# mips_multicycle_controller_flat

Fig. 1: mips_multicycle_controller_flat, sequential cells colored by netlist name
Other cells in gray.
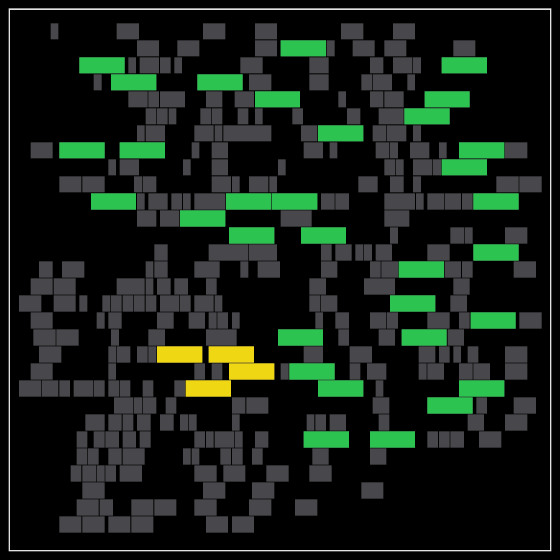

## src/rtl/mips_mc_pkg.sv

```systemverilog
// rtl/mips_mc_pkg.sv - state encoding, opcodes and control-select constants for the multicycle controller
package mips_mc_pkg;

   typedef enum logic [3:0] {
      S_FETCH     = 4'd0,
      S_DECODE    = 4'd1,
      S_MEM_ADDR  = 4'd2,
      S_MEM_RD    = 4'd3,
      S_MEM_WB    = 4'd4,
      S_MEM_WR    = 4'd5,
      S_R_EXEC    = 4'd6,
      S_R_WB      = 4'd7,
      S_BRANCH    = 4'd8,
      S_JUMP      = 4'd9,
      S_ADDI_EXEC = 4'd10,
      S_ADDI_WB   = 4'd11
   } state_t;

   localparam logic [5:0] OP_RTYPE = 6'b000000;
   localparam logic [5:0] OP_LW    = 6'b100011;
   localparam logic [5:0] OP_SW    = 6'b101011;
   localparam logic [5:0] OP_BEQ   = 6'b000100;
   localparam logic [5:0] OP_J     = 6'b000010;
   localparam logic [5:0] OP_ADDI  = 6'b001000;

   localparam logic [1:0] ALUOP_ADD  = 2'b00;
   localparam logic [1:0] ALUOP_SUB  = 2'b01;
   localparam logic [1:0] ALUOP_FUNC = 2'b10;

   localparam logic [1:0] SRCB_REG    = 2'b00;
   localparam logic [1:0] SRCB_FOUR   = 2'b01;
   localparam logic [1:0] SRCB_IMM    = 2'b10;
   localparam logic [1:0] SRCB_IMM_SH = 2'b11;

   localparam logic [1:0] PCSRC_ALU    = 2'b00;
   localparam logic [1:0] PCSRC_ALUOUT = 2'b01;
   localparam logic [1:0] PCSRC_JUMP   = 2'b10;

   typedef struct packed {
      logic       pc_write;
      logic       pc_write_cond;
      logic [1:0] pc_source;
      logic       i_or_d;
      logic       mem_read;
      logic       mem_write;
      logic       ir_write;
      logic       reg_dst;
      logic       mem_to_reg;
      logic       reg_write;
      logic       alu_src_a;
      logic [1:0] alu_src_b;
      logic [1:0] alu_op;
   } ctrl_t;

endpackage

```

## src/rtl/mips_multicycle_controller_if.sv

```systemverilog
// rtl/mips_multicycle_controller_if.sv - controller <-> datapath/memory control bundle
interface mips_multicycle_controller_if #(
   parameter int CNT_W = 32
) ();
   logic [5:0]       opcode;
   logic [5:0]       func;
   logic             zero;
   logic             mem_ready;
   logic             pc_write;
   logic             pc_write_cond;
   logic [1:0]       pc_source;
   logic             i_or_d;
   logic             mem_read;
   logic             mem_write;
   logic             ir_write;
   logic             reg_dst;
   logic             mem_to_reg;
   logic             reg_write;
   logic             alu_src_a;
   logic [1:0]       alu_src_b;
   logic [1:0]       alu_op;
   logic [3:0]       state_o;
   logic [CNT_W-1:0] instr_retired;
   logic             illegal_op;
   logic             mem_timeout;

   modport master (
      input  opcode, func, zero, mem_ready,
      output pc_write, pc_write_cond, pc_source, i_or_d, mem_read, mem_write,
             ir_write, reg_dst, mem_to_reg, reg_write, alu_src_a, alu_src_b,
             alu_op, state_o, instr_retired, illegal_op, mem_timeout
   );

   modport slave (
      output opcode, func, zero, mem_ready,
      input  pc_write, pc_write_cond, pc_source, i_or_d, mem_read, mem_write,
             ir_write, reg_dst, mem_to_reg, reg_write, alu_src_a, alu_src_b,
             alu_op, state_o, instr_retired, illegal_op, mem_timeout
   );
endinterface

```

## src/rtl/mips_multicycle_controller_output_decode.sv

```systemverilog
// rtl/mips_multicycle_controller_output_decode.sv - mc_output_decode: pure state -> control-vector map
module mc_output_decode
   import mips_mc_pkg::*;
(
   input  state_t state,
   output ctrl_t  ctrl
);

   always_comb begin
      ctrl = '0;
      case (state)
         S_FETCH: begin
            ctrl.mem_read  = 1'b1;
            ctrl.alu_src_b = SRCB_FOUR;
            ctrl.alu_op    = ALUOP_ADD;
            ctrl.pc_source = PCSRC_ALU;
            ctrl.ir_write  = 1'b1;
            ctrl.pc_write  = 1'b1;
         end
         S_DECODE: begin
            ctrl.alu_src_b = SRCB_IMM_SH;
            ctrl.alu_op    = ALUOP_ADD;
         end
         S_MEM_ADDR, S_ADDI_EXEC: begin
            ctrl.alu_src_a = 1'b1;
            ctrl.alu_src_b = SRCB_IMM;
            ctrl.alu_op    = ALUOP_ADD;
         end
         S_MEM_RD: begin
            ctrl.mem_read = 1'b1;
            ctrl.i_or_d   = 1'b1;
         end
         S_MEM_WB: begin
            ctrl.reg_write  = 1'b1;
            ctrl.mem_to_reg = 1'b1;
         end
         S_MEM_WR: begin
            ctrl.mem_write = 1'b1;
            ctrl.i_or_d    = 1'b1;
         end
         S_R_EXEC: begin
            ctrl.alu_src_a = 1'b1;
            ctrl.alu_src_b = SRCB_REG;
            ctrl.alu_op    = ALUOP_FUNC;
         end
         S_R_WB: begin
            ctrl.reg_write = 1'b1;
            ctrl.reg_dst   = 1'b1;
         end
         S_BRANCH: begin
            ctrl.alu_src_a     = 1'b1;
            ctrl.alu_src_b     = SRCB_REG;
            ctrl.alu_op        = ALUOP_SUB;
            ctrl.pc_write_cond = 1'b1;
            ctrl.pc_source     = PCSRC_ALUOUT;
         end
         S_JUMP: begin
            ctrl.pc_write  = 1'b1;
            ctrl.pc_source = PCSRC_JUMP;
         end
         S_ADDI_WB: begin
            ctrl.reg_write = 1'b1;
         end
         default: ctrl = '0;
      endcase
   end

endmodule

```

## src/rtl/mips_multicycle_controller.sv

```systemverilog
// rtl/mips_multicycle_controller.sv - multicycle MIPS control FSM; MC_TIMEOUT_EN enables the memory-wait watchdog
module mips_multicycle_controller
   import mips_mc_pkg::*;
#(
   parameter int CNT_W          = 32,
   parameter int TIMEOUT_CYCLES = 16
) (
   input logic                         clk,
   input logic                         rst,
   mips_multicycle_controller_if.master bus
);

   state_t           state;
   state_t           next_state;
   ctrl_t            dec_ctrl;
   ctrl_t            ctrl;
   logic             illegal;
   logic             timeout;
   logic             retire;
   logic [CNT_W-1:0] retired_cnt;

   // func and zero are consumed by the ALU-control stage and PC logic, not here
   logic unused_inputs;
   assign unused_inputs = ^{bus.func, bus.zero};

   mc_output_decode u_decode (
      .state (state),
      .ctrl  (dec_ctrl)
   );

   always_ff @(posedge clk) begin
      if (!rst) state <= S_FETCH;
      else      state <= next_state;
   end

   always_comb begin
      next_state = S_FETCH;
      illegal    = 1'b0;
      case (state)
         S_FETCH:  next_state = bus.mem_ready ? S_DECODE : S_FETCH;
         S_DECODE: begin
            case (bus.opcode)
               OP_RTYPE:     next_state = S_R_EXEC;
               OP_LW, OP_SW: next_state = S_MEM_ADDR;
               OP_BEQ:       next_state = S_BRANCH;
               OP_J:         next_state = S_JUMP;
               OP_ADDI:      next_state = S_ADDI_EXEC;
               default: begin
                  next_state = S_FETCH;
                  illegal    = 1'b1;
               end
            endcase
         end
         S_MEM_ADDR:  next_state = (bus.opcode == OP_SW) ? S_MEM_WR : S_MEM_RD;
         S_MEM_RD:    next_state = bus.mem_ready ? S_MEM_WB : S_MEM_RD;
         S_MEM_WR:    next_state = bus.mem_ready ? S_FETCH : S_MEM_WR;
         S_R_EXEC:    next_state = S_R_WB;
         S_ADDI_EXEC: next_state = S_ADDI_WB;
         default:     next_state = S_FETCH;
      endcase
      if (timeout) next_state = S_FETCH;
   end

`ifdef MC_TIMEOUT_EN
   localparam int WAIT_W = $clog2(TIMEOUT_CYCLES + 1);
   logic [WAIT_W-1:0] wait_cnt;
   logic              wait_state;

   assign wait_state = (state == S_FETCH) || (state == S_MEM_RD) || (state == S_MEM_WR);
   assign timeout    = rst && wait_state && !bus.mem_ready &&
                       (wait_cnt == WAIT_W'(TIMEOUT_CYCLES - 1));

   // staying in a wait state implies mem_ready=0; any state change or abort restarts the count
   always_ff @(posedge clk) begin
      if (!rst || timeout || (next_state != state)) wait_cnt <= '0;
      else if (wait_state)                          wait_cnt <= wait_cnt + WAIT_W'(1);
   end
`else
   localparam int unused_timeout = TIMEOUT_CYCLES;
   assign timeout = 1'b0;
`endif

   assign retire = rst && !timeout &&
                   ((state inside {S_MEM_WB, S_R_WB, S_BRANCH, S_JUMP, S_ADDI_WB}) ||
                    ((state == S_MEM_WR) && bus.mem_ready));

   always_ff @(posedge clk) begin
      if (!rst)        retired_cnt <= '0;
      else if (retire) retired_cnt <= retired_cnt + CNT_W'(1);
   end

   // fetch commits only on the mem_ready cycle; reset silences every output
   always_comb begin
      ctrl = dec_ctrl;
      if ((state == S_FETCH) && !bus.mem_ready) begin
         ctrl.ir_write = 1'b0;
         ctrl.pc_write = 1'b0;
      end
      if (!rst) ctrl = '0;
   end

   assign bus.pc_write      = ctrl.pc_write;
   assign bus.pc_write_cond = ctrl.pc_write_cond;
   assign bus.pc_source     = ctrl.pc_source;
   assign bus.i_or_d        = ctrl.i_or_d;
   assign bus.mem_read      = ctrl.mem_read;
   assign bus.mem_write     = ctrl.mem_write;
   assign bus.ir_write      = ctrl.ir_write;
   assign bus.reg_dst       = ctrl.reg_dst;
   assign bus.mem_to_reg    = ctrl.mem_to_reg;
   assign bus.reg_write     = ctrl.reg_write;
   assign bus.alu_src_a     = ctrl.alu_src_a;
   assign bus.alu_src_b     = ctrl.alu_src_b;
   assign bus.alu_op        = ctrl.alu_op;
   assign bus.state_o       = state;
   assign bus.instr_retired = retired_cnt;
   assign bus.illegal_op    = rst && illegal;
   assign bus.mem_timeout   = timeout;

endmodule

```

## src/flat_wrapper.sv

```systemverilog
// flat-port wrapper written by rule: the top's interface ports become plain ports
module mips_multicycle_controller_flat import mips_mc_pkg::*;
#(
   parameter int CNT_W          = 32,
   parameter int TIMEOUT_CYCLES = 16
)
  (clk, rst, bus_opcode, bus_func, bus_zero, bus_mem_ready, bus_pc_write, bus_pc_write_cond, bus_pc_source, bus_i_or_d, bus_mem_read, bus_mem_write, bus_ir_write, bus_reg_dst, bus_mem_to_reg, bus_reg_write, bus_alu_src_a, bus_alu_src_b, bus_alu_op, bus_state_o, bus_instr_retired, bus_illegal_op, bus_mem_timeout);
  mips_multicycle_controller_if #(.CNT_W(CNT_W)) bus_i ();
  input logic clk;
  input logic rst;
  input wire logic [$bits(bus_i.opcode)-1:0] bus_opcode;
  input wire logic [$bits(bus_i.func)-1:0] bus_func;
  input wire logic [$bits(bus_i.zero)-1:0] bus_zero;
  input wire logic [$bits(bus_i.mem_ready)-1:0] bus_mem_ready;
  output wire logic [$bits(bus_i.pc_write)-1:0] bus_pc_write;
  output wire logic [$bits(bus_i.pc_write_cond)-1:0] bus_pc_write_cond;
  output wire logic [$bits(bus_i.pc_source)-1:0] bus_pc_source;
  output wire logic [$bits(bus_i.i_or_d)-1:0] bus_i_or_d;
  output wire logic [$bits(bus_i.mem_read)-1:0] bus_mem_read;
  output wire logic [$bits(bus_i.mem_write)-1:0] bus_mem_write;
  output wire logic [$bits(bus_i.ir_write)-1:0] bus_ir_write;
  output wire logic [$bits(bus_i.reg_dst)-1:0] bus_reg_dst;
  output wire logic [$bits(bus_i.mem_to_reg)-1:0] bus_mem_to_reg;
  output wire logic [$bits(bus_i.reg_write)-1:0] bus_reg_write;
  output wire logic [$bits(bus_i.alu_src_a)-1:0] bus_alu_src_a;
  output wire logic [$bits(bus_i.alu_src_b)-1:0] bus_alu_src_b;
  output wire logic [$bits(bus_i.alu_op)-1:0] bus_alu_op;
  output wire logic [$bits(bus_i.state_o)-1:0] bus_state_o;
  output wire logic [$bits(bus_i.instr_retired)-1:0] bus_instr_retired;
  output wire logic [$bits(bus_i.illegal_op)-1:0] bus_illegal_op;
  output wire logic [$bits(bus_i.mem_timeout)-1:0] bus_mem_timeout;
  assign bus_i.opcode = bus_opcode;
  assign bus_i.func = bus_func;
  assign bus_i.zero = bus_zero;
  assign bus_i.mem_ready = bus_mem_ready;
  assign bus_pc_write = bus_i.pc_write;
  assign bus_pc_write_cond = bus_i.pc_write_cond;
  assign bus_pc_source = bus_i.pc_source;
  assign bus_i_or_d = bus_i.i_or_d;
  assign bus_mem_read = bus_i.mem_read;
  assign bus_mem_write = bus_i.mem_write;
  assign bus_ir_write = bus_i.ir_write;
  assign bus_reg_dst = bus_i.reg_dst;
  assign bus_mem_to_reg = bus_i.mem_to_reg;
  assign bus_reg_write = bus_i.reg_write;
  assign bus_alu_src_a = bus_i.alu_src_a;
  assign bus_alu_src_b = bus_i.alu_src_b;
  assign bus_alu_op = bus_i.alu_op;
  assign bus_state_o = bus_i.state_o;
  assign bus_instr_retired = bus_i.instr_retired;
  assign bus_illegal_op = bus_i.illegal_op;
  assign bus_mem_timeout = bus_i.mem_timeout;
  mips_multicycle_controller #(.CNT_W(CNT_W), .TIMEOUT_CYCLES(TIMEOUT_CYCLES)) u_core (.clk(clk), .rst(rst), .bus(bus_i));
endmodule
```

## config.mk

```make
export PLATFORM = sky130hd
export DESIGN_NAME = mips_multicycle_controller_flat
export DESIGN_NICKNAME = d
export VERILOG_FILES = /design/src/rtl/mips_mc_pkg.sv /design/src/rtl/mips_multicycle_controller_if.sv /design/src/rtl/mips_multicycle_controller_output_decode.sv /design/src/rtl/mips_multicycle_controller.sv /design/src/flat_wrapper.sv
export SDC_FILE = /design/constraint.sdc
export NUM_CORES = 1
export LEC_CHECK = 0
export CORE_UTILIZATION = 30
export CTS_CLUSTER_SIZE = 24
export DETAILED_ROUTE_END_ITERATION = 7
export HOLD_SLACK_MARGIN = 0.1
export PLACE_DENSITY_LB_ADDON = 0.1
export SLEW_MARGIN = 20
export SYNTH_ARGS = -nofsm -noshare
export SYNTH_HDL_FRONTEND = slang
export SYNTH_SLANG_ARGS = --single-unit
export TNS_END_PERCENT = 1
```

## constraint.sdc

```tcl
create_clock -name clk -period 6.4 [get_ports clk]
set_input_delay 1.92 -clock clk [delete_from_list [all_inputs] [get_ports clk]]
set_output_delay 1.92 -clock clk [all_outputs]
set_load 0.02 [all_outputs]
```

# gf_serial_host_flat

`src/rtl/gf_serial_host_if.sv`:
```
// Signal bundle between gf_serial_host, its register-side requester and the serial GF wrapper.
// The slave modport is the host block itself; master is whatever drives it (CPU side plus wrapper).
interface gf_serial_host_if #(
    parameter int DATA_WIDTH = 32
);
    localparam int W2 = 2 * DATA_WIDTH;

    logic                  start;
    logic [W2-1:0]         reduc_par;
    logic                  busy;
    logic                  done;
    logic                  err;
    logic                  ser_reduc;
    logic                  op_enable;
    logic                  op_finish;
    logic                  ser_out;
    logic                  ser_poly;
    logic                  ser_mult;
    logic [DATA_WIDTH-1:0] res_out;
    logic [DATA_WIDTH-1:0] res_poly;
    logic [W2-1:0]         res_mult;

    modport master (
        output start, reduc_par, op_finish, ser_out, ser_poly, ser_mult,
        input  busy, done, err, ser_reduc, op_enable, res_out, res_poly, res_mult
    );

    modport slave (
        input  start, reduc_par, op_finish, ser_out, ser_poly, ser_mult,
        output busy, done, err, ser_reduc, op_enable, res_out, res_poly, res_mult
    );
endinterface

```
`src/rtl/gf_serial_host.sv`:
```
// Host side of the serial GF wrapper: shifts the reduction polynomial out MSB first,
// handshakes op_enable/op_finish with a timeout, then shifts the three result lines back in.
module gf_serial_host #(
    parameter int DATA_WIDTH     = 32,
    parameter int TIMEOUT_CYCLES = 4096
) (
    input  logic            clk,
    input  logic            resetn,
    gf_serial_host_if.slave bus
);
    localparam int W2 = 2 * DATA_WIDTH;
    localparam int CW = $clog2(W2);
    localparam int TW = $clog2(TIMEOUT_CYCLES + 1);
    localparam logic [CW-1:0] LAST_BIT = CW'(W2 - 1);
    localparam logic [CW-1:0] HALF     = CW'(DATA_WIDTH);
    localparam logic [TW-1:0] TMO_LAST = TW'(TIMEOUT_CYCLES - 1);

    typedef enum logic [2:0] {
        S_IDLE,
        S_SHIFT,
        S_WAIT,
        S_CAPTURE,
        S_DONE
    } state_t;

    state_t                r_state;
    state_t                w_next;
    logic [W2-1:0]         r_shift;
    logic [CW-1:0]         r_bit_cnt;
    logic [TW-1:0]         r_tmo_cnt;
    logic                  r_err;
    logic [DATA_WIDTH-1:0] r_res_out;
    logic [DATA_WIDTH-1:0] r_res_poly;
    logic [W2-1:0]         r_res_mult;
    logic                  w_last_bit;
    logic                  w_tmo_hit;
    logic                  w_busy;
    logic                  w_done;
    logic                  w_op_enable;
    logic                  w_ser_reduc;

    assign w_last_bit = (r_bit_cnt == LAST_BIT);
    assign w_tmo_hit  = (r_tmo_cnt == TMO_LAST);

    always_ff @(posedge clk or negedge resetn) begin
        if (!resetn) begin
            r_state <= S_IDLE;
        end else begin
            r_state <= w_next;
        end
    end

    always_comb begin
        w_next      = r_state;
        w_busy      = 1'b1;
        w_done      = 1'b0;
        w_op_enable = 1'b0;
        w_ser_reduc = 1'b0;
        case (r_state)
            S_IDLE: begin
                w_busy = 1'b0;
                if (bus.start) w_next = S_SHIFT;
            end
            S_SHIFT: begin
                w_ser_reduc = r_shift[W2-1];
                if (w_last_bit) w_next = S_WAIT;
            end
            S_WAIT: begin
                w_op_enable = 1'b1;
                if (bus.op_finish)   w_next = S_CAPTURE;
                else if (w_tmo_hit)  w_next = S_DONE;
            end
            S_CAPTURE: begin
                if (w_last_bit) w_next = S_DONE;
            end
            S_DONE: begin
                w_done = 1'b1;
                w_next = S_IDLE;
            end
            default: w_next = S_IDLE;
        endcase
    end

    // One bit counter serves both SHIFT and CAPTURE; it is re-armed on every entry to either.
    always_ff @(posedge clk or negedge resetn) begin
        if (!resetn) begin
            r_shift    <= '0;
            r_bit_cnt  <= '0;
            r_tmo_cnt  <= '0;
            r_err      <= 1'b0;
            r_res_out  <= '0;
            r_res_poly <= '0;
            r_res_mult <= '0;
        end else begin
            case (r_state)
                S_IDLE: begin
                    if (bus.start) begin
                        r_shift   <= bus.reduc_par;
                        r_err     <= 1'b0;
                        r_bit_cnt <= '0;
                    end
                end
                S_SHIFT: begin
                    r_shift <= {r_shift[W2-2:0], 1'b0};
                    if (w_last_bit) begin
                        r_bit_cnt <= '0;
                        r_tmo_cnt <= '0;
                    end else begin
                        r_bit_cnt <= r_bit_cnt + 1'b1;
                    end
                end
                S_WAIT: begin
                    if (bus.op_finish) begin
                        r_bit_cnt <= '0;
                    end else if (w_tmo_hit) begin
                        r_err <= 1'b1;
                    end else begin
                        r_tmo_cnt <= r_tmo_cnt + 1'b1;
                    end
                end
                S_CAPTURE: begin
                    r_res_mult <= {r_res_mult[W2-2:0], bus.ser_mult};
                    if (r_bit_cnt < HALF) begin
                        r_res_out  <= {r_res_out[DATA_WIDTH-2:0], bus.ser_out};
                        r_res_poly <= {r_res_poly[DATA_WIDTH-2:0], bus.ser_poly};
                    end
                    r_bit_cnt <= w_last_bit ? '0 : r_bit_cnt + 1'b1;
                end
                default: begin
                end
            endcase
        end
    end

    assign bus.busy      = w_busy;
    assign bus.done      = w_done;
    assign bus.err       = r_err;
    assign bus.op_enable = w_op_enable;
    assign bus.ser_reduc = w_ser_reduc;
    assign bus.res_out   = r_res_out;
    assign bus.res_poly  = r_res_poly;
    assign bus.res_mult  = r_res_mult;
endmodule
```
`src/flat_wrapper.sv`:
```
// flat-port wrapper written by rule: the top's interface ports become plain ports
module gf_serial_host_flat 
#(
    parameter int DATA_WIDTH     = 32,
    parameter int TIMEOUT_CYCLES = 4096
)
  (clk, resetn, bus_start, bus_reduc_par, bus_op_finish, bus_ser_out, bus_ser_poly, bus_ser_mult, bus_busy, bus_done, bus_err, bus_ser_reduc, bus_op_enable, bus_res_out, bus_res_poly, bus_res_mult);
  gf_serial_host_if #(.DATA_WIDTH(DATA_WIDTH)) bus_i ();
  input  logic clk;
  input  logic resetn;
  input wire logic [$bits(bus_i.start)-1:0] bus_start;
  input wire logic [$bits(bus_i.reduc_par)-1:0] bus_reduc_par;
  input wire logic [$bits(bus_i.op_finish)-1:0] bus_op_finish;
  input wire logic [$bits(bus_i.ser_out)-1:0] bus_ser_out;
  input wire logic [$bits(bus_i.ser_poly)-1:0] bus_ser_poly;
  input wire logic [$bits(bus_i.ser_mult)-1:0] bus_ser_mult;
  output wire logic [$bits(bus_i.busy)-1:0] bus_busy;
  output wire logic [$bits(bus_i.done)-1:0] bus_done;
  output wire logic [$bits(bus_i.err)-1:0] bus_err;
  output wire logic [$bits(bus_i.ser_reduc)-1:0] bus_ser_reduc;
  output wire logic [$bits(bus_i.op_enable)-1:0] bus_op_enable;
  output wire logic [$bits(bus_i.res_out)-1:0] bus_res_out;
  output wire logic [$bits(bus_i.res_poly)-1:0] bus_res_poly;
  output wire logic [$bits(bus_i.res_mult)-1:0] bus_res_mult;
  assign bus_i.start = bus_start;
  assign bus_i.reduc_par = bus_reduc_par;
  assign bus_i.op_finish = bus_op_finish;
  assign bus_i.ser_out = bus_ser_out;
  assign bus_i.ser_poly = bus_ser_poly;
  assign bus_i.ser_mult = bus_ser_mult;
  assign bus_busy = bus_i.busy;
  assign bus_done = bus_i.done;
  assign bus_err = bus_i.err;
  assign bus_ser_reduc = bus_i.ser_reduc;
  assign bus_op_enable = bus_i.op_enable;
  assign bus_res_out = bus_i.res_out;
  assign bus_res_poly = bus_i.res_poly;
  assign bus_res_mult = bus_i.res_mult;
  gf_serial_host #(.DATA_WIDTH(DATA_WIDTH), .TIMEOUT_CYCLES(TIMEOUT_CYCLES)) u_core (.clk(clk), .resetn(resetn), .bus(bus_i));
endmodule
```
`config.mk`:
```
export PLATFORM = sky130hd
export DESIGN_NAME = gf_serial_host_flat
export DESIGN_NICKNAME = d
export VERILOG_FILES = /design/src/rtl/gf_serial_host_if.sv /design/src/rtl/gf_serial_host.sv /design/src/flat_wrapper.sv
export SDC_FILE = /design/constraint.sdc
export NUM_CORES = 1
export LEC_CHECK = 0
export CAP_MARGIN = 20
export CORE_UTILIZATION = 55
export CTS_BUF_LIST = sky130_fd_sc_hd__clkbuf_4
export DETAILED_ROUTE_END_ITERATION = 12
export GPL_TIMING_DRIVEN = 0
export MAX_ROUTING_LAYER = met4
export PLACE_DENSITY_LB_ADDON = 0.12
export SYNTH_ARGS = -nofsm -noshare
export SYNTH_HDL_FRONTEND = slang
export SYNTH_SLANG_ARGS = --single-unit
```
`constraint.sdc`:
```
create_clock -name clk -period 5.3 [get_ports clk]
set_clock_uncertainty 0.05 [all_clocks]
set_input_delay 1.06 -clock clk [delete_from_list [all_inputs] [get_ports clk]]
set_output_delay 1.06 -clock clk [all_outputs]
set_load 0.05 [all_outputs]
```
# any1_decode_queue

===== config.mk =====
export PLATFORM = sky130hd
export DESIGN_NAME = any1_decode_queue
export DESIGN_NICKNAME = d
export VERILOG_FILES = /design/src/rtl/any1_decode_queue.sv
export SDC_FILE = /design/constraint.sdc
export NUM_CORES = 1
export LEC_CHECK = 0
export ABC_AREA = 1
export CAP_MARGIN = 20
export CORE_MARGIN = 3
export CORE_UTILIZATION = 38
export CTS_BUF_LIST = sky130_fd_sc_hd__clkbuf_4
export DETAILED_ROUTE_END_ITERATION = 16
export PLACE_DENSITY_LB_ADDON = 0.1
export SYNTH_ARGS = -nofsm -noshare
export SYNTH_HDL_FRONTEND = slang
export SYNTH_SLANG_ARGS = --single-unit

===== constraint.sdc =====
create_clock -name clk_i -period 19.2 [get_ports clk_i]
set_clock_uncertainty 0.1 [all_clocks]
set_input_delay 2.88 -clock clk_i [delete_from_list [all_inputs] [get_ports clk_i]]
set_output_delay 2.88 -clock clk_i [all_outputs]
set_load 0.005 [all_outputs]

===== src/rtl/any1_decode_queue.sv =====
// rtl/any1_decode_queue.sv - Any1 decode stage feeding a QDEPTH-entry FIFO of decoded entries
// Optional immediate-prefix support is enabled by defining ANY1_IMM_PREFIX_EN.
module any1_decode_queue #(
  parameter int QDEPTH = 4,
  parameter int AWID   = 32,
  parameter int RIDW   = 6
) (
  input  logic                     clk_i,
  input  logic                     rst_i,
  input  logic                     flush_i,
  input  logic                     in_valid_i,
  output logic                     in_ready_o,
  input  logic [RIDW-1:0]          in_rid_i,
  input  logic [AWID-1:0]          in_ip_i,
  input  logic [AWID-1:0]          in_pip_i,
  input  logic [63:0]              in_ir_i,
  input  logic                     in_predict_taken_i,
  input  logic                     in_stream_i,
  output logic                     out_valid_o,
  input  logic                     out_ready_i,
  output logic [RIDW+2*AWID+157:0] out_dec_o,
  output logic [$clog2(QDEPTH):0]  count_o
);
  localparam int PW = $clog2(QDEPTH);
  localparam int CW = PW + 1;

  localparam logic [6:0] OP_R1 = 7'h01, OP_R2 = 7'h02, OP_R3 = 7'h03;
  localparam logic [6:0] OP_ADDI = 7'h04, OP_SUBFI = 7'h05, OP_MULI = 7'h06, OP_DIVI = 7'h07;
  localparam logic [6:0] OP_SEQI = 7'h08, OP_SNEI = 7'h09, OP_SLTI = 7'h0A, OP_SGTI = 7'h0B;
  localparam logic [6:0] OP_MULUI = 7'h0C, OP_MULSUI = 7'h0D, OP_DIVUI = 7'h0E, OP_DIVSUI = 7'h0F;
  localparam logic [6:0] OP_ORI = 7'h10, OP_XORI = 7'h11, OP_SLTUI = 7'h12, OP_SGTUI = 7'h13;
  localparam logic [6:0] OP_ANDI = 7'h14, OP_BYTNDX = 7'h15, OP_U21NDX = 7'h16, OP_PERM = 7'h17;
  localparam logic [6:0] OP_EXT = 7'h18, OP_EXTU = 7'h19, OP_CHKI = 7'h1A;
  localparam logic [6:0] OP_JAL = 7'h20, OP_BAL = 7'h21, OP_JALR = 7'h22;
  localparam logic [6:0] OP_BCC0 = 7'h28, OP_BCC7 = 7'h2F, OP_LEA = 7'h30, OP_LD7 = 7'h37;
  localparam logic [6:0] OP_ST0 = 7'h38, OP_ST7 = 7'h3F, OP_SYS = 7'h40, OP_NOP = 7'h7F;
  localparam logic [5:0] F_ABS = 6'h0C, F_NOT = 6'h08, F_V2BITS = 6'h18, F_CHK = 6'h30;

  typedef struct packed {
    logic [RIDW-1:0] rid;
    logic [AWID-1:0] ip;
    logic [AWID-1:0] pip;
    logic [63:0]     ir;
    logic [5:0]      ra;
    logic [5:0]      rb;
    logic [5:0]      rt;
    logic [5:0]      rc;
    logic            rfwr;
    logic [63:0]     imm;
    logic            ui;
    logic            is_vec;
    logic            stream;
    logic            stream_inc;
    logic            predict_taken;
  } dec_t;

  logic [6:0]    op;
  logic [5:0]    func;
  logic          is_pfx, accept, push, pop;
  logic          in_ready_q, in_ready_d;
  logic [PW-1:0] wr_q, wr_d, rd_q, rd_d;
  logic [CW-1:0] count_q, count_d;
  dec_t          dec;
  dec_t          mem_q [QDEPTH];

  assign op     = in_ir_i[6:0];
  assign func   = in_ir_i[31:26];
  assign accept = in_valid_i & in_ready_q & ~flush_i;
  assign push   = accept & ~is_pfx;
  assign pop    = (count_q != '0) & out_ready_i & ~flush_i;

`ifdef ANY1_IMM_PREFIX_EN
  localparam logic [6:0] OP_IMMPFX = 7'h50;
  typedef enum logic {PFX_IDLE, PFX_HELD} pfx_e;
  pfx_e        pfx_q, pfx_d;
  logic [23:0] pfx_data_q, pfx_data_d;
  logic        has_imm12;

  assign is_pfx    = (op == OP_IMMPFX);
  assign has_imm12 = op inside {[OP_ADDI:OP_ANDI], OP_CHKI};

  always_ff @(posedge clk_i or posedge rst_i) begin
    if (rst_i) begin
      pfx_q      <= PFX_IDLE;
      pfx_data_q <= '0;
    end else begin
      pfx_q      <= pfx_d;
      pfx_data_q <= pfx_data_d;
    end
  end

  // Any accepted non-prefix instruction consumes or discards the held payload.
  always_comb begin
    pfx_d      = pfx_q;
    pfx_data_d = pfx_data_q;
    if (flush_i) begin
      pfx_d = PFX_IDLE;
    end else if (accept) begin
      if (is_pfx) begin
        pfx_d      = PFX_HELD;
        pfx_data_d = in_ir_i[31:8];
      end else begin
        pfx_d = PFX_IDLE;
      end
    end
  end
`else
  assign is_pfx = 1'b0;
`endif

  always_comb begin
    dec               = '0;
    dec.rid           = in_rid_i;
    dec.ip            = in_ip_i;
    dec.pip           = in_pip_i;
    dec.ir            = in_ir_i;
    dec.ra            = in_ir_i[19:14];
    dec.rb            = in_ir_i[25:20];
    dec.ui            = 1'b1;
    dec.is_vec        = in_ir_i[7];
    dec.stream        = in_stream_i;
    dec.predict_taken = in_predict_taken_i;
    case (op) inside
      OP_R1:
        if (func inside {F_ABS, F_NOT, F_V2BITS}) begin
          dec.rt = in_ir_i[13:8]; dec.rfwr = 1'b1; dec.ui = 1'b0;
        end
      OP_R2: begin
        dec.rt = in_ir_i[13:8]; dec.rfwr = 1'b1; dec.ui = 1'b0;
      end
      OP_R3:
        if (func == F_CHK) begin
          dec.rc = in_ir_i[13:8]; dec.ui = 1'b0;
        end else begin
          dec.rt = in_ir_i[13:8]; dec.rfwr = 1'b1; dec.ui = 1'b0;
        end
      [OP_ADDI:OP_SGTI]: begin
        dec.imm = {{52{in_ir_i[31]}}, in_ir_i[31:20]};
        dec.rt = in_ir_i[13:8]; dec.rfwr = 1'b1; dec.ui = 1'b0;
      end
      [OP_MULUI:OP_SGTUI]: begin
        dec.imm = {52'h0, in_ir_i[31:20]};
        dec.rt = in_ir_i[13:8]; dec.rfwr = 1'b1; dec.ui = 1'b0;
      end
      OP_ANDI: begin
        dec.imm = {{52{1'b1}}, in_ir_i[31:20]};
        dec.rt = in_ir_i[13:8]; dec.rfwr = 1'b1; dec.ui = 1'b0;
      end
      OP_BYTNDX, OP_U21NDX, OP_PERM: begin
        dec.imm = {56'h0, in_ir_i[27:20]};
        dec.rt = in_ir_i[13:8]; dec.rfwr = 1'b1; dec.ui = 1'b0;
      end
      OP_EXT, OP_EXTU: begin
        dec.rt = in_ir_i[13:8]; dec.rfwr = 1'b1; dec.ui = 1'b0;
      end
      OP_CHKI: begin
        dec.imm = {{52{in_ir_i[31]}}, in_ir_i[31:20]}; dec.ui = 1'b0;
      end
      OP_JAL, OP_BAL: begin
        dec.rt = {4'h0, in_ir_i[9:8]}; dec.rfwr = 1'b1; dec.ui = 1'b0;
        dec.imm = {{41{in_ir_i[31]}}, in_ir_i[31:10], 1'b0};
        dec.stream_inc = 1'b1;
      end
      OP_JALR: begin
        dec.rt = {4'h0, in_ir_i[9:8]}; dec.rfwr = 1'b1; dec.ui = 1'b0;
        dec.imm = {{47{in_ir_i[31]}}, in_ir_i[31:20], in_ir_i[13:10], 1'b0};
      end
      [OP_BCC0:OP_BCC7]: begin
        dec.rt = in_ir_i[13:8]; dec.rfwr = 1'b1; dec.ui = 1'b0;
        dec.imm = {{49{in_ir_i[31]}}, in_ir_i[31:26], in_ir_i[13:8], 3'b000};
      end
      [OP_LEA:OP_LD7]: begin
        dec.rt = in_ir_i[13:8]; dec.rfwr = 1'b1; dec.ui = 1'b0;
        dec.imm = {{44{in_ir_i[59]}}, in_ir_i[59:48], in_ir_i[39:32]};
      end
      [OP_ST0:OP_ST7]: begin
        dec.rc = in_ir_i[13:8]; dec.ui = 1'b0;
        dec.imm = {{44{in_ir_i[59]}}, in_ir_i[59:48], in_ir_i[39:32]};
      end
      OP_SYS:
        case (in_ir_i[47:45])
          3'd0, 3'd1: dec.ui = 1'b0;
          3'd2: begin dec.rt = in_ir_i[13:8]; dec.rfwr = 1'b1; dec.ui = 1'b0; end
          default: ;
        endcase
      OP_NOP: dec.ui = 1'b0;
      default: ;
    endcase
`ifdef ANY1_IMM_PREFIX_EN
    if (pfx_q == PFX_HELD && has_imm12)
      dec.imm = {{28{pfx_data_q[23]}}, pfx_data_q, in_ir_i[31:20]};
`endif
  end

  // QDEPTH is a power of two, so pointer overflow is the modulo wrap.
  always_comb begin
    wr_d    = wr_q + PW'(push);
    rd_d    = rd_q + PW'(pop);
    count_d = count_q + CW'(push) - CW'(pop);
    if (flush_i) begin
      wr_d    = '0;
      rd_d    = '0;
      count_d = '0;
    end
    in_ready_d = (count_d < CW'(QDEPTH));
  end

  always_ff @(posedge clk_i or posedge rst_i) begin
    if (rst_i) begin
      wr_q       <= '0;
      rd_q       <= '0;
      count_q    <= '0;
      in_ready_q <= 1'b1;
    end else begin
      wr_q       <= wr_d;
      rd_q       <= rd_d;
      count_q    <= count_d;
      in_ready_q <= in_ready_d;
    end
  end

  always_ff @(posedge clk_i) begin
    if (push) mem_q[wr_q] <= dec;
  end

  assign out_valid_o = (count_q != '0);
  assign out_dec_o   = out_valid_o ? mem_q[rd_q] : '0;
  assign in_ready_o  = in_ready_q;
  assign count_o     = count_q;
endmodule

Fig. 2: any1_decode_queue, the metal 2 layer
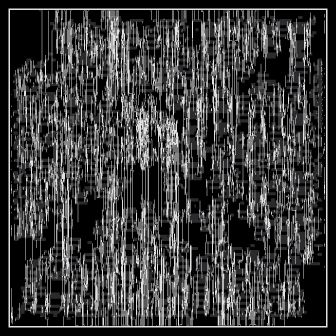
The longest straight run is 143 µm. 2260 nets have wire on it. The wires run mostly vertical. The layer holds 48% of the routed length.

==> impl_metrics.yaml, any1_decode_queue <==
# generated from flow reports
grt:
  grt_use_met2_pct: 33.29
  grt_overflow: 0
synth:
  yosysTopAreaCell: "edfxtp_1"
  yosysWarnings: 0
  floorplan.nets: 2622
run_status:
  outcome: "finished clean"
cells_and_area:
  flops: 704
  diodes: 12
  buffers: 400
  sh_seq_area_pct: 58.96
critical_path:
  r2r-start: "in_ready_o"
route:
  wl_per_cell_um: 20.28
job:
  maxCapViolCount: 0
cts:
  clk_path_buf_depth: 3
placed_design:
  placed_cells: 3695
worst_hold_path:
  hp-class: "reg2reg"
==> any1_decode_queue: sequential cells by signal (all words and copies together), names as in the netlist <==
name and count:
mem_q 696, wr_q 2, count_o 3, rd_q 2, in_ready_o 1
==> any1_decode_queue: synthesized netlist by cell type, types with 3 or more instances <==
cell type and n:
buf_1 14, nor2_4 4, nand2_4 5, o21ai_1 17
ha_1 4, a21oi_1 196, inv_2 13, clkbuf_1 73
nor3_1 4, buf_6 5, nand4_1 3, buf_4 55
edfxtp_1 696, nand3_1 33, buf_2 54, dfrtp_1 7
nand2_2 8, nor2_1 733, nand2_1 102, inv_1 54
o22ai_1 7, o21ai_0 364
==> any1_decode_queue: cells by family after synthesis <==
| group | count (synthesis) | share of synthesized area [%] |
|---|---|---|
| compound gates | 591 | 10.26 |
| xor+xnor | 1 | 0.03008 |
| fa+ha+maj | 5 | 0.2406 |
| buf+inv | 270 | 4.567 |
| flops | 704 | 72.46 |
| simple gates | 905 | 12.45 |
==> any1_decode_queue: where the power goes <==
group          total (µW)  internal, µW  switching [µW]
sequential           1800          1770            25.9
clock                1330           728             601
combinational        1320           601             715
total                4440          3100            1340
Fig. 3: mips_multicycle_controller_flat, M3 wires
Scale bar: 20 µm.
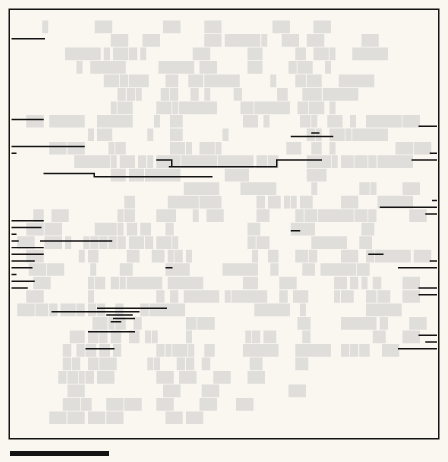
39 nets have wire on it. The longest straight run is 23.7 µm. The wires run mostly horizontal. The layer holds 5.0% of the routed length.

Notes on Fig. 1 above:
Key: `u_core.bus.instr_retired` = green [sequential cells 32]; `u_core.bus.state_o` = yellow [sequential cells 4]

==> impl_metrics.yaml, mips_multicycle_controller_flat <==
# generated from flow reports
timing:
  finalWorstSetupSlack_ps: 677.0
  timing.final.hold_violations: 0
  finalMaxSlewViolations: 0
  slew_headroom_pct: 60.82
floorplan:
  rows: 30
  pin_count: 70
route:
  viasPerCell: 5.084
  wl_met1_um: 2626
  drc: 0
synth:
  yosysCellCount: 268
  synth_cells: 268
  synth_top_cell_by_count: "dfxtp_1"
  synth-area-yosys_um2: 2136
  async_flop_share_pct: 0
grt:
  grt_pass1_vias: 1853
cells_and_area:
  diodes: 0
  drive_above_1_share_pct: 6.542
  nNetsFinal: 338
placed_design:
  gp_congestion: 0.7960
critical_path:
  startpoint: "rst"
  max_stage_delay_ps: 590
  rr_worst_depth: 5
pwr:
  swShare_pct: 24.05
run_status:
  outcome: "finished clean"
cts:
  postCtsSetupBuffers: 0
  clk_path_buf_depth: 2
  clock_latency_ps: 290
[mips_multicycle_controller_flat: sequential cells by signal (all words and copies together), names as in the netlist]
name                      count
u_core.bus.state_o            4
u_core.bus.instr_retired     32
[mips_multicycle_controller_flat: cell type report]
type | count | area, µm² | area share, %
Clock buffer | 6 | 72.57 | 2.545
Clock inverter | 1 | 5.005 | 0.1755
Inverter | 8 | 30.03 | 1.053
Multi-Input combinational cell | 207 | 1277 | 44.80
Sequential cell | 36 | 720.7 | 25.27
Tap cell | 96 | 120.1 | 4.212
Timing Repair Buffer | 63 | 625.6 | 21.94
[mips_multicycle_controller_flat: kinds of logic after synthesis]
family | count (synthesis) | share of synthesized area [%]
and+or+nand+nor | 137 | 37.32
AOI/OAI and AO/OA | 46 | 12.60
DFF | 36 | 33.74
buffers and inverters | 25 | 6.443
xor gates and xnor gates | 20 | 8.201
adders and majority gates | 2 | 1.054
other | 1 | 0.1756
muxes | 1 | 0.4687
[mips_multicycle_controller_flat: worst max-delay path: cells and delay by family]
family                 cells  cell delay, ps
and+or+nand+nor            3             710
buffers and inverters      3            1180
Fig. 4: gf_serial_host_flat, metal 1
Scale bar: 50 µm.
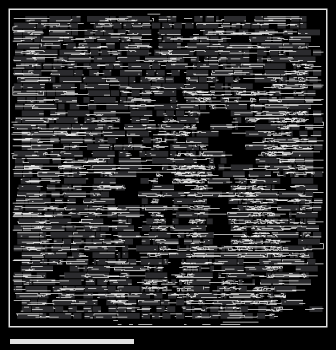
The layer carries 7920 µm of wire. The layer holds 40% of the routed length. The wires run mostly horizontal. The longest straight run is 38.6 µm.

==> impl_metrics.yaml, gf_serial_host_flat <==
# generated from flow reports
grt:
  grt_pass1_vias: 6776
  grt_pass1_wl_um: 32810
  grtUsageTotal_pct: 26.57
timing:
  timing.final.hold_violations: 0
  rsz0062_at_grt: "false"
critical_path:
  end_kind: "output pin"
  rr_worst_depth: 5
  crit_type: "reg2out"
synth:
  yosysWarnings: 0
  ys.flop_type: "dfrtp_1"
  synth_area_per_cell_um2: 12.61
  synth_cell_type_count: 44
cells_and_area:
  flops: 215
  final_cell_mix: "dfrtp_1 (215), clkdlybuf4s50_1 (202), nor2_1 (131)"
  fillers: 1046
  final_area_um2: 11570
worst_hold_path:
  holdPathStages: 2
  hp-class: "reg2reg"
run_status:
  outcome: "finished clean"
cts:
  cts_sinks: 215
  cts_max_level: 2
pwr:
  swShare_pct: 41.41
  vdd_drop_max_uv: 387.5
route:
  drtIter0Drc: 332
## gf_serial_host_flat: routing by layer
layer | vias up | global-route usage (%) | wire length, µm
met5 | - | - | 0
met4 | 0 | 10.08 | 401
met3 | 33 | 9.087 | 1674
met2 | 193 | 43.17 | 9948
met1 | 3146 | 30.52 | 7920
li1 | 2990 | - | -
## gf_serial_host_flat: Yosys cell counts, types with 2 or more instances
cell type / count
a21o_1: 2
a21oi_1: 8
a221o_1: 2
a22o_1: 3
a31oi_1: 8
a41oi_1: 2
and3_1: 5
and4_1: 2
buf_1: 5
buf_2: 19
buf_6: 3
clkbuf_1: 12
dfrtp_1: 215
ha_1: 2
inv_1: 4
mux2_2: 130
nand2_1: 14
nand2b_1: 3
nand3_1: 9
nand4_1: 4
nor2_1: 131
nor3_1: 5
o21ai_0: 11
o22a_1: 2
o22ai_1: 62
or3_1: 3
or4b_1: 2
## gf_serial_host_flat: critical path, stage by stage, from the launching register on
cell             delay (ps)
dfrtp_1                 460
or3b_1                  410
buf_6                   150
clkbuf_1                210
nor2_1                  140
clkdlybuf4s50_1         810

# tc77_temp_monitor

`src/rtl/tc77_temp_monitor.sv`:
```
// TC77 poller: reads the sensor over its 3-wire bus and turns each accepted
// reading into the heater-wait release (nTEMPLO) and the fan enable (nFANEN).
module tc77_temp_monitor #(
  parameter int unsigned CLK_DIV     = 12,
  parameter int unsigned POLL_CYCLES = 19200000,
  parameter int          FAN_ON      = 720,
  parameter int          FAN_OFF     = 640,
  parameter bit          CHECK_FLAG  = 1'b1
) (
  input  logic        MCLK,
  input  logic        nRESET,
  input  logic        nSYSOK,
  input  logic [2:0]  TEMPSW,
  input  logic        FORCEBOOT,
  output logic        nTEMPCS,
  output logic        TEMPCLK,
  input  logic        TEMPSIO,
  output logic        nTEMPLO,
  output logic        nFANEN,
  output logic [12:0] TEMPDATA,
  output logic        TEMPVALID
);

  localparam int unsigned DIV_W  = (CLK_DIV > 1) ? $clog2(CLK_DIV) : 1;
  localparam int unsigned POLL_W = $clog2(POLL_CYCLES + 1);
  localparam logic [DIV_W-1:0]  DIV_LAST  = DIV_W'(CLK_DIV - 1);
  localparam logic [POLL_W-1:0] POLL_LAST = POLL_W'(POLL_CYCLES - 1);
  localparam logic signed [12:0] FAN_ON_S  = 13'(FAN_ON);
  localparam logic signed [12:0] FAN_OFF_S = 13'(FAN_OFF);

  typedef enum logic [2:0] {
    S_IDLE, S_WAIT, S_SETUP, S_SHIFT, S_HOLD, S_EVAL
  } state_t;

  state_t              state_q, state_d;
  logic [POLL_W-1:0]   poll_q, poll_d;
  logic [DIV_W-1:0]    div_q, div_d;
  logic [3:0]          bit_q, bit_d;
  logic [15:0]         sreg_q, sreg_d;
  logic                cs_d, sclk_d, templo_d, fanen_d, valid_d;
  logic [12:0]         data_d;

  logic                div_last_c;
  logic                accept_c;
  logic signed [12:0]  temp_c;
  logic signed [12:0]  rel_thr_c;

  assign div_last_c = (div_q == DIV_LAST);
  assign accept_c   = !CHECK_FLAG || sreg_q[2];
  assign temp_c     = sreg_q[15:3];
  assign rel_thr_c  = 13'(TEMPSW) * 13'd80;

  // Next-state and next-output logic; all outputs are registered below.
  always_comb begin
    state_d  = state_q;
    poll_d   = poll_q;
    div_d    = div_q;
    bit_d    = bit_q;
    sreg_d   = sreg_q;
    cs_d     = nTEMPCS;
    sclk_d   = TEMPCLK;
    templo_d = nTEMPLO;
    fanen_d  = nFANEN;
    data_d   = TEMPDATA;
    valid_d  = 1'b0;

    case (state_q)
      S_IDLE: begin
        poll_d = '0;
        if (!nSYSOK) state_d = S_WAIT;
      end
      S_WAIT: begin
        if (poll_q == POLL_LAST) begin
          poll_d  = '0;
          div_d   = '0;
          cs_d    = 1'b0;
          state_d = S_SETUP;
        end else begin
          poll_d = poll_q + POLL_W'(1);
        end
      end
      S_SETUP: begin
        if (div_last_c) begin
          div_d   = '0;
          bit_d   = '0;
          state_d = S_SHIFT;
        end else begin
          div_d = div_q + DIV_W'(1);
        end
      end
      S_SHIFT: begin
        if (!div_last_c) begin
          div_d = div_q + DIV_W'(1);
        end else begin
          div_d = '0;
          if (!TEMPCLK) begin
            // Sample on the edge where TEMPCLK is driven high.
            sclk_d = 1'b1;
            sreg_d = {sreg_q[14:0], TEMPSIO};
          end else begin
            sclk_d = 1'b0;
            bit_d  = bit_q + 4'd1;
            if (bit_q == 4'd15) state_d = S_HOLD;
          end
        end
      end
      S_HOLD: begin
        if (div_last_c) begin
          div_d   = '0;
          cs_d    = 1'b1;
          state_d = S_EVAL;
        end else begin
          div_d = div_q + DIV_W'(1);
        end
      end
      S_EVAL: begin
        poll_d  = '0;
        state_d = S_WAIT;
        if (accept_c) begin
          data_d  = sreg_q[15:3];
          valid_d = 1'b1;
          if (temp_c >= FAN_ON_S)       fanen_d = 1'b0;
          else if (temp_c <= FAN_OFF_S) fanen_d = 1'b1;
          if (TEMPSW == 3'd7 || temp_c >= rel_thr_c) templo_d = 1'b1;
        end
      end
      default: state_d = S_IDLE;
    endcase

    if (!nSYSOK && FORCEBOOT) templo_d = 1'b1;

    // Power-not-good overrides everything except the last reading.
    if (nSYSOK) begin
      state_d  = S_IDLE;
      poll_d   = '0;
      div_d    = '0;
      bit_d    = '0;
      cs_d     = 1'b1;
      sclk_d   = 1'b0;
      templo_d = 1'b0;
      fanen_d  = 1'b1;
      valid_d  = 1'b0;
    end
  end

  always_ff @(posedge MCLK or negedge nRESET) begin
    if (!nRESET) begin
      state_q   <= S_IDLE;
      poll_q    <= '0;
      div_q     <= '0;
      bit_q     <= '0;
      sreg_q    <= '0;
      nTEMPCS   <= 1'b1;
      TEMPCLK   <= 1'b0;
      nTEMPLO   <= 1'b0;
      nFANEN    <= 1'b1;
      TEMPDATA  <= '0;
      TEMPVALID <= 1'b0;
    end else begin
      state_q   <= state_d;
      poll_q    <= poll_d;
      div_q     <= div_d;
      bit_q     <= bit_d;
      sreg_q    <= sreg_d;
      nTEMPCS   <= cs_d;
      TEMPCLK   <= sclk_d;
      nTEMPLO   <= templo_d;
      nFANEN    <= fanen_d;
      TEMPDATA  <= data_d;
      TEMPVALID <= valid_d;
    end
  end

endmodule

```
`config.mk`:
```
export PLATFORM = sky130hd
export DESIGN_NAME = tc77_temp_monitor
export DESIGN_NICKNAME = d
export VERILOG_FILES = /design/src/rtl/tc77_temp_monitor.sv
export SDC_FILE = /design/constraint.sdc
export NUM_CORES = 1
export LEC_CHECK = 0
export CAP_MARGIN = 20
export CORE_UTILIZATION = 55
export DETAILED_ROUTE_END_ITERATION = 16
export GPL_ROUTABILITY_DRIVEN = 0
export GPL_TIMING_DRIVEN = 0
export PLACE_DENSITY_LB_ADDON = 0.3
export SLEW_MARGIN = 20
export SYNTH_ARGS = -nofsm -noshare
export SYNTH_HDL_FRONTEND = slang
export SYNTH_SLANG_ARGS = --single-unit
```
`constraint.sdc`:
```
create_clock -name MCLK -period 2.8 [get_ports MCLK]
set_clock_uncertainty 0.2 [all_clocks]
set_input_delay 0.56 -clock MCLK [delete_from_list [all_inputs] [get_ports MCLK]]
set_output_delay 0.56 -clock MCLK [all_outputs]
set_load 0.1 [all_outputs]
```
# pipe_hazard_ctrl_flat

## src/rtl/pipe_hazard_ctrl_if.sv

```systemverilog
// pipe_hazard_ctrl_if: hazard inputs and stall/flush controls between the
// pipeline datapath (master) and the hazard sequencer (slave).
// The performance-counter signals exist only when HAZARD_PERF_CNT_EN is defined.
interface pipe_hazard_ctrl_if #(
    parameter int REG_ADDR_W = 5
`ifdef HAZARD_PERF_CNT_EN
    , parameter int CNT_W = 32
`endif
);
    logic [REG_ADDR_W-1:0] id_rs1;
    logic [REG_ADDR_W-1:0] id_rs2;
    logic                  id_uses_rs1;
    logic                  id_uses_rs2;
    logic [REG_ADDR_W-1:0] ex_rd;
    logic                  ex_mem_read;
    logic                  ex_branch_taken;
    logic                  imem_ready;
    logic                  mem_req;
    logic                  dmem_ready;
    logic                  pc_stall;
    logic                  if_id_stall;
    logic                  id_ex_stall;
    logic                  ex_mem_stall;
    logic                  if_id_flush;
    logic                  id_ex_flush;
    logic                  mem_wb_bubble;
    logic                  mem_timeout;
`ifdef HAZARD_PERF_CNT_EN
    logic [CNT_W-1:0]      stall_cycles;
    logic [CNT_W-1:0]      redirect_count;

    modport master (
        output id_rs1, id_rs2, id_uses_rs1, id_uses_rs2, ex_rd, ex_mem_read,
               ex_branch_taken, imem_ready, mem_req, dmem_ready,
        input  pc_stall, if_id_stall, id_ex_stall, ex_mem_stall, if_id_flush,
               id_ex_flush, mem_wb_bubble, mem_timeout, stall_cycles, redirect_count
    );

    modport slave (
        input  id_rs1, id_rs2, id_uses_rs1, id_uses_rs2, ex_rd, ex_mem_read,
               ex_branch_taken, imem_ready, mem_req, dmem_ready,
        output pc_stall, if_id_stall, id_ex_stall, ex_mem_stall, if_id_flush,
               id_ex_flush, mem_wb_bubble, mem_timeout, stall_cycles, redirect_count
    );
`else
    modport master (
        output id_rs1, id_rs2, id_uses_rs1, id_uses_rs2, ex_rd, ex_mem_read,
               ex_branch_taken, imem_ready, mem_req, dmem_ready,
        input  pc_stall, if_id_stall, id_ex_stall, ex_mem_stall, if_id_flush,
               id_ex_flush, mem_wb_bubble, mem_timeout
    );

    modport slave (
        input  id_rs1, id_rs2, id_uses_rs1, id_uses_rs2, ex_rd, ex_mem_read,
               ex_branch_taken, imem_ready, mem_req, dmem_ready,
        output pc_stall, if_id_stall, id_ex_stall, ex_mem_stall, if_id_flush,
               id_ex_flush, mem_wb_bubble, mem_timeout
    );
`endif
endinterface

```

## src/rtl/pipe_hazard_ctrl.sv

```systemverilog
// pipe_hazard_ctrl: central stall/flush sequencer for the 5-stage core.
// The FSM suppresses a double stall on load-use, squashes the in-flight wrong-path
// fetch after a redirect, and trips a sticky fault on over-long data-memory waits.
// Optional macro HAZARD_PERF_CNT_EN adds saturating stall/redirect counters.
module pipe_hazard_ctrl #(
    parameter int REG_ADDR_W  = 5,
    parameter int MEM_TIMEOUT = 255
`ifdef HAZARD_PERF_CNT_EN
    , parameter int CNT_W = 32
`endif
) (
    input logic               clk,
    input logic               rst,
    pipe_hazard_ctrl_if.slave hz
);
    localparam int WCNT_W = $clog2(MEM_TIMEOUT + 1);
    localparam logic [WCNT_W-1:0] TMO = WCNT_W'(MEM_TIMEOUT);

    typedef enum logic [2:0] {RUN, LOAD_STALL, REDIRECT, DMEM_WAIT, FAULT} state_t;

    state_t              state_q, state_d;
    logic [WCNT_W-1:0]   wcnt_q, wcnt_d, wcnt_inc;
    logic                tmo_q, tmo_d;
    logic [REG_ADDR_W-1:0] rs1, rs2, rd;
    logic                lu, freeze_req;
    logic                freeze, rules, lu_en, enter_wait;
    logic                pc_stall, if_id_stall, id_ex_stall, ex_mem_stall;
    logic                if_id_flush, id_ex_flush, mem_wb_bubble;

    assign rs1        = hz.id_rs1;
    assign rs2        = hz.id_rs2;
    assign rd         = hz.ex_rd;
    assign lu         = hz.ex_mem_read && (rd != '0) &&
                        ((hz.id_uses_rs1 && (rs1 == rd)) || (hz.id_uses_rs2 && (rs2 == rd)));
    assign freeze_req = hz.mem_req && !hz.dmem_ready;
    assign wcnt_inc   = wcnt_q + 1'b1;

    // Next-state and Mealy control outputs; the per-state case only selects which
    // rule set applies, the shared freeze / RUN-priority logic follows it.
    always_comb begin
        state_d       = state_q;
        wcnt_d        = wcnt_q;
        tmo_d         = tmo_q;
        freeze        = 1'b0;
        rules         = 1'b0;
        lu_en         = 1'b0;
        enter_wait    = 1'b0;
        pc_stall      = 1'b0;
        if_id_stall   = 1'b0;
        id_ex_stall   = 1'b0;
        ex_mem_stall  = 1'b0;
        if_id_flush   = 1'b0;
        id_ex_flush   = 1'b0;
        mem_wb_bubble = 1'b0;

        unique case (state_q)
            RUN, LOAD_STALL: begin
                if (freeze_req) begin
                    freeze     = 1'b1;
                    enter_wait = 1'b1;
                end else begin
                    rules   = 1'b1;
                    lu_en   = (state_q == RUN);
                    state_d = RUN;
                end
            end
            REDIRECT: begin
                if (freeze_req) begin
                    freeze     = 1'b1;
                    enter_wait = 1'b1;
                end else begin
                    if_id_flush = 1'b1;
                    state_d     = RUN;
                end
            end
            DMEM_WAIT: begin
                if (!hz.dmem_ready) begin
                    freeze = 1'b1;
                    if (wcnt_inc >= TMO) begin
                        state_d = FAULT;
                        wcnt_d  = '0;
                        tmo_d   = 1'b1;
                    end else begin
                        wcnt_d = wcnt_inc;
                    end
                end else begin
                    wcnt_d  = '0;
                    rules   = 1'b1;
                    lu_en   = 1'b1;
                    state_d = RUN;
                end
            end
            FAULT: begin
                freeze = 1'b1;
                tmo_d  = 1'b1;
            end
            default: state_d = RUN;
        endcase

        if (enter_wait) begin
            state_d = DMEM_WAIT;
            wcnt_d  = WCNT_W'(1);
            if (MEM_TIMEOUT <= 1) begin
                state_d = FAULT;
                wcnt_d  = '0;
                tmo_d   = 1'b1;
            end
        end

        if (freeze) begin
            pc_stall      = 1'b1;
            if_id_stall   = 1'b1;
            id_ex_stall   = 1'b1;
            ex_mem_stall  = 1'b1;
            mem_wb_bubble = 1'b1;
        end

        if (rules) begin
            if (hz.ex_branch_taken) begin
                if_id_flush = 1'b1;
                id_ex_flush = 1'b1;
                state_d     = REDIRECT;
            end else if (lu_en && lu) begin
                pc_stall    = 1'b1;
                if_id_stall = 1'b1;
                id_ex_flush = 1'b1;
                state_d     = LOAD_STALL;
            end else if (!hz.imem_ready) begin
                pc_stall    = 1'b1;
                if_id_flush = 1'b1;
            end
        end

        if (rst) begin
            pc_stall      = 1'b0;
            if_id_stall   = 1'b0;
            id_ex_stall   = 1'b0;
            ex_mem_stall  = 1'b0;
            if_id_flush   = 1'b0;
            id_ex_flush   = 1'b0;
            mem_wb_bubble = 1'b0;
        end
    end

    // State register, wait counter and sticky timeout flag.
    always_ff @(posedge clk) begin
        if (rst) begin
            state_q <= RUN;
            wcnt_q  <= '0;
            tmo_q   <= 1'b0;
        end else begin
            state_q <= state_d;
            wcnt_q  <= wcnt_d;
            tmo_q   <= tmo_d;
        end
    end

    assign hz.pc_stall      = pc_stall;
    assign hz.if_id_stall   = if_id_stall;
    assign hz.id_ex_stall   = id_ex_stall;
    assign hz.ex_mem_stall  = ex_mem_stall;
    assign hz.if_id_flush   = if_id_flush;
    assign hz.id_ex_flush   = id_ex_flush;
    assign hz.mem_wb_bubble = mem_wb_bubble;
    assign hz.mem_timeout   = tmo_q;

`ifdef HAZARD_PERF_CNT_EN
    logic [CNT_W-1:0] stall_cnt_q, redir_cnt_q;

    // Saturating performance counters: stalled PC cycles and redirect entries.
    always_ff @(posedge clk) begin
        if (rst) begin
            stall_cnt_q <= '0;
            redir_cnt_q <= '0;
        end else begin
            if (pc_stall && (stall_cnt_q != '1)) stall_cnt_q <= stall_cnt_q + 1'b1;
            if ((state_d == REDIRECT) && (state_q != REDIRECT) && (redir_cnt_q != '1))
                redir_cnt_q <= redir_cnt_q + 1'b1;
        end
    end

    assign hz.stall_cycles   = stall_cnt_q;
    assign hz.redirect_count = redir_cnt_q;
`endif
endmodule

```

## src/flat_wrapper.sv

```systemverilog
// flat-port wrapper written by rule: the top's interface ports become plain ports
module pipe_hazard_ctrl_flat 
#(
    parameter int REG_ADDR_W  = 5,
    parameter int MEM_TIMEOUT = 255

)
  (clk, rst, hz_id_rs1, hz_id_rs2, hz_id_uses_rs1, hz_id_uses_rs2, hz_ex_rd, hz_ex_mem_read, hz_ex_branch_taken, hz_imem_ready, hz_mem_req, hz_dmem_ready, hz_pc_stall, hz_if_id_stall, hz_id_ex_stall, hz_ex_mem_stall, hz_if_id_flush, hz_id_ex_flush, hz_mem_wb_bubble, hz_mem_timeout);
  pipe_hazard_ctrl_if #(.REG_ADDR_W(REG_ADDR_W)) hz_i ();
  input logic clk;
  input logic rst;
  input wire logic [$bits(hz_i.id_rs1)-1:0] hz_id_rs1;
  input wire logic [$bits(hz_i.id_rs2)-1:0] hz_id_rs2;
  input wire logic [$bits(hz_i.id_uses_rs1)-1:0] hz_id_uses_rs1;
  input wire logic [$bits(hz_i.id_uses_rs2)-1:0] hz_id_uses_rs2;
  input wire logic [$bits(hz_i.ex_rd)-1:0] hz_ex_rd;
  input wire logic [$bits(hz_i.ex_mem_read)-1:0] hz_ex_mem_read;
  input wire logic [$bits(hz_i.ex_branch_taken)-1:0] hz_ex_branch_taken;
  input wire logic [$bits(hz_i.imem_ready)-1:0] hz_imem_ready;
  input wire logic [$bits(hz_i.mem_req)-1:0] hz_mem_req;
  input wire logic [$bits(hz_i.dmem_ready)-1:0] hz_dmem_ready;
  output wire logic [$bits(hz_i.pc_stall)-1:0] hz_pc_stall;
  output wire logic [$bits(hz_i.if_id_stall)-1:0] hz_if_id_stall;
  output wire logic [$bits(hz_i.id_ex_stall)-1:0] hz_id_ex_stall;
  output wire logic [$bits(hz_i.ex_mem_stall)-1:0] hz_ex_mem_stall;
  output wire logic [$bits(hz_i.if_id_flush)-1:0] hz_if_id_flush;
  output wire logic [$bits(hz_i.id_ex_flush)-1:0] hz_id_ex_flush;
  output wire logic [$bits(hz_i.mem_wb_bubble)-1:0] hz_mem_wb_bubble;
  output wire logic [$bits(hz_i.mem_timeout)-1:0] hz_mem_timeout;
  assign hz_i.id_rs1 = hz_id_rs1;
  assign hz_i.id_rs2 = hz_id_rs2;
  assign hz_i.id_uses_rs1 = hz_id_uses_rs1;
  assign hz_i.id_uses_rs2 = hz_id_uses_rs2;
  assign hz_i.ex_rd = hz_ex_rd;
  assign hz_i.ex_mem_read = hz_ex_mem_read;
  assign hz_i.ex_branch_taken = hz_ex_branch_taken;
  assign hz_i.imem_ready = hz_imem_ready;
  assign hz_i.mem_req = hz_mem_req;
  assign hz_i.dmem_ready = hz_dmem_ready;
  assign hz_pc_stall = hz_i.pc_stall;
  assign hz_if_id_stall = hz_i.if_id_stall;
  assign hz_id_ex_stall = hz_i.id_ex_stall;
  assign hz_ex_mem_stall = hz_i.ex_mem_stall;
  assign hz_if_id_flush = hz_i.if_id_flush;
  assign hz_id_ex_flush = hz_i.id_ex_flush;
  assign hz_mem_wb_bubble = hz_i.mem_wb_bubble;
  assign hz_mem_timeout = hz_i.mem_timeout;
  pipe_hazard_ctrl #(.REG_ADDR_W(REG_ADDR_W), .MEM_TIMEOUT(MEM_TIMEOUT)) u_core (.clk(clk), .rst(rst), .hz(hz_i));
endmodule
```

## config.mk

```make
export PLATFORM = sky130hd
export DESIGN_NAME = pipe_hazard_ctrl_flat
export DESIGN_NICKNAME = d
export VERILOG_FILES = /design/src/rtl/pipe_hazard_ctrl_if.sv /design/src/rtl/pipe_hazard_ctrl.sv /design/src/flat_wrapper.sv
export SDC_FILE = /design/constraint.sdc
export NUM_CORES = 1
export LEC_CHECK = 0
export CORE_ASPECT_RATIO = 1.2
export CORE_MARGIN = 3
export CORE_UTILIZATION = 39
export DETAILED_ROUTE_END_ITERATION = 8
export PLACE_DENSITY = 0.69
export SYNTH_ARGS = -nofsm -noshare
export SYNTH_HDL_FRONTEND = slang
export SYNTH_SLANG_ARGS = --single-unit
```

## constraint.sdc

```tcl
create_clock -name clk -period 7.2 [get_ports clk]
set_clock_uncertainty 0.2 [all_clocks]
set_input_delay 2.16 -clock clk [delete_from_list [all_inputs] [get_ports clk]]
set_output_delay 2.16 -clock clk [all_outputs]
set_load 0.005 [all_outputs]
```

# uart_csr_ctrl

[src/rtl/uart_csr_ctrl.sv]
// CSR front-end for the UART core: single-outstanding register bus, baud/control
// registers, and a status word with a sticky parity-error flag.
module uart_csr_ctrl #(
  parameter int unsigned           BAUD_W   = 16,
  parameter logic [BAUD_W-1:0]     BAUD_RST = 16'd434,
  parameter int unsigned           DATA_W   = 32
) (
  input  logic              clk,
  input  logic              rst_n,
  input  logic              req_valid,
  output logic              req_ready,
  input  logic              req_write,
  input  logic [1:0]        req_addr,
  input  logic [DATA_W-1:0] req_wdata,
  output logic              rsp_valid,
  input  logic              rsp_ready,
  output logic [DATA_W-1:0] rsp_rdata,
  output logic              rsp_err,
  output logic [BAUD_W-1:0] baud_div,
  output logic              tx_en,
  output logic              rx_en,
  output logic              parity_en,
  output logic              parity_odd,
  input  logic              parity_error,
  input  logic              busy,
  input  logic              free
);

  localparam logic [0:0] IDLE = 1'b0;
  localparam logic [0:0] RESP = 1'b1;

  localparam logic [1:0] A_BAUD = 2'd0;
  localparam logic [1:0] A_CTRL = 2'd1;
  localparam logic [1:0] A_STAT = 2'd2;

  logic [0:0]        state;
  logic [BAUD_W-1:0] shadow;
  logic              pending;
  logic [3:0]        ctrl;
  logic              par_sticky;
  logic              accept;
  logic              baud_wr;
  logic              ctrl_wr;
  logic              par_clr;
  logic              can_apply;
  logic              unmapped;
  logic [DATA_W-1:0] rd_mux;

  assign req_ready = (state == IDLE);
  assign rsp_valid = (state == RESP);
  assign accept    = req_valid && req_ready;
  assign unmapped  = (req_addr == 2'd3);
  assign baud_wr   = accept && req_write && (req_addr == A_BAUD);
  assign ctrl_wr   = accept && req_write && (req_addr == A_CTRL);
  assign par_clr   = accept && req_write && (req_addr == A_STAT) && req_wdata[2];
  // The divisor may only move while the UART is idle between frames.
  assign can_apply = !busy && free;

  assign {parity_odd, parity_en, rx_en, tx_en} = ctrl;

  always_comb begin
    rd_mux = '0;
    if (!req_write) begin
      case (req_addr)
        A_BAUD:  rd_mux = DATA_W'(baud_div);
        A_CTRL:  rd_mux = DATA_W'(ctrl);
        A_STAT:  rd_mux = DATA_W'({pending, par_sticky, free, busy});
        default: rd_mux = '0;
      endcase
    end
  end

  always_ff @(posedge clk) begin
    if (!rst_n) begin
      state      <= IDLE;
      rsp_rdata  <= '0;
      rsp_err    <= 1'b0;
      baud_div   <= BAUD_RST;
      shadow     <= BAUD_RST;
      pending    <= 1'b0;
      ctrl       <= 4'h0;
      par_sticky <= 1'b0;
    end else begin
      case (state)
        IDLE: if (accept) begin
          state     <= RESP;
          rsp_rdata <= rd_mux;
          rsp_err   <= unmapped;
        end
        RESP: if (rsp_ready) state <= IDLE;
        default: state <= IDLE;
      endcase

      // A fresh BAUD write takes priority over draining an older deferred value.
      if (baud_wr) begin
        if (can_apply) begin
          baud_div <= req_wdata[BAUD_W-1:0];
          pending  <= 1'b0;
        end else begin
          shadow   <= req_wdata[BAUD_W-1:0];
          pending  <= 1'b1;
        end
      end else if (pending && can_apply) begin
        baud_div <= shadow;
        pending  <= 1'b0;
      end

      if (ctrl_wr) ctrl <= req_wdata[3:0];

      // A new error in the same cycle as a clear wins, so no event is lost.
      par_sticky <= parity_error || (par_sticky && !par_clr);
    end
  end

endmodule

[config.mk]
export PLATFORM = sky130hd
export DESIGN_NAME = uart_csr_ctrl
export DESIGN_NICKNAME = d
export VERILOG_FILES = /design/src/rtl/uart_csr_ctrl.sv
export SDC_FILE = /design/constraint.sdc
export NUM_CORES = 1
export LEC_CHECK = 0
export CORE_ASPECT_RATIO = 1.75
export CORE_UTILIZATION = 50
export CTS_BUF_LIST = sky130_fd_sc_hd__clkbuf_4 sky130_fd_sc_hd__clkbuf_8
export CTS_CLUSTER_SIZE = 30
export DETAILED_ROUTE_END_ITERATION = 7
export GPL_ROUTABILITY_DRIVEN = 0
export PLACE_DENSITY = 0.95
export SLEW_MARGIN = 40
export SYNTH_ARGS = -nofsm -noshare
export SYNTH_HDL_FRONTEND = slang
export SYNTH_SLANG_ARGS = --single-unit
export TNS_END_PERCENT = 10
[constraint.sdc]
create_clock -name clk -period 4.2 [get_ports clk]
set_clock_uncertainty 0.15 [all_clocks]
set_input_delay 0.63 -clock clk [delete_from_list [all_inputs] [get_ports clk]]
set_output_delay 0.63 -clock clk [all_outputs]
set_load 0.005 [all_outputs]
# demod_out_decimator

## config.mk

```make
export PLATFORM = sky130hd
export DESIGN_NAME = demod_out_decimator
export DESIGN_NICKNAME = d
export VERILOG_FILES = /design/src/rtl/demod_out_decimator.sv
export SDC_FILE = /design/constraint.sdc
export NUM_CORES = 1
export LEC_CHECK = 0
export CAP_MARGIN = 30
export CELL_PAD_IN_SITES_DETAIL_PLACEMENT = 0
export CELL_PAD_IN_SITES_GLOBAL_PLACEMENT = 1
export CORE_ASPECT_RATIO = 0.8
export CORE_MARGIN = 8
export CORE_UTILIZATION = 54
export DETAILED_ROUTE_END_ITERATION = 10
export PLACE_DENSITY_LB_ADDON = 0.25
export SLEW_MARGIN = 20
export SYNTH_ARGS = -nofsm -noshare
export SYNTH_HDL_FRONTEND = slang
export SYNTH_SLANG_ARGS = --single-unit
```

## constraint.sdc

```tcl
create_clock -name clk -period 5.9 [get_ports clk]
set_input_delay 1.77 -clock clk [delete_from_list [all_inputs] [get_ports clk]]
set_output_delay 1.77 -clock clk [all_outputs]
set_load 0.05 [all_outputs]
```

## src/rtl/demod_out_decimator.sv

```systemverilog
// Boxcar-average / decimate-by-2^DEC_LOG2 of the demodulator output, mode-tagged, buffered in an FWFT FIFO.
// Build option DEC_ROUND_EN: round half toward +inf before the decimating shift (default: floor).
module demod_out_decimator #(
    parameter int DATA_W     = 16,
    parameter int DEC_LOG2   = 4,
    parameter int FIFO_AW    = 3,
    parameter int SETTLE_CYC = 64
) (
    input  logic              clk,
    input  logic              rst_n,
    input  logic [DATA_W-1:0] d_in,
    input  logic              in_en,
    input  logic [1:0]        mode_select,
    output logic [DATA_W-1:0] out_data,
    output logic [1:0]        out_mode,
    output logic              out_valid,
    input  logic              out_ready,
    output logic [FIFO_AW:0]  fifo_level,
    output logic              overflow,
    input  logic              ovf_clr
);
    localparam int ACC_W = DATA_W + 1 + DEC_LOG2;
    localparam int DEPTH = 1 << FIFO_AW;
    localparam int SC_W  = $clog2(SETTLE_CYC + 1);

    typedef enum logic [1:0] {IDLE, SETTLE, ACCUM} state_t;

    state_t                   state;
    logic [1:0]               mode_q;
    logic                     mode_chg;
    logic signed [DATA_W:0]   smp;
    logic signed [ACC_W-1:0]  acc, acc_next, acc_rnd;
    logic [DEC_LOG2-1:0]      cnt;
    logic [SC_W-1:0]          settle_cnt;
    logic [DATA_W-1:0]        res_word, res_data;
    logic [1:0]               res_mode;
    logic                     res_vld;

    assign mode_chg = (mode_select != mode_q);

    always_comb begin
        smp = '0;
        case (mode_q)
            2'b00:   smp = {{(DATA_W-7){1'b0}}, d_in[7:0]};
            2'b01:   smp = {{(DATA_W-7){d_in[7]}}, d_in[7:0]};
            default: smp = {d_in[DATA_W-1], d_in};
        endcase
    end

    assign acc_next = acc + $signed({{DEC_LOG2{smp[DATA_W]}}, smp});

`ifdef DEC_ROUND_EN
    localparam logic [ACC_W-1:0] RND = ACC_W'(1) << (DEC_LOG2 - 1);
    assign acc_rnd = acc_next + $signed(RND);
`else
    assign acc_rnd = acc_next;
`endif

    assign res_word = DATA_W'(acc_rnd >>> DEC_LOG2);

    // Any mode change (checked first) drops the current sample and any partial sum.
    always_ff @(posedge clk or negedge rst_n) begin
        if (!rst_n) begin
            mode_q     <= 2'b11;
            state      <= IDLE;
            acc        <= '0;
            cnt        <= '0;
            settle_cnt <= '0;
            res_vld    <= 1'b0;
            res_data   <= '0;
            res_mode   <= '0;
        end else begin
            mode_q  <= mode_select;
            res_vld <= 1'b0;
            if (mode_chg) begin
                acc        <= '0;
                cnt        <= '0;
                settle_cnt <= '0;
                state      <= (mode_select == 2'b11) ? IDLE : SETTLE;
            end else begin
                case (state)
                    IDLE: ;
                    SETTLE: begin
                        acc <= '0;
                        cnt <= '0;
                        if (in_en) begin
                            if (settle_cnt == SC_W'(SETTLE_CYC - 1)) begin
                                settle_cnt <= '0;
                                state      <= ACCUM;
                            end else begin
                                settle_cnt <= settle_cnt + 1'b1;
                            end
                        end
                    end
                    ACCUM: begin
                        if (in_en) begin
                            if (cnt == '1) begin
                                res_vld  <= 1'b1;
                                res_data <= res_word;
                                res_mode <= mode_q;
                                acc      <= '0;
                                cnt      <= '0;
                            end else begin
                                acc <= acc_next;
                                cnt <= cnt + 1'b1;
                            end
                        end
                    end
                    default: state <= IDLE;
                endcase
            end
        end
    end

    logic [DATA_W-1:0]  mem_d [DEPTH];
    logic [1:0]         mem_m [DEPTH];
    logic [FIFO_AW-1:0] wr_ptr, rd_ptr, rd_nxt;
    logic [FIFO_AW:0]   level_nxt;
    logic               full, pop, wr_ok;

    assign full   = (fifo_level == (FIFO_AW+1)'(DEPTH));
    assign pop    = out_valid && out_ready;
    assign wr_ok  = res_vld && (!full || pop);
    assign rd_nxt = rd_ptr + 1'b1;

    always_comb begin
        level_nxt = fifo_level;
        case ({wr_ok, pop})
            2'b10:   level_nxt = fifo_level + 1'b1;
            2'b01:   level_nxt = fifo_level - 1'b1;
            default: level_nxt = fifo_level;
        endcase
    end

    always_ff @(posedge clk) begin
        if (wr_ok) begin
            mem_d[wr_ptr] <= res_data;
            mem_m[wr_ptr] <= res_mode;
        end
    end

    // Head register: refilled from the next slot on pop, or straight from the write when the FIFO drains to it.
    always_ff @(posedge clk or negedge rst_n) begin
        if (!rst_n) begin
            wr_ptr     <= '0;
            rd_ptr     <= '0;
            fifo_level <= '0;
            out_valid  <= 1'b0;
            out_data   <= '0;
            out_mode   <= '0;
            overflow   <= 1'b0;
        end else begin
            if (wr_ok) wr_ptr <= wr_ptr + 1'b1;
            if (pop)   rd_ptr <= rd_nxt;
            fifo_level <= level_nxt;
            out_valid  <= (level_nxt != '0);
            if (pop) begin
                if (fifo_level > (FIFO_AW+1)'(1)) begin
                    out_data <= mem_d[rd_nxt];
                    out_mode <= mem_m[rd_nxt];
                end else if (wr_ok) begin
                    out_data <= res_data;
                    out_mode <= res_mode;
                end
            end else if (!out_valid && wr_ok) begin
                out_data <= res_data;
                out_mode <= res_mode;
            end
            if (res_vld && full && !pop)
                overflow <= 1'b1;
            else if (ovf_clr)
                overflow <= 1'b0;
        end
    end
endmodule

```

Fig. 5: uart_csr_ctrl, metal 1
Scale bar: 20 µm.
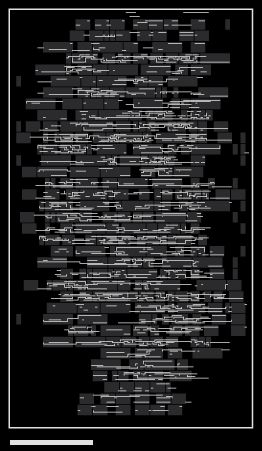
The longest straight run is 17.5 µm. The wires run mostly horizontal. The layer holds 36% of the routed length. The layer carries 2540 µm of wire. 312 nets have wire on it.

==> impl_metrics.yaml, uart_csr_ctrl <==
# generated from flow reports
synth:
  yosysCellCount: 291
  async_flop_share_pct: 0
  ys.flops: 56
pwr:
  power_uw: 1002
  cellLeakagePower_uw: 0.001173
  vdd_drop_max_uv: 277.6
  clock_power_share_pct: 31.2
  maxPowerGroup: "sequential cells"
route:
  drc: 4
  met3_length_um: 538
  ant_nets: 0
timing:
  slew_headroom_pct: 42.04
  holdWs_ps: 313.8
grt:
  grtUsageTotal_pct: 24.58
  grt_pass1_wl_um: 11300
  grt_max_degree: 55
run_status:
  outcome: "complete, but fails checks"
  violations: "design-rule violations"
cells_and_area:
  nNetsFinal: 381
  fin_cells: 395
worst_hold_path:
  hold_end: "shadow[3]"
critical_path:
  start_kind: "input port"
uart_csr_ctrl: logic make-up after synthesis:
group / after synthesis
compound gates: 88
simple gates: 80
flops: 56
buf+inv: 51
mux: 15
other cells: 1
uart_csr_ctrl: final cells by class:
type	instances	share of cell area, %
multi-input cells	199	41.32
clock buffers	6	2.411
flip-flops and latches	56	32.74
clock inverters	2	0.4019
inverters	4	0.4384
repair buffers	73	20.68
well taps	55	2.010
uart_csr_ctrl: worst max-delay path, stage by stage:
cell,delay [ps]
clkdlybuf4s50_1,540
or3b_2,730
nor3_4,680
mux2i_1,270
uart_csr_ctrl: synthesized netlist by cell type (2+ instances only):
cell type	n
a21oi_1	12
nand2b_1	4
buf_2	5
nand3_1	6
a2bb2oi_2	10
mux2i_1	15
o2111ai_1	11
a32o_1	4
nor2_1	13
o2bb2ai_1	4
and4b_1	5
buf_4	16
nor4_1	5
nor2b_1	9
nand4_1	9
nand2_1	23
a31oi_1	5
inv_1	4
o22ai_1	5
a32oi_1	12
buf_6	2
clkbuf_1	24
o21ai_0	9
dfxtp_1	56
o221ai_1	11
Fig. 6: pipe_hazard_ctrl_flat, sequential cells colored by netlist name
Other sequential cells in the stronger gray, the rest of the logic in the fainter gray.
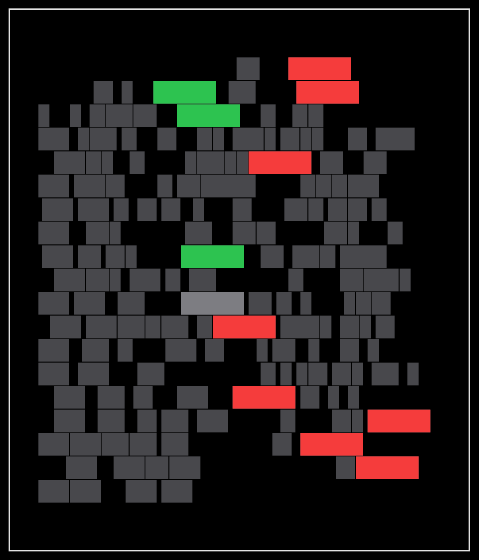
Key: `u_core.wcnt_q` = red [sequential cells 8]; `u_core.state_q` = green [sequential cells 3]
Another 1 sequential cells are not colored.
Seq/total area: 17.52%
Reg area: 240.2 µm²

==> impl_metrics.yaml, pipe_hazard_ctrl_flat <==
# generated from flow reports
cells_and_area:
  inv_count: 6
  logic_area_um2: 737.0
critical_path:
  cp_slowest_cell: "clkdlybuf4s50_1"
  worst-path-buf-inv: 2
  path_max_fanout: 6
  crit_type: "in2out"
  crit_family: "buffers and inverters"
timing:
  holdWs_ps: 310.6
  setup-violations-final: 0
  fmax_ghz: 0.1459
route:
  dr.pass1.iters: 4
  num_vias: 1137
  viasPerCell: 5.714
  drc: 0
run_status:
  outcome: "finished clean"
synth:
  synth_top_cell_by_count: "nand2_1"
  ys_seq_share_pct: 23.10
cts:
  cts_max_level: 1
  cts_sinks: 12
floorplan:
  die_y_um: 62.56
  fp-utilization_pct: 43.30
worst_hold_path:
  hp-class: "reg2reg"
grt:
  grtUsageTotal_pct: 18.44
job:
  warnings: 27
pipe_hazard_ctrl_flat: how the worst max path moves through the flow:
stage                     slack, ps  cells after the start     endpoint         from
after floorplan                1470                      6  hz_pc_stall  hz_ex_rd[1]
after global placement          400                      8  hz_pc_stall  hz_ex_rd[1]
after detailed placement        330                      8  hz_pc_stall  hz_ex_rd[1]
after CTS                       320                      8  hz_pc_stall  hz_ex_rd[1]
after global routing            150                      8  hz_pc_stall  hz_ex_rd[1]
final                           350                      8  hz_pc_stall  hz_ex_rd[1]
pipe_hazard_ctrl_flat: worst reg2reg max path: cells and delay by family (launching register included):
family	cells	cell delay, ps
compound gates	3	750
simple gates	3	710
flops	1	490
pipe_hazard_ctrl_flat: cell families (layout without fill, tap and decap cells):
logic type / count (synthesis) / count (layout) / share of synthesized area (%)
adder cells (fa/ha/maj): 2 / 2 / 2.406
flip-flops: 12 / 12 / 23.10
XOR/XNOR: 10 / 10 / 8.424
buffers and inverters: 14 / 40 / 6.015
AND/OR/NAND/NOR: 58 / 58 / 30.33
AND-OR/OR-AND: 46 / 46 / 29.72
Fig. 7: tc77_temp_monitor, metal 1
Scale bar: 20 µm.
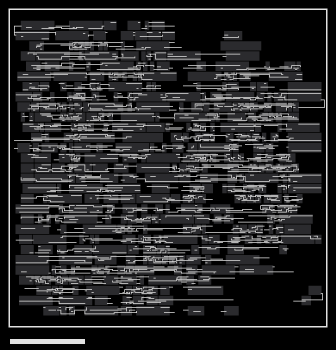
The layer carries 3690 µm of wire. The longest straight run is 20.7 µm.
Detailed Route WL: 7902 µm
via count: 2979

==> impl_metrics.yaml, tc77_temp_monitor <==
# generated from flow reports
synth:
  synth-area-yosys_um2: 3731
  synth_top_cell_by_count: "dfrtp_1"
  top_area_share_pct: 45.61
  ys_top_logic_family: "simple AND/OR/NAND/NOR gates"
cts:
  root_buffer: "clkbuf_8"
run_status:
  outcome: "finished clean"
pwr:
  p_seq_uw: 1030
  p_int_uw: 1597
  switchingPower_uw: 481.3
  p_per_area_nw_per_um2: 480.5
  vdd_drop_max_uv: 336.7
critical_path:
  end_kind: "output pin"
  r2r-start: "state_q[0]"
  cp_num_cells: 1
  crit_family: "buffers and inverters"
  path_max_fanout: 5
  rr_worst_depth: 6
floorplan:
  chip_area_um2: 7117
tc77_temp_monitor: layer usage:
| layer | wire length (µm) | vias to the layer above | GRT usage, % |
|---|---|---|---|
| li1 | - | 1445 | - |
| met1 | 3688 | 1453 | 32.22 |
| met2 | 3856 | 74 | 40.01 |
| met3 | 284 | 7 | 5.015 |
| met4 | 73 | 0 | 8.629 |
| met5 | 0 | - | 0 |
tc77_temp_monitor: metrics by stage:
step                      area (µm²)  TNS [ps]  utilization, %
final                           4325         0           66.97
after global routing            4325         0           66.97
after CTS                       4318         0           66.85
after detailed placement        4085    -275.4           63.25
after global placement          4068    -94970           62.98
after floorplan                 3731         0               -
tc77_temp_monitor: layout make-up:
| class | instances | area, µm² |
|---|---|---|
| flip-flops and latches | 70 | 1754 |
| inverters | 12 | 45.04 |
| repair buffers | 26 | 269.0 |
| well taps | 77 | 96.34 |
| multi-input cells | 279 | 1817 |
| clock buffers | 11 | 141.4 |
| clock inverters | 5 | 82.58 |
| fillers | 515 | 2133 |
| plain buffers | 19 | 120.1 |
tc77_temp_monitor: repair_timing:
item	4_1_cts	5_1_grt
pin swaps	0	0
setup endpoints to repair	1	2
gates resized	1	3
endpoints found under the hold margin	28	0
hold buffers	1	0
Fig. 8: demod_out_decimator, sequential cells colored by netlist name
Other sequential cells in the stronger gray, the rest of the logic in the fainter gray.
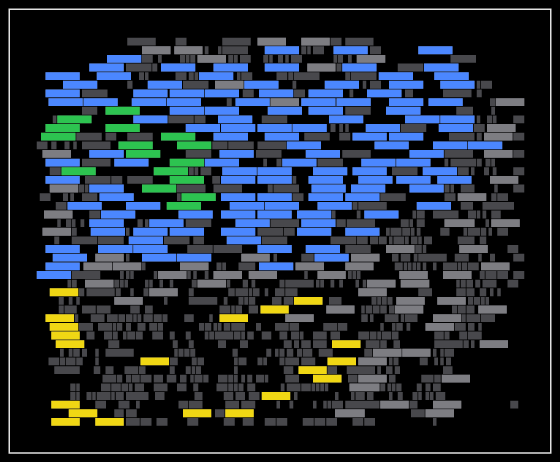
Key: `mem_m` = green [sequential cells 16]; `acc` = yellow [sequential cells 20]; `mem_d` = blue [sequential cells 128]
Another 64 sequential cells are not colored.

Fig. 9: demod_out_decimator, the metal 2 layer
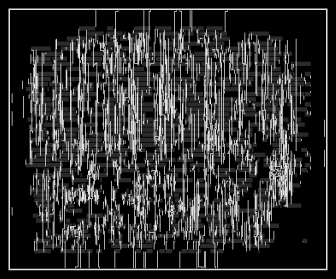
736 nets have wire on it. The longest straight run is 60.2 µm. The layer carries 9890 µm of wire.
met2 Use GR: 28.50%
via count: 6257
Detailed Route WL: 21590 µm

==> impl_metrics.yaml, demod_out_decimator <==
# generated from flow reports
cells_and_area:
  finish.utilization_pct: 62.52
  fillers: 1431
  top_regs: "mem_d x128, acc x20"
  flops: 228
  regArea_um2: 6430
placed_design:
  placed_cells: 1043
  dp_hpwl_um: 13780
  io_buffer_count: 46
  place_area_um2: 11020
critical_path:
  worstPathCellList: "clkdlybuf4s50_1 > xnor2_1 > nand2_1 > or3_1 > clkinv_1 > nand4_1 > o311ai_0 > or3_1"
  end_kind: "register"
route:
  dr.pass1.iters: 5
  wl_met1_um: 10320
cts:
  cts_buffers: 23
  clock_latency_ps: 510
  postCtsSetupBuffers: 0
synth:
  ys.flops: 228
  yosysWarnings: 0
  ys.flop_type: "edfxtp_1"
  netlist_top_cells_count: "edfxtp_1 (144), nand2_1 (128), dfrtp_1 (82)"
  xor_share_pct: 2.433
run_status:
  outcome: "finished clean"
timing:
  timing.final.hold_violations: 0
  setup-violations-final: 0
floorplan:
  chip_area_um2: 23640
grt:
  grt_overflow: 0
==> demod_out_decimator: worst register-to-register path, cell delays in order, from the launching register on <==
cell	delay (ps)
dfstp_2	690
xnor2_1	120
nand2_1	390
or3_1	590
clkinv_1	630
nand4_1	260
o311ai_0	140
or3_1	330
==> demod_out_decimator: path summary, 6_finish.rpt <==
path                            endpoint  depth (start not counted)  slack (ps)           start
min                         out_data[11]                          2         480    out_data[11]
max                         res_data[10]                          8        1550  mode_select[1]
max reg2reg                 res_data[10]                          7        2640       mode_q[1]
min reg2reg                 out_data[11]                          2         480    out_data[11]
min in group asynchronous  settle_cnt[2]                          1        1310           rst_n
max in group asynchronous   res_data[13]                          2        3600           rst_n
==> demod_out_decimator: power by group through the flow <==
| stage | clock, µW | sequential (µW) | combinational [µW] |
|---|---|---|---|
| floorplan | 0 | 1720 | 48.9 |
| global placement | 0 | 1720 | 88.1 |
| detailed placement | 0 | 1720 | 90.4 |
| CTS | 1430 | 1690 | 91.1 |
| global route | 1490 | 1690 | 99.7 |
| finish | 1400 | 1690 | 90.3 |

# core_dispatch_unit

Fig. 10: core_dispatch_unit, the metal 2 layer
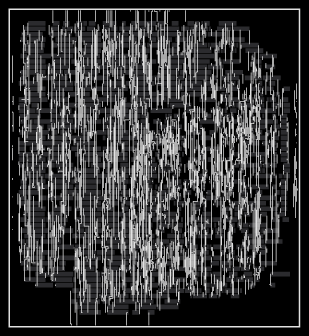

[src/rtl/core_dispatch_unit_pkg.sv]
// Shared types for the dispatch unit: op codes, FSM states and cache bus encodings.
package core_dispatch_unit_pkg;

  typedef enum logic [2:0] {
    OP_ADD, OP_SUB, OP_MUL, OP_AND, OP_XOR, OP_LOAD, OP_STORE, OP_NOP
  } core_op_e;

  typedef enum logic [1:0] {
    ST_IDLE, ST_ALU, ST_MEM, ST_RESP
  } core_state_e;

  localparam logic [1:0] RW_READ  = 2'b10;
  localparam logic [1:0] RW_WRITE = 2'b01;
  localparam logic [1:0] RW_IDLE  = 2'b00;

  function automatic logic is_mem_op(input core_op_e op);
    return (op == OP_LOAD) || (op == OP_STORE);
  endfunction

endpackage

[src/rtl/core_cmd_fifo.sv]
// Synchronous command FIFO; head is combinational from storage, flags derive from a registered count.
module core_cmd_fifo #(
  parameter int DEPTH = 4,
  parameter int W     = 8
) (
  input  logic         clk,
  input  logic         rst,
  input  logic         push,
  input  logic [W-1:0] push_data,
  input  logic         pop,
  output logic [W-1:0] head,
  output logic         full,
  output logic         empty
);

  localparam int PW = $clog2(DEPTH);
  localparam int CW = $clog2(DEPTH + 1);

  logic [W-1:0]  mem [DEPTH];
  logic [PW-1:0] wr_ptr;
  logic [PW-1:0] rd_ptr;
  logic [CW-1:0] count;
  logic          do_push;
  logic          do_pop;

  assign full    = (count == CW'(DEPTH));
  assign empty   = (count == '0);
  assign do_push = push && !full;
  assign do_pop  = pop && !empty;
  assign head    = mem[rd_ptr];

  // DEPTH is a power of two, so pointers wrap by natural overflow.
  always_ff @(posedge clk or negedge rst) begin
    if (!rst) begin
      wr_ptr <= '0;
      rd_ptr <= '0;
      count  <= '0;
    end else begin
      if (do_push) wr_ptr <= wr_ptr + PW'(1);
      if (do_pop)  rd_ptr <= rd_ptr + PW'(1);
      case ({do_push, do_pop})
        2'b10:   count <= count + CW'(1);
        2'b01:   count <= count - CW'(1);
        default: count <= count;
      endcase
    end
  end

  always_ff @(posedge clk) begin
    if (do_push) mem[wr_ptr] <= push_data;
  end

endmodule

[src/rtl/core_dispatch_unit.sv]
// In-order dispatcher: queued ALU ops complete in 3 cycles; LOAD/STORE wait on cache grants with bounded miss retry.
// Commands backpressure through cmd_ready (FIFO full); responses are single-cycle pulses with no backpressure.
module core_dispatch_unit
  import core_dispatch_unit_pkg::*;
#(
  parameter int DW        = 8,
  parameter int AW        = 12,
  parameter int DEPTH     = 4,
  parameter int MAX_RETRY = 3
) (
  input  logic            clk,
  input  logic            rst,
  input  logic            cmd_valid,
  output logic            cmd_ready,
  input  core_op_e        cmd_op,
  input  logic [DW-1:0]   cmd_a,
  input  logic [DW-1:0]   cmd_b,
  input  logic [AW-1:0]   cmd_addr,
  input  logic [DW-1:0]   cmd_wdata,
  output logic            mem_req,
  output logic [1:0]      mem_rw,
  output logic [AW-1:0]   mem_addr,
  output logic [DW-1:0]   mem_wdata,
  input  logic            mem_gnt,
  input  logic            mem_hit,
  input  logic [DW-1:0]   mem_rdata,
  output logic            rsp_valid,
  output core_op_e        rsp_op,
  output logic [2*DW-1:0] rsp_data,
  output logic            rsp_err
);

  localparam int PW  = 3 + 3 * DW + AW;
  localparam int RCW = $clog2(MAX_RETRY + 1);

  logic [PW-1:0] push_data;
  logic [PW-1:0] head;
  logic          full;
  logic          empty;
  logic          pop;
  core_op_e      head_op;

  core_state_e   state_q, state_d;
  core_op_e      op_q;
  logic [DW-1:0] a_q, b_q, wdata_q;
  logic [AW-1:0] addr_q;
  logic [2*DW-1:0] res_q, alu_res;
  logic          err_q;
  logic [RCW-1:0] retry_q, retry_inc;
  logic          retry_last;

  assign push_data = {cmd_op, cmd_a, cmd_b, cmd_addr, cmd_wdata};
  assign cmd_ready = !full;
  assign pop       = (state_q == ST_IDLE) && !empty;
  assign head_op   = core_op_e'(head[PW-1 -: 3]);

  core_cmd_fifo #(.DEPTH(DEPTH), .W(PW)) u_fifo (
    .clk       (clk),
    .rst       (rst),
    .push      (cmd_valid && cmd_ready),
    .push_data (push_data),
    .pop       (pop),
    .head      (head),
    .full      (full),
    .empty     (empty)
  );

  assign retry_inc  = retry_q + RCW'(1);
  assign retry_last = (retry_inc == RCW'(MAX_RETRY));

  // Operands are zero-extended first so SUB yields the true signed difference.
  always_comb begin
    alu_res = '0;
    case (op_q)
      OP_ADD:  alu_res = {{DW{1'b0}}, a_q} + {{DW{1'b0}}, b_q};
      OP_SUB:  alu_res = {{DW{1'b0}}, a_q} - {{DW{1'b0}}, b_q};
      OP_MUL:  alu_res = {{DW{1'b0}}, a_q} * {{DW{1'b0}}, b_q};
      OP_AND:  alu_res = {{DW{1'b0}}, a_q & b_q};
      OP_XOR:  alu_res = {{DW{1'b0}}, a_q ^ b_q};
      default: alu_res = '0;
    endcase
  end

  always_comb begin
    state_d = state_q;
    case (state_q)
      ST_IDLE: if (!empty) state_d = is_mem_op(head_op) ? ST_MEM : ST_ALU;
      ST_ALU:  state_d = ST_RESP;
      ST_MEM:  if (mem_gnt && (mem_hit || retry_last)) state_d = ST_RESP;
      ST_RESP: state_d = ST_IDLE;
      default: state_d = ST_IDLE;
    endcase
  end

  always_ff @(posedge clk or negedge rst) begin
    if (!rst) state_q <= ST_IDLE;
    else      state_q <= state_d;
  end

  always_ff @(posedge clk or negedge rst) begin
    if (!rst) begin
      op_q    <= OP_NOP;
      a_q     <= '0;
      b_q     <= '0;
      addr_q  <= '0;
      wdata_q <= '0;
      res_q   <= '0;
      err_q   <= 1'b0;
      retry_q <= '0;
    end else begin
      if (pop) begin
        op_q    <= head_op;
        a_q     <= head[2*DW+AW +: DW];
        b_q     <= head[DW+AW +: DW];
        addr_q  <= head[DW +: AW];
        wdata_q <= head[DW-1:0];
      end
      case (state_q)
        ST_ALU: begin
          res_q <= alu_res;
          err_q <= 1'b0;
        end
        ST_MEM: begin
          if (mem_gnt && mem_hit) begin
            res_q <= (op_q == OP_LOAD) ? {{DW{1'b0}}, mem_rdata} : '0;
            err_q <= 1'b0;
          end else if (mem_gnt) begin
            retry_q <= retry_inc;
            if (retry_last) begin
              res_q <= '0;
              err_q <= 1'b1;
            end
          end
        end
        ST_RESP: retry_q <= '0;
        default: ;
      endcase
    end
  end

  assign mem_req   = (state_q == ST_MEM);
  assign mem_rw    = mem_req ? ((op_q == OP_LOAD) ? RW_READ : RW_WRITE) : RW_IDLE;
  assign mem_addr  = mem_req ? addr_q : '0;
  assign mem_wdata = mem_req ? wdata_q : '0;

  assign rsp_valid = (state_q == ST_RESP);
  assign rsp_op    = rsp_valid ? op_q : OP_NOP;
  assign rsp_data  = rsp_valid ? res_q : '0;
  assign rsp_err   = rsp_valid && err_q;

endmodule
[config.mk]
export PLATFORM = sky130hd
export DESIGN_NAME = core_dispatch_unit
export DESIGN_NICKNAME = d
export VERILOG_FILES = /design/src/rtl/core_dispatch_unit_pkg.sv /design/src/rtl/core_cmd_fifo.sv /design/src/rtl/core_dispatch_unit.sv
export SDC_FILE = /design/constraint.sdc
export NUM_CORES = 1
export LEC_CHECK = 0
export CAP_MARGIN = 20
export CORE_ASPECT_RATIO = 1.1
export CORE_MARGIN = 4
export CORE_UTILIZATION = 59
export DETAILED_ROUTE_END_ITERATION = 8
export GPL_TIMING_DRIVEN = 0
export MAX_ROUTING_LAYER = met4
export PLACE_DENSITY = 0.81
export SLEW_MARGIN = 15
export SYNTH_ARGS = -nofsm -noshare
export SYNTH_HDL_FRONTEND = slang
export SYNTH_SLANG_ARGS = --single-unit
[constraint.sdc]
create_clock -name clk -period 5.9 [get_ports clk]
set_input_delay 0.885 -clock clk [delete_from_list [all_inputs] [get_ports clk]]
set_output_delay 0.885 -clock clk [all_outputs]
set_load 0.005 [all_outputs]
# player_move_ctrl_flat

## config.mk

```make
export PLATFORM = sky130hd
export DESIGN_NAME = player_move_ctrl_flat
export DESIGN_NICKNAME = d
export VERILOG_FILES = /design/src/rtl/player_move_ctrl_if.sv /design/src/rtl/player_move_ctrl.sv /design/src/flat_wrapper.sv
export SDC_FILE = /design/constraint.sdc
export NUM_CORES = 1
export LEC_CHECK = 0
export CAP_MARGIN = 20
export CORE_MARGIN = 2
export CORE_UTILIZATION = 40
export DETAILED_ROUTE_END_ITERATION = 7
export GPL_TIMING_DRIVEN = 0
export HOLD_SLACK_MARGIN = 0.1
export PLACE_DENSITY = 0.58
export SYNTH_ARGS = -nofsm -noshare
export SYNTH_HDL_FRONTEND = slang
export SYNTH_SLANG_ARGS = --single-unit
export TNS_END_PERCENT = 20
```

## constraint.sdc

```tcl
create_clock -name clk -period 4.6 [get_ports clk]
set_input_delay 1.15 -clock clk [delete_from_list [all_inputs] [get_ports clk]]
set_output_delay 1.15 -clock clk [all_outputs]
set_load 0.05 [all_outputs]
```

## src/rtl/player_move_ctrl_if.sv

```systemverilog
// Request/acknowledge and position bundle between the two player inputs and player_move_ctrl.
interface player_move_ctrl_if;
    logic       reqA;
    logic       reqB;
    logic [1:0] dirA;
    logic [1:0] dirB;
    logic [3:0] curAh;
    logic [3:0] curAv;
    logic [3:0] curBh;
    logic [3:0] curBv;
    logic       ackA;
    logic       ackB;
    logic       okA;
    logic       okB;
    logic       busy;

    modport master (
        output reqA, reqB, dirA, dirB,
        input  curAh, curAv, curBh, curBv, ackA, ackB, okA, okB, busy
    );

    modport slave (
        input  reqA, reqB, dirA, dirB,
        output curAh, curAv, curBh, curBv, ackA, ackB, okA, okB, busy
    );
endinterface

```

## src/rtl/player_move_ctrl.sv

```systemverilog
// Two-player tile movement arbiter: round-robin grant, one-cycle legality check, per-move cooldown.
// Optional macro WATER_BLOCK_EN makes water columns (h mod 3 == 0) impassable.
module player_move_ctrl #(
    parameter int STEP_CYCLES = 10_000_000,
    parameter int A_H0        = 1,
    parameter int A_V0        = 1,
    parameter int B_H0        = 8,
    parameter int B_V0        = 5
) (
    input  logic            clk,
    input  logic            rst_n,
    player_move_ctrl_if.slave bus
);
    localparam logic [1:0]  S_IDLE   = 2'd0;
    localparam logic [1:0]  S_CHECK  = 2'd1;
    localparam logic [1:0]  S_COOL   = 2'd2;
    localparam logic [23:0] CNT_LOAD = 24'(STEP_CYCLES - 1);
    localparam logic [3:0]  A_H0_L   = 4'(A_H0);
    localparam logic [3:0]  A_V0_L   = 4'(A_V0);
    localparam logic [3:0]  B_H0_L   = 4'(B_H0);
    localparam logic [3:0]  B_V0_L   = 4'(B_V0);

    logic [1:0]  state_q, state_d;
    logic        pend_a_q, pend_a_d, pend_b_q, pend_b_d;
    logic [1:0]  dir_a_q, dir_a_d, dir_b_q, dir_b_d;
    logic        grant_b_q, grant_b_d;
    logic        last_b_q, last_b_d;
    logic [3:0]  a_h_q, a_h_d, a_v_q, a_v_d, b_h_q, b_h_d, b_v_q, b_v_d;
    logic [23:0] cnt_q, cnt_d;
    logic        ack_a_q, ack_a_d, ok_a_q, ok_a_d;
    logic        ack_b_q, ack_b_d, ok_b_q, ok_b_d;
    logic        busy_q, busy_d;

    logic [3:0]        sel_h_s, sel_v_s, oth_h_s, oth_v_s, tgt_h_u_s, tgt_v_u_s;
    logic [1:0]        sel_dir_s;
    logic signed [4:0] tgt_h_s, tgt_v_s;
    logic              in_bounds_s, wall_s, occupied_s, water_blk_s, legal_s;
    logic              clear_a_s, clear_b_s;

    assign sel_h_s   = grant_b_q ? b_h_q : a_h_q;
    assign sel_v_s   = grant_b_q ? b_v_q : a_v_q;
    assign oth_h_s   = grant_b_q ? a_h_q : b_h_q;
    assign oth_v_s   = grant_b_q ? a_v_q : b_v_q;
    assign sel_dir_s = grant_b_q ? dir_b_q : dir_a_q;

    // Target tile of the granted player, signed so that stepping off the top/left edge goes negative.
    always_comb begin
        tgt_h_s = $signed({1'b0, sel_h_s});
        tgt_v_s = $signed({1'b0, sel_v_s});
        case (sel_dir_s)
            2'b00:   tgt_v_s = $signed({1'b0, sel_v_s}) - 5'sd1;
            2'b01:   tgt_v_s = $signed({1'b0, sel_v_s}) + 5'sd1;
            2'b10:   tgt_h_s = $signed({1'b0, sel_h_s}) - 5'sd1;
            2'b11:   tgt_h_s = $signed({1'b0, sel_h_s}) + 5'sd1;
            default: tgt_h_s = $signed({1'b0, sel_h_s});
        endcase
    end

    assign tgt_h_u_s   = tgt_h_s[3:0];
    assign tgt_v_u_s   = tgt_v_s[3:0];
    assign in_bounds_s = (tgt_h_s >= 5'sd0) && (tgt_h_s <= 5'sd9) &&
                         (tgt_v_s >= 5'sd0) && (tgt_v_s <= 5'sd5);
    assign wall_s      = ((tgt_h_u_s % 4'd3) != 4'd0) && (tgt_v_u_s[1:0] == 2'b00);
    assign occupied_s  = (tgt_h_u_s == oth_h_s) && (tgt_v_u_s == oth_v_s);
`ifdef WATER_BLOCK_EN
    assign water_blk_s = (tgt_h_u_s % 4'd3) == 4'd0;
`else
    assign water_blk_s = 1'b0;
`endif
    assign legal_s     = in_bounds_s && !wall_s && !occupied_s && !water_blk_s;

    // A fresh request always wins over the clear issued when its previous one resolves.
    assign clear_a_s = (state_q == S_CHECK) && !grant_b_q;
    assign clear_b_s = (state_q == S_CHECK) &&  grant_b_q;
    assign pend_a_d  = bus.reqA | (pend_a_q & ~clear_a_s);
    assign pend_b_d  = bus.reqB | (pend_b_q & ~clear_b_s);
    assign dir_a_d   = bus.reqA ? bus.dirA : dir_a_q;
    assign dir_b_d   = bus.reqB ? bus.dirB : dir_b_q;

    // Arbitration, move resolution and cooldown sequencing.
    always_comb begin
        state_d   = state_q;
        grant_b_d = grant_b_q;
        last_b_d  = last_b_q;
        a_h_d     = a_h_q;
        a_v_d     = a_v_q;
        b_h_d     = b_h_q;
        b_v_d     = b_v_q;
        cnt_d     = cnt_q;
        ack_a_d   = 1'b0;
        ok_a_d    = 1'b0;
        ack_b_d   = 1'b0;
        ok_b_d    = 1'b0;
        case (state_q)
            S_IDLE: begin
                if (pend_a_q || pend_b_q) begin
                    grant_b_d = pend_b_q && (!pend_a_q || !last_b_q);
                    last_b_d  = pend_b_q && (!pend_a_q || !last_b_q);
                    state_d   = S_CHECK;
                end else begin
                    state_d   = S_IDLE;
                end
            end
            S_CHECK: begin
                if (grant_b_q) begin
                    ack_b_d = 1'b1;
                    ok_b_d  = legal_s;
                    b_h_d   = legal_s ? tgt_h_u_s : b_h_q;
                    b_v_d   = legal_s ? tgt_v_u_s : b_v_q;
                end else begin
                    ack_a_d = 1'b1;
                    ok_a_d  = legal_s;
                    a_h_d   = legal_s ? tgt_h_u_s : a_h_q;
                    a_v_d   = legal_s ? tgt_v_u_s : a_v_q;
                end
                state_d = legal_s ? S_COOL : S_IDLE;
                cnt_d   = legal_s ? CNT_LOAD : 24'd0;
            end
            S_COOL: begin
                if (cnt_q == 24'd0) begin
                    state_d = S_IDLE;
                end else begin
                    cnt_d   = cnt_q - 24'd1;
                end
            end
            default: state_d = S_IDLE;
        endcase
        busy_d = (state_d != S_IDLE);
    end

    // State and output registers; reset discards any in-flight move without an acknowledge.
    always_ff @(posedge clk or negedge rst_n) begin
        if (!rst_n) begin
            state_q   <= S_IDLE;
            pend_a_q  <= 1'b0;
            pend_b_q  <= 1'b0;
            dir_a_q   <= 2'b00;
            dir_b_q   <= 2'b00;
            grant_b_q <= 1'b0;
            last_b_q  <= 1'b1;
            a_h_q     <= A_H0_L;
            a_v_q     <= A_V0_L;
            b_h_q     <= B_H0_L;
            b_v_q     <= B_V0_L;
            cnt_q     <= 24'd0;
            ack_a_q   <= 1'b0;
            ok_a_q    <= 1'b0;
            ack_b_q   <= 1'b0;
            ok_b_q    <= 1'b0;
            busy_q    <= 1'b0;
        end else begin
            state_q   <= state_d;
            pend_a_q  <= pend_a_d;
            pend_b_q  <= pend_b_d;
            dir_a_q   <= dir_a_d;
            dir_b_q   <= dir_b_d;
            grant_b_q <= grant_b_d;
            last_b_q  <= last_b_d;
            a_h_q     <= a_h_d;
            a_v_q     <= a_v_d;
            b_h_q     <= b_h_d;
            b_v_q     <= b_v_d;
            cnt_q     <= cnt_d;
            ack_a_q   <= ack_a_d;
            ok_a_q    <= ok_a_d;
            ack_b_q   <= ack_b_d;
            ok_b_q    <= ok_b_d;
            busy_q    <= busy_d;
        end
    end

    assign bus.curAh = a_h_q;
    assign bus.curAv = a_v_q;
    assign bus.curBh = b_h_q;
    assign bus.curBv = b_v_q;
    assign bus.ackA  = ack_a_q;
    assign bus.okA   = ok_a_q;
    assign bus.ackB  = ack_b_q;
    assign bus.okB   = ok_b_q;
    assign bus.busy  = busy_q;
endmodule

```

## src/flat_wrapper.sv

```systemverilog
// flat-port wrapper written by rule: the top's interface ports become plain ports
module player_move_ctrl_flat 
#(
    parameter int STEP_CYCLES = 10_000_000,
    parameter int A_H0        = 1,
    parameter int A_V0        = 1,
    parameter int B_H0        = 8,
    parameter int B_V0        = 5
)
  (clk, rst_n, bus_reqA, bus_reqB, bus_dirA, bus_dirB, bus_curAh, bus_curAv, bus_curBh, bus_curBv, bus_ackA, bus_ackB, bus_okA, bus_okB, bus_busy);
  player_move_ctrl_if bus_i ();
  input  logic clk;
  input  logic rst_n;
  input wire logic [$bits(bus_i.reqA)-1:0] bus_reqA;
  input wire logic [$bits(bus_i.reqB)-1:0] bus_reqB;
  input wire logic [$bits(bus_i.dirA)-1:0] bus_dirA;
  input wire logic [$bits(bus_i.dirB)-1:0] bus_dirB;
  output wire logic [$bits(bus_i.curAh)-1:0] bus_curAh;
  output wire logic [$bits(bus_i.curAv)-1:0] bus_curAv;
  output wire logic [$bits(bus_i.curBh)-1:0] bus_curBh;
  output wire logic [$bits(bus_i.curBv)-1:0] bus_curBv;
  output wire logic [$bits(bus_i.ackA)-1:0] bus_ackA;
  output wire logic [$bits(bus_i.ackB)-1:0] bus_ackB;
  output wire logic [$bits(bus_i.okA)-1:0] bus_okA;
  output wire logic [$bits(bus_i.okB)-1:0] bus_okB;
  output wire logic [$bits(bus_i.busy)-1:0] bus_busy;
  assign bus_i.reqA = bus_reqA;
  assign bus_i.reqB = bus_reqB;
  assign bus_i.dirA = bus_dirA;
  assign bus_i.dirB = bus_dirB;
  assign bus_curAh = bus_i.curAh;
  assign bus_curAv = bus_i.curAv;
  assign bus_curBh = bus_i.curBh;
  assign bus_curBv = bus_i.curBv;
  assign bus_ackA = bus_i.ackA;
  assign bus_ackB = bus_i.ackB;
  assign bus_okA = bus_i.okA;
  assign bus_okB = bus_i.okB;
  assign bus_busy = bus_i.busy;
  player_move_ctrl #(.STEP_CYCLES(STEP_CYCLES), .A_H0(A_H0), .A_V0(A_V0), .B_H0(B_H0), .B_V0(B_V0)) u_core (.clk(clk), .rst_n(rst_n), .bus(bus_i));
endmodule
```

# alu_issue_ctrl

### config.mk
export PLATFORM = sky130hd
export DESIGN_NAME = alu_issue_ctrl
export DESIGN_NICKNAME = d
export VERILOG_FILES = /design/src/rtl/alu_ctrl_pkg.sv /design/src/rtl/alu_ctrl_decode.sv /design/src/rtl/alu_issue_ctrl.sv
export SDC_FILE = /design/constraint.sdc
export NUM_CORES = 1
export LEC_CHECK = 0
export CORE_MARGIN = 3
export CORE_UTILIZATION = 42
export CTS_BUF_LIST = sky130_fd_sc_hd__clkbuf_2
export CTS_CLUSTER_DIAMETER = 120
export CTS_CLUSTER_SIZE = 8
export DETAILED_ROUTE_END_ITERATION = 10
export GPL_TIMING_DRIVEN = 0
export HOLD_SLACK_MARGIN = 0.08
export PLACE_DENSITY = 0.77
export SKIP_CTS_REPAIR_TIMING = 1
export SLEW_MARGIN = 20
export SYNTH_ARGS = -nofsm -noshare
export SYNTH_HDL_FRONTEND = slang
export SYNTH_SLANG_ARGS = --single-unit
export TNS_END_PERCENT = 100
### constraint.sdc
create_clock -name clk -period 1.9 [get_ports clk]
set_input_delay 0.19 -clock clk [delete_from_list [all_inputs] [get_ports clk]]
set_output_delay 0.19 -clock clk [all_outputs]
set_load 0.05 [all_outputs]
### src/rtl/alu_ctrl_pkg.sv
// rtl/alu_ctrl_pkg.sv - shared constants for the ALU issue controller
package alu_ctrl_pkg;

    localparam int INSTR_W = 20;
    localparam int OPC_W   = 4;
    localparam int DATA_W  = 8;
    localparam int OPC_MSB = 19;
    localparam int A_MSB   = 15;
    localparam int B_MSB   = 7;

    localparam logic [OPC_W-1:0] HALT_OP = 4'b1111;

    localparam logic [2:0] S_IDLE  = 3'd0;
    localparam logic [2:0] S_FETCH = 3'd1;
    localparam logic [2:0] S_WAIT  = 3'd2;
    localparam logic [2:0] S_EXEC  = 3'd3;
    localparam logic [2:0] S_RESP  = 3'd4;
    localparam logic [2:0] S_DONE  = 3'd5;

endpackage

### src/rtl/alu_ctrl_decode.sv
// rtl/alu_ctrl_decode.sv - splits an instruction word into ALU fields and flags HALT
module alu_ctrl_decode
    import alu_ctrl_pkg::*;
#(
    parameter logic [OPC_W-1:0] HALT_OP = 4'b1111
) (
    input  logic [INSTR_W-1:0] i_instr,
    output logic [OPC_W-1:0]   o_opcode,
    output logic [DATA_W-1:0]  o_operand_a,
    output logic [DATA_W-1:0]  o_operand_b,
    output logic               o_is_halt
);

    assign o_opcode    = i_instr[OPC_MSB -: OPC_W];
    assign o_operand_a = i_instr[A_MSB -: DATA_W];
    assign o_operand_b = i_instr[B_MSB -: DATA_W];
    assign o_is_halt   = (o_opcode == HALT_OP);

endmodule

### src/rtl/alu_issue_ctrl.sv
// rtl/alu_issue_ctrl.sv - fetches instructions from ROM, issues them to the ALU, streams results out
module alu_issue_ctrl
    import alu_ctrl_pkg::*;
#(
    parameter int               ADDR_W  = 4,
    parameter logic [OPC_W-1:0] HALT_OP = 4'b1111
) (
    input  logic               clk,
    input  logic               rst,
    input  logic               start,
    output logic               imem_rd_en,
    output logic [ADDR_W-1:0]  imem_addr,
    input  logic [INSTR_W-1:0] imem_data,
    output logic [OPC_W-1:0]   opcode,
    output logic [DATA_W-1:0]  operand_A,
    output logic [DATA_W-1:0]  operand_B,
    input  logic [DATA_W-1:0]  result,
    input  logic [2:0]         flag,
    output logic               res_valid,
    input  logic               res_ready,
    output logic [DATA_W-1:0]  res_data,
    output logic [2:0]         res_flag,
    output logic [ADDR_W-1:0]  res_addr,
    output logic [2:0]         flag_sticky,
    output logic               busy,
    output logic               done
);

    localparam logic [ADDR_W-1:0] PC_LAST = '1;
    localparam logic [ADDR_W-1:0] PC_ONE  = 1;

    logic [2:0]        r_state;
    logic [ADDR_W-1:0] r_pc;
    logic [OPC_W-1:0]  r_opcode;
    logic [DATA_W-1:0] r_operand_a;
    logic [DATA_W-1:0] r_operand_b;
    logic              r_res_valid;
    logic [DATA_W-1:0] r_res_data;
    logic [2:0]        r_res_flag;
    logic [ADDR_W-1:0] r_res_addr;
    logic [2:0]        r_flag_sticky;
    logic              r_busy;
    logic              r_done;

    logic [OPC_W-1:0]  w_opcode;
    logic [DATA_W-1:0] w_operand_a;
    logic [DATA_W-1:0] w_operand_b;
    logic              w_is_halt;

    alu_ctrl_decode #(
        .HALT_OP (HALT_OP)
    ) u_decode (
        .i_instr     (imem_data),
        .o_opcode    (w_opcode),
        .o_operand_a (w_operand_a),
        .o_operand_b (w_operand_b),
        .o_is_halt   (w_is_halt)
    );

    always_ff @(posedge clk or posedge rst) begin
        if (rst) begin
            r_state       <= S_IDLE;
            r_pc          <= '0;
            r_opcode      <= '0;
            r_operand_a   <= '0;
            r_operand_b   <= '0;
            r_res_valid   <= 1'b0;
            r_res_data    <= '0;
            r_res_flag    <= '0;
            r_res_addr    <= '0;
            r_flag_sticky <= '0;
            r_busy        <= 1'b0;
            r_done        <= 1'b0;
        end else begin
            case (r_state)
                S_IDLE, S_DONE: begin
                    if (start) begin
                        r_pc          <= '0;
                        r_flag_sticky <= '0;
                        r_done        <= 1'b0;
                        r_busy        <= 1'b1;
                        r_state       <= S_FETCH;
                    end
                end
                S_FETCH: r_state <= S_WAIT;
                S_WAIT: begin
                    // HALT leaves the ALU inputs showing the last real instruction
                    if (w_is_halt) begin
                        r_busy  <= 1'b0;
                        r_done  <= 1'b1;
                        r_state <= S_DONE;
                    end else begin
                        r_opcode    <= w_opcode;
                        r_operand_a <= w_operand_a;
                        r_operand_b <= w_operand_b;
                        r_state     <= S_EXEC;
                    end
                end
                S_EXEC: begin
                    r_res_data  <= result;
                    r_res_flag  <= flag;
                    r_res_addr  <= r_pc;
                    r_res_valid <= 1'b1;
                    r_state     <= S_RESP;
                end
                S_RESP: begin
                    if (res_ready) begin
                        r_res_valid   <= 1'b0;
                        r_flag_sticky <= r_flag_sticky | r_res_flag;
                        if (r_pc == PC_LAST) begin
                            r_busy  <= 1'b0;
                            r_done  <= 1'b1;
                            r_state <= S_DONE;
                        end else begin
                            r_pc    <= r_pc + PC_ONE;
                            r_state <= S_FETCH;
                        end
                    end
                end
                default: r_state <= S_IDLE;
            endcase
        end
    end

    assign imem_rd_en  = (r_state == S_FETCH);
    assign imem_addr   = r_pc;
    assign opcode      = r_opcode;
    assign operand_A   = r_operand_a;
    assign operand_B   = r_operand_b;
    assign res_valid   = r_res_valid;
    assign res_data    = r_res_data;
    assign res_flag    = r_res_flag;
    assign res_addr    = r_res_addr;
    assign flag_sticky = r_flag_sticky;
    assign busy        = r_busy;
    assign done        = r_done;

endmodule

## Gallery

M3 wires.
image #1
Scale bar: 20 µm.
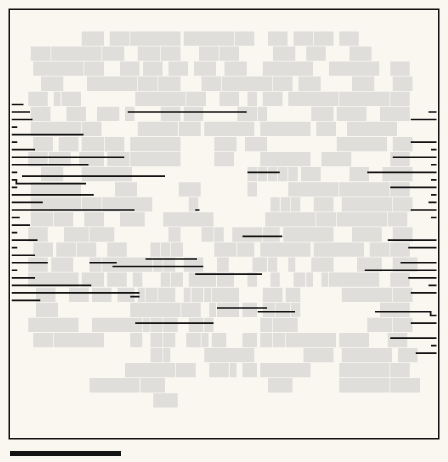
image #2
Scale bar: 20 µm.
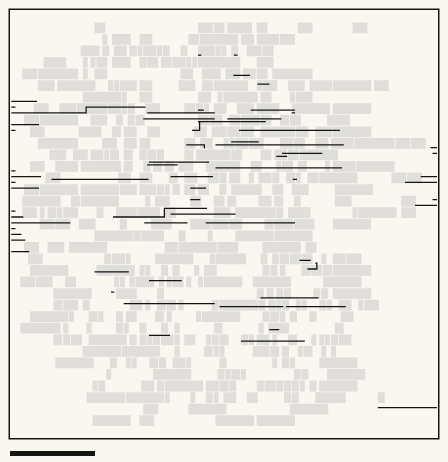
image #3
Scale bar: 50 µm.
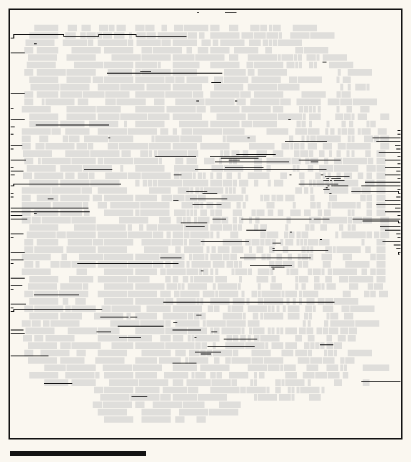
Of these, smallest die: image #1
Image #2 is player_move_ctrl_flat.
Image #3 is core_dispatch_unit.
Image #1 is alu_issue_ctrl.

Key to image #2:
53 nets have wire on it. The layer holds 5.7% of the routed length.

Fig. 11: player_move_ctrl_flat, sequential cells colored by netlist name
Other sequential cells in the stronger gray, the rest of the logic in the fainter gray.
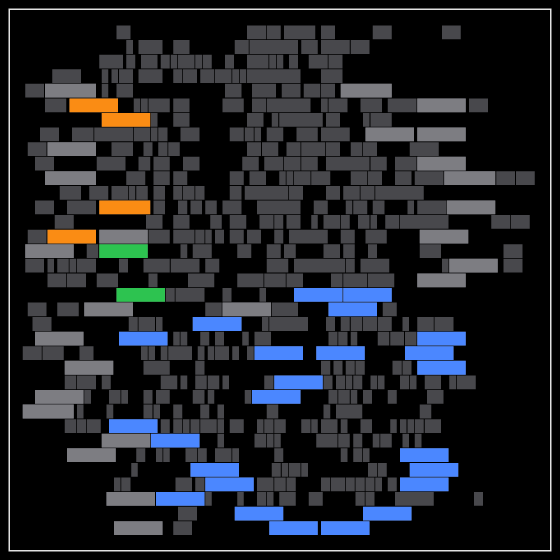
Key: `u_core.cnt_q` = blue [sequential cells 24]; `u_core.bus.curAv` = orange [sequential cells 4]; `u_core.dir_b_q` = green [sequential cells 2]
Another 25 sequential cells are not colored.

==> impl_metrics.yaml, player_move_ctrl_flat <==
# generated from flow reports
run_status:
  outcome: "finished clean"
synth:
  ys_seq_share_pct: 36.97
  synth_cell_type_count: 71
  topCellsByArea: "dfrtp_1 (33%), mux2_2 (4.5%), dfstp_2 (4.2%), mux2i_1 (3.7%), xnor2_1 (3.7%)"
  top_area_share_pct: 32.75
  synth-area-yosys_um2: 3744
  async_flop_share_pct: 100.0
  edf_count: 0
  xor_share_pct: 5.147
timing:
  period_used_pct: 97.16
placed_design:
  dpl_worst_slack_ps: -509.4
  placed_cells: 538
cells_and_area:
  n_clock_buffer: 5
  nMultiInputCombCells: 312
grt:
  grt_pass1_vias: 3097
  grt_pass1_wl_um: 15770
floorplan:
  die_y_um: 100.7
cts:
  cts_tree: "built"
route:
  num_vias: 3266
  drc: 0
critical_path:
  crit_type: "reg2reg"
job:
  maxCapViolCount: 0
-- player_move_ctrl_flat: how the worst max path moves through the flow --
stage	slack (ps)	end	start	cells past startpoint
after floorplan	20	u_core.bus.curAh[1]	u_core.bus.curBh[2]	18
after global placement	-380	u_core.bus.curAh[1]	u_core.grant_b_q	19
after detailed placement	-510	u_core.bus.curAv[1]	u_core.grant_b_q	19
after CTS	10	u_core.bus.curAh[2]	u_core.grant_b_q	19
after global routing	-60	u_core.bus.curAh[3]	u_core.grant_b_q	19
final	130	u_core.bus.curAv[1]	u_core.grant_b_q	17
-- player_move_ctrl_flat: registers in the layout, indices dropped and copies added, names as in the netlist, 2 cells and up --
name / count
u_core.bus.curAh: 4
u_core.bus.curAv: 4
u_core.bus.curBh: 4
u_core.bus.curBv: 4
u_core.cnt_q: 24
u_core.dir_a_q: 2
u_core.dir_b_q: 2
u_core.state_q: 2
-- player_move_ctrl_flat: routing by layer --
layer	routed length, µm	track usage (%)	share of wire, %	up-vias
li1	-	-	-	1563
met1	4631	30.30	49	1583
met2	4177	28.46	44	104
met3	540	2.843	5.7	16
met4	189	4.847	2.0	0
met5	0	0	0	-
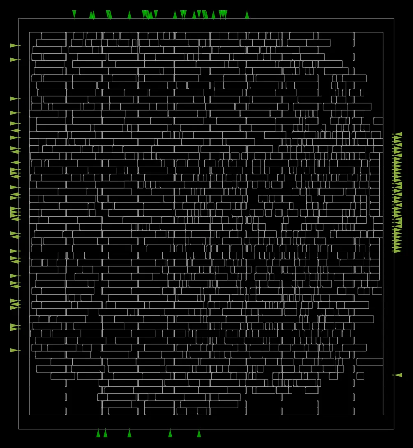
Fig. 12. Placement view (core_dispatch_unit).
final core occ: 71.10%
floorplan row count: 54
Seq/total area: 44.91%
Layout fillers: 1307
Core Box Area: 19930 µm²

About Fig. 10:
The wires run mostly vertical. The layer carries 12800 µm of wire. The longest straight run is 54.4 µm.
Detailed Route WL: 25700 µm
met2 Use GR: 39.87%
via count: 7340

==> impl_metrics.yaml, core_dispatch_unit <==
# generated from flow reports
run_status:
  outcome: "finished clean"
synth:
  top_area_share_pct: 39.02
  yosysWarnings: 0
  ys_top_logic_family: "adder cells"
  adder_share_pct: 12.97
  ys_seq_share_pct: 53.02
  synth_area_per_cell_um2: 13.72
grt:
  grt_pass1_vias: 7845
cts:
  cts.clk_slew.worst_paths_ps: 60
  cts_buffers: 23
  cts_max_level: 1
cells_and_area:
  syn2layout_area_growth_pct: 18.05
  mostFrequentLayoutCell: "edfxtp_1"
floorplan:
  die_y_um: 157.6
critical_path:
  path_max_fanout: 12
  start_kind: "register"
  startpoint: "a_q[1]"
route:
  drtIter0Drc: 456
timing:
  worst_slew_pin_slew_ps: 739.2
  finalWorstSetupSlack_ps: 1174
placed_design:
  gp_congestion: 0.9120
  dpl_worst_slack_ps: 1164
-- core_dispatch_unit: final cells by class --
class / count / area [µm²] / area share, %
plain buffers: 31 / 166.4 / 1.174
clock buffers: 28 / 604.3 / 4.265
flip-flops and latches: 223 / 6365 / 44.91
inverters: 78 / 292.8 / 2.066
clock inverters: 13 / 153.9 / 1.086
repair buffers: 101 / 1089 / 7.681
multi-input cells: 543 / 5185 / 36.59
well taps: 252 / 315.3 / 2.225
-- core_dispatch_unit: layer usage --
metal  part of all wire [%]  routed length (µm)  global-route usage (%)  vias to the layer above
met2                     50               12790                   39.87                      205
li1                       -                   -                       -                     3417
met5                      0                   0                       -                        -
met1                     43               11010                   33.30                     3663
met3                    4.9                1251                   3.565                       55
met4                    2.5                 648                   6.368                        0
-- core_dispatch_unit: stage by stage --
stage | cell area, µm² | std cells
detailed placement | 13410 | 1228
global placement | 13280 | 1223
CTS | 14170 | 1269
global route | 14170 | 1269
floorplan | 12000 | 875
finish | 14170 | 1269
-- core_dispatch_unit: registers in the layout, summed over array words and instances (netlist names), 3 cells and up --
name and cells:
res_q 16, b_q 8, addr_q 12, u_fifo.mem 156, a_q 8, wdata_q 8
op_q 3, u_fifo.count 3
Fig. 13: alu_issue_ctrl, the metal 2 layer
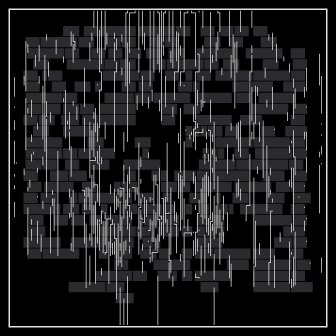
The layer holds 46% of the routed length. The wires run mostly vertical. The layer carries 2200 µm of wire.

Fig. 14: alu_issue_ctrl, placement view
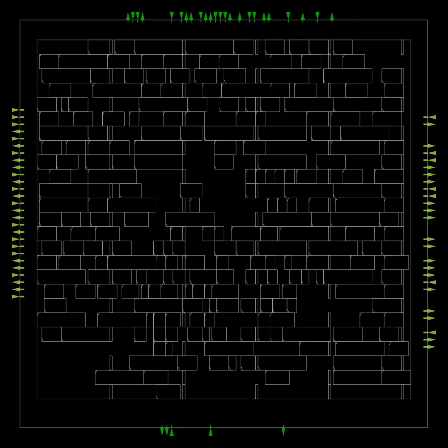
tap cells: 67
final core occ: 64.36%
Seq/total area: 38.74%
Seq cells: 48

==> impl_metrics.yaml, alu_issue_ctrl <==
# generated from flow reports
critical_path:
  r2r-end: "operand_B[1]"
  crit_arrival_ps: 1650
  path_max_fanout: 3
  r2r_slack_ps: 150
route:
  dr.pass1.iters: 4
  num_vias: 1639
  wl_met1_um: 2069
floorplan:
  core_um2: 4817
  pin_count: 81
  chip_area_um2: 5964
grt:
  grt_pass1_vias: 1657
  grt_use_met2_pct: 26.17
  antenna_found_initial: 0
  grtUsageMet3_pct: 5.751
  grt_overflow: 0
  grt_max_degree: 35
run_status:
  outcome: "finished clean"
cells_and_area:
  sh_comb_area_pct: 27.12
  fillers: 396
  regArea_um2: 1201
  largest_class: "flip-flops and latches"
  diodes: 0
timing:
  slew_headroom_pct: 62.66
synth:
  synth_area_per_cell_um2: 13.57
placed_design:
  io_buffer_count: 80
-- alu_issue_ctrl: metrics by stage --
step	area, µm²
after CTS	3070
after global routing	3100
after detailed placement	3035
after global placement	3015
after floorplan	2131
final	3100
-- alu_issue_ctrl: placed cells by master (no fill, tap or decap), types with 2 or more instances in the layout --
master           instances
o32a_1                   3
nand3_1                  3
nor2_1                   3
o22ai_1                  2
nand4_1                  2
mux2_4                   9
dlymetal6s2s_1          10
a31oi_1                  6
clkbuf_2                 7
nor3b_1                  2
nand2_1                  2
or3_1                    2
o21ai_1                  3
o211ai_1                 5
dfrtp_1                 48
mux2_2                  24
buf_2                    2
nand2b_1                 4
buf_6                    4
o21ai_0                  8
inv_1                    5
clkdlybuf4s50_1         69


==> layout pictures side by side <==
Placement view.
panel A
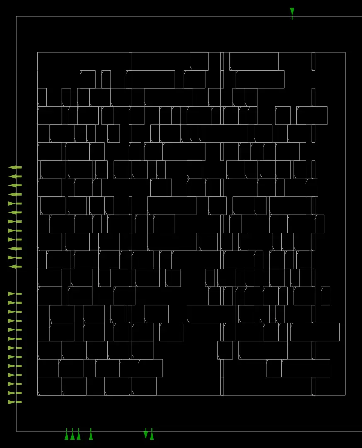
panel B
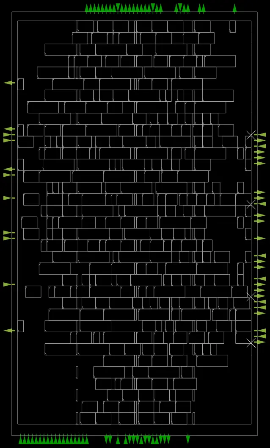
panel C
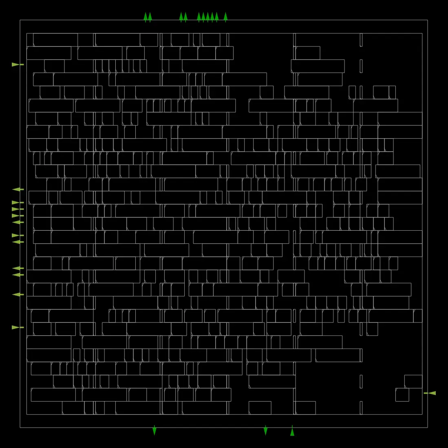
panel D
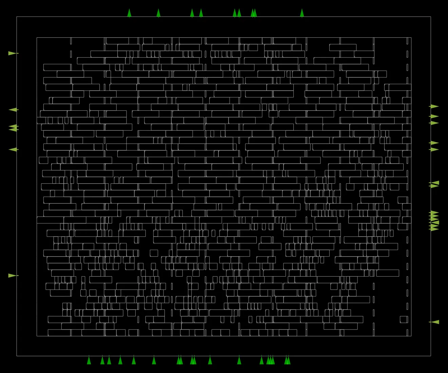
panel E
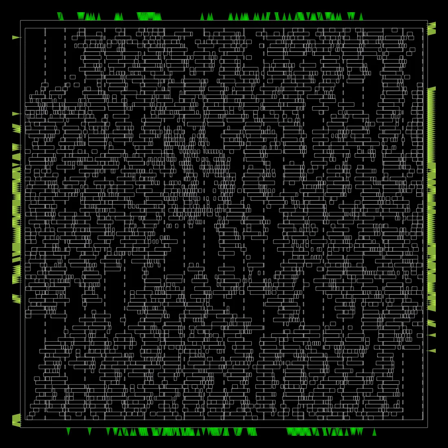
panel F
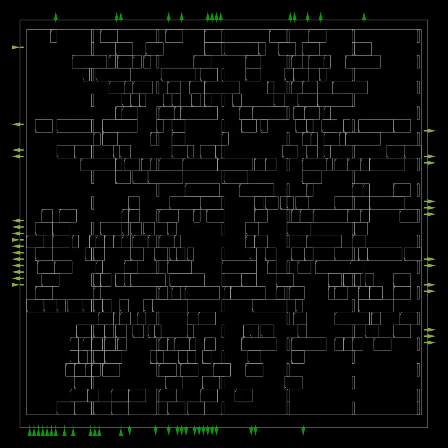
tc77_temp_monitor: panel C
pipe_hazard_ctrl_flat: panel A
mips_multicycle_controller_flat: panel F
any1_decode_queue: panel E
uart_csr_ctrl: panel B
demod_out_decimator: panel D


## Gallery

The metal 2 layer.
Plate I
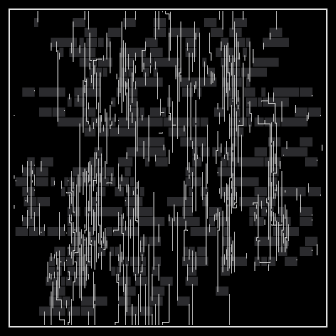
Plate II
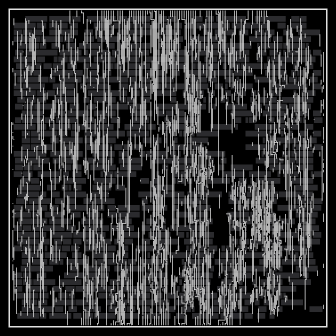
Plate III
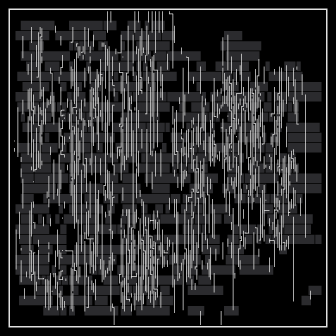
Plate IV
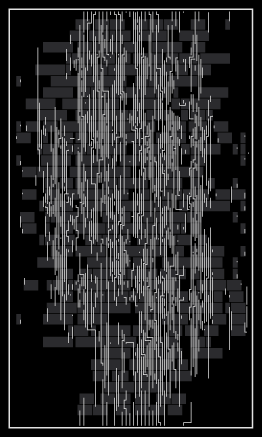
Plate V
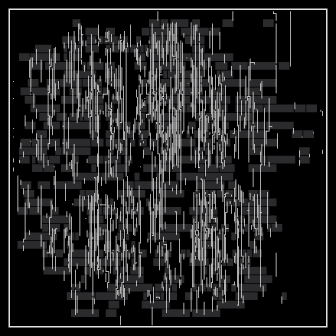
Plate VI
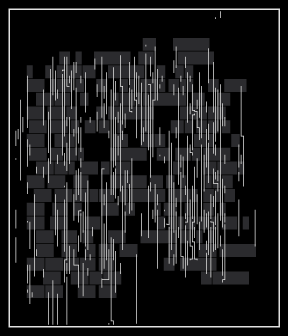
mips_multicycle_controller_flat -> Plate I
uart_csr_ctrl -> Plate IV
player_move_ctrl_flat -> Plate V
tc77_temp_monitor -> Plate III
gf_serial_host_flat -> Plate II
pipe_hazard_ctrl_flat -> Plate VI

Power and IR drop assume default switching activity.
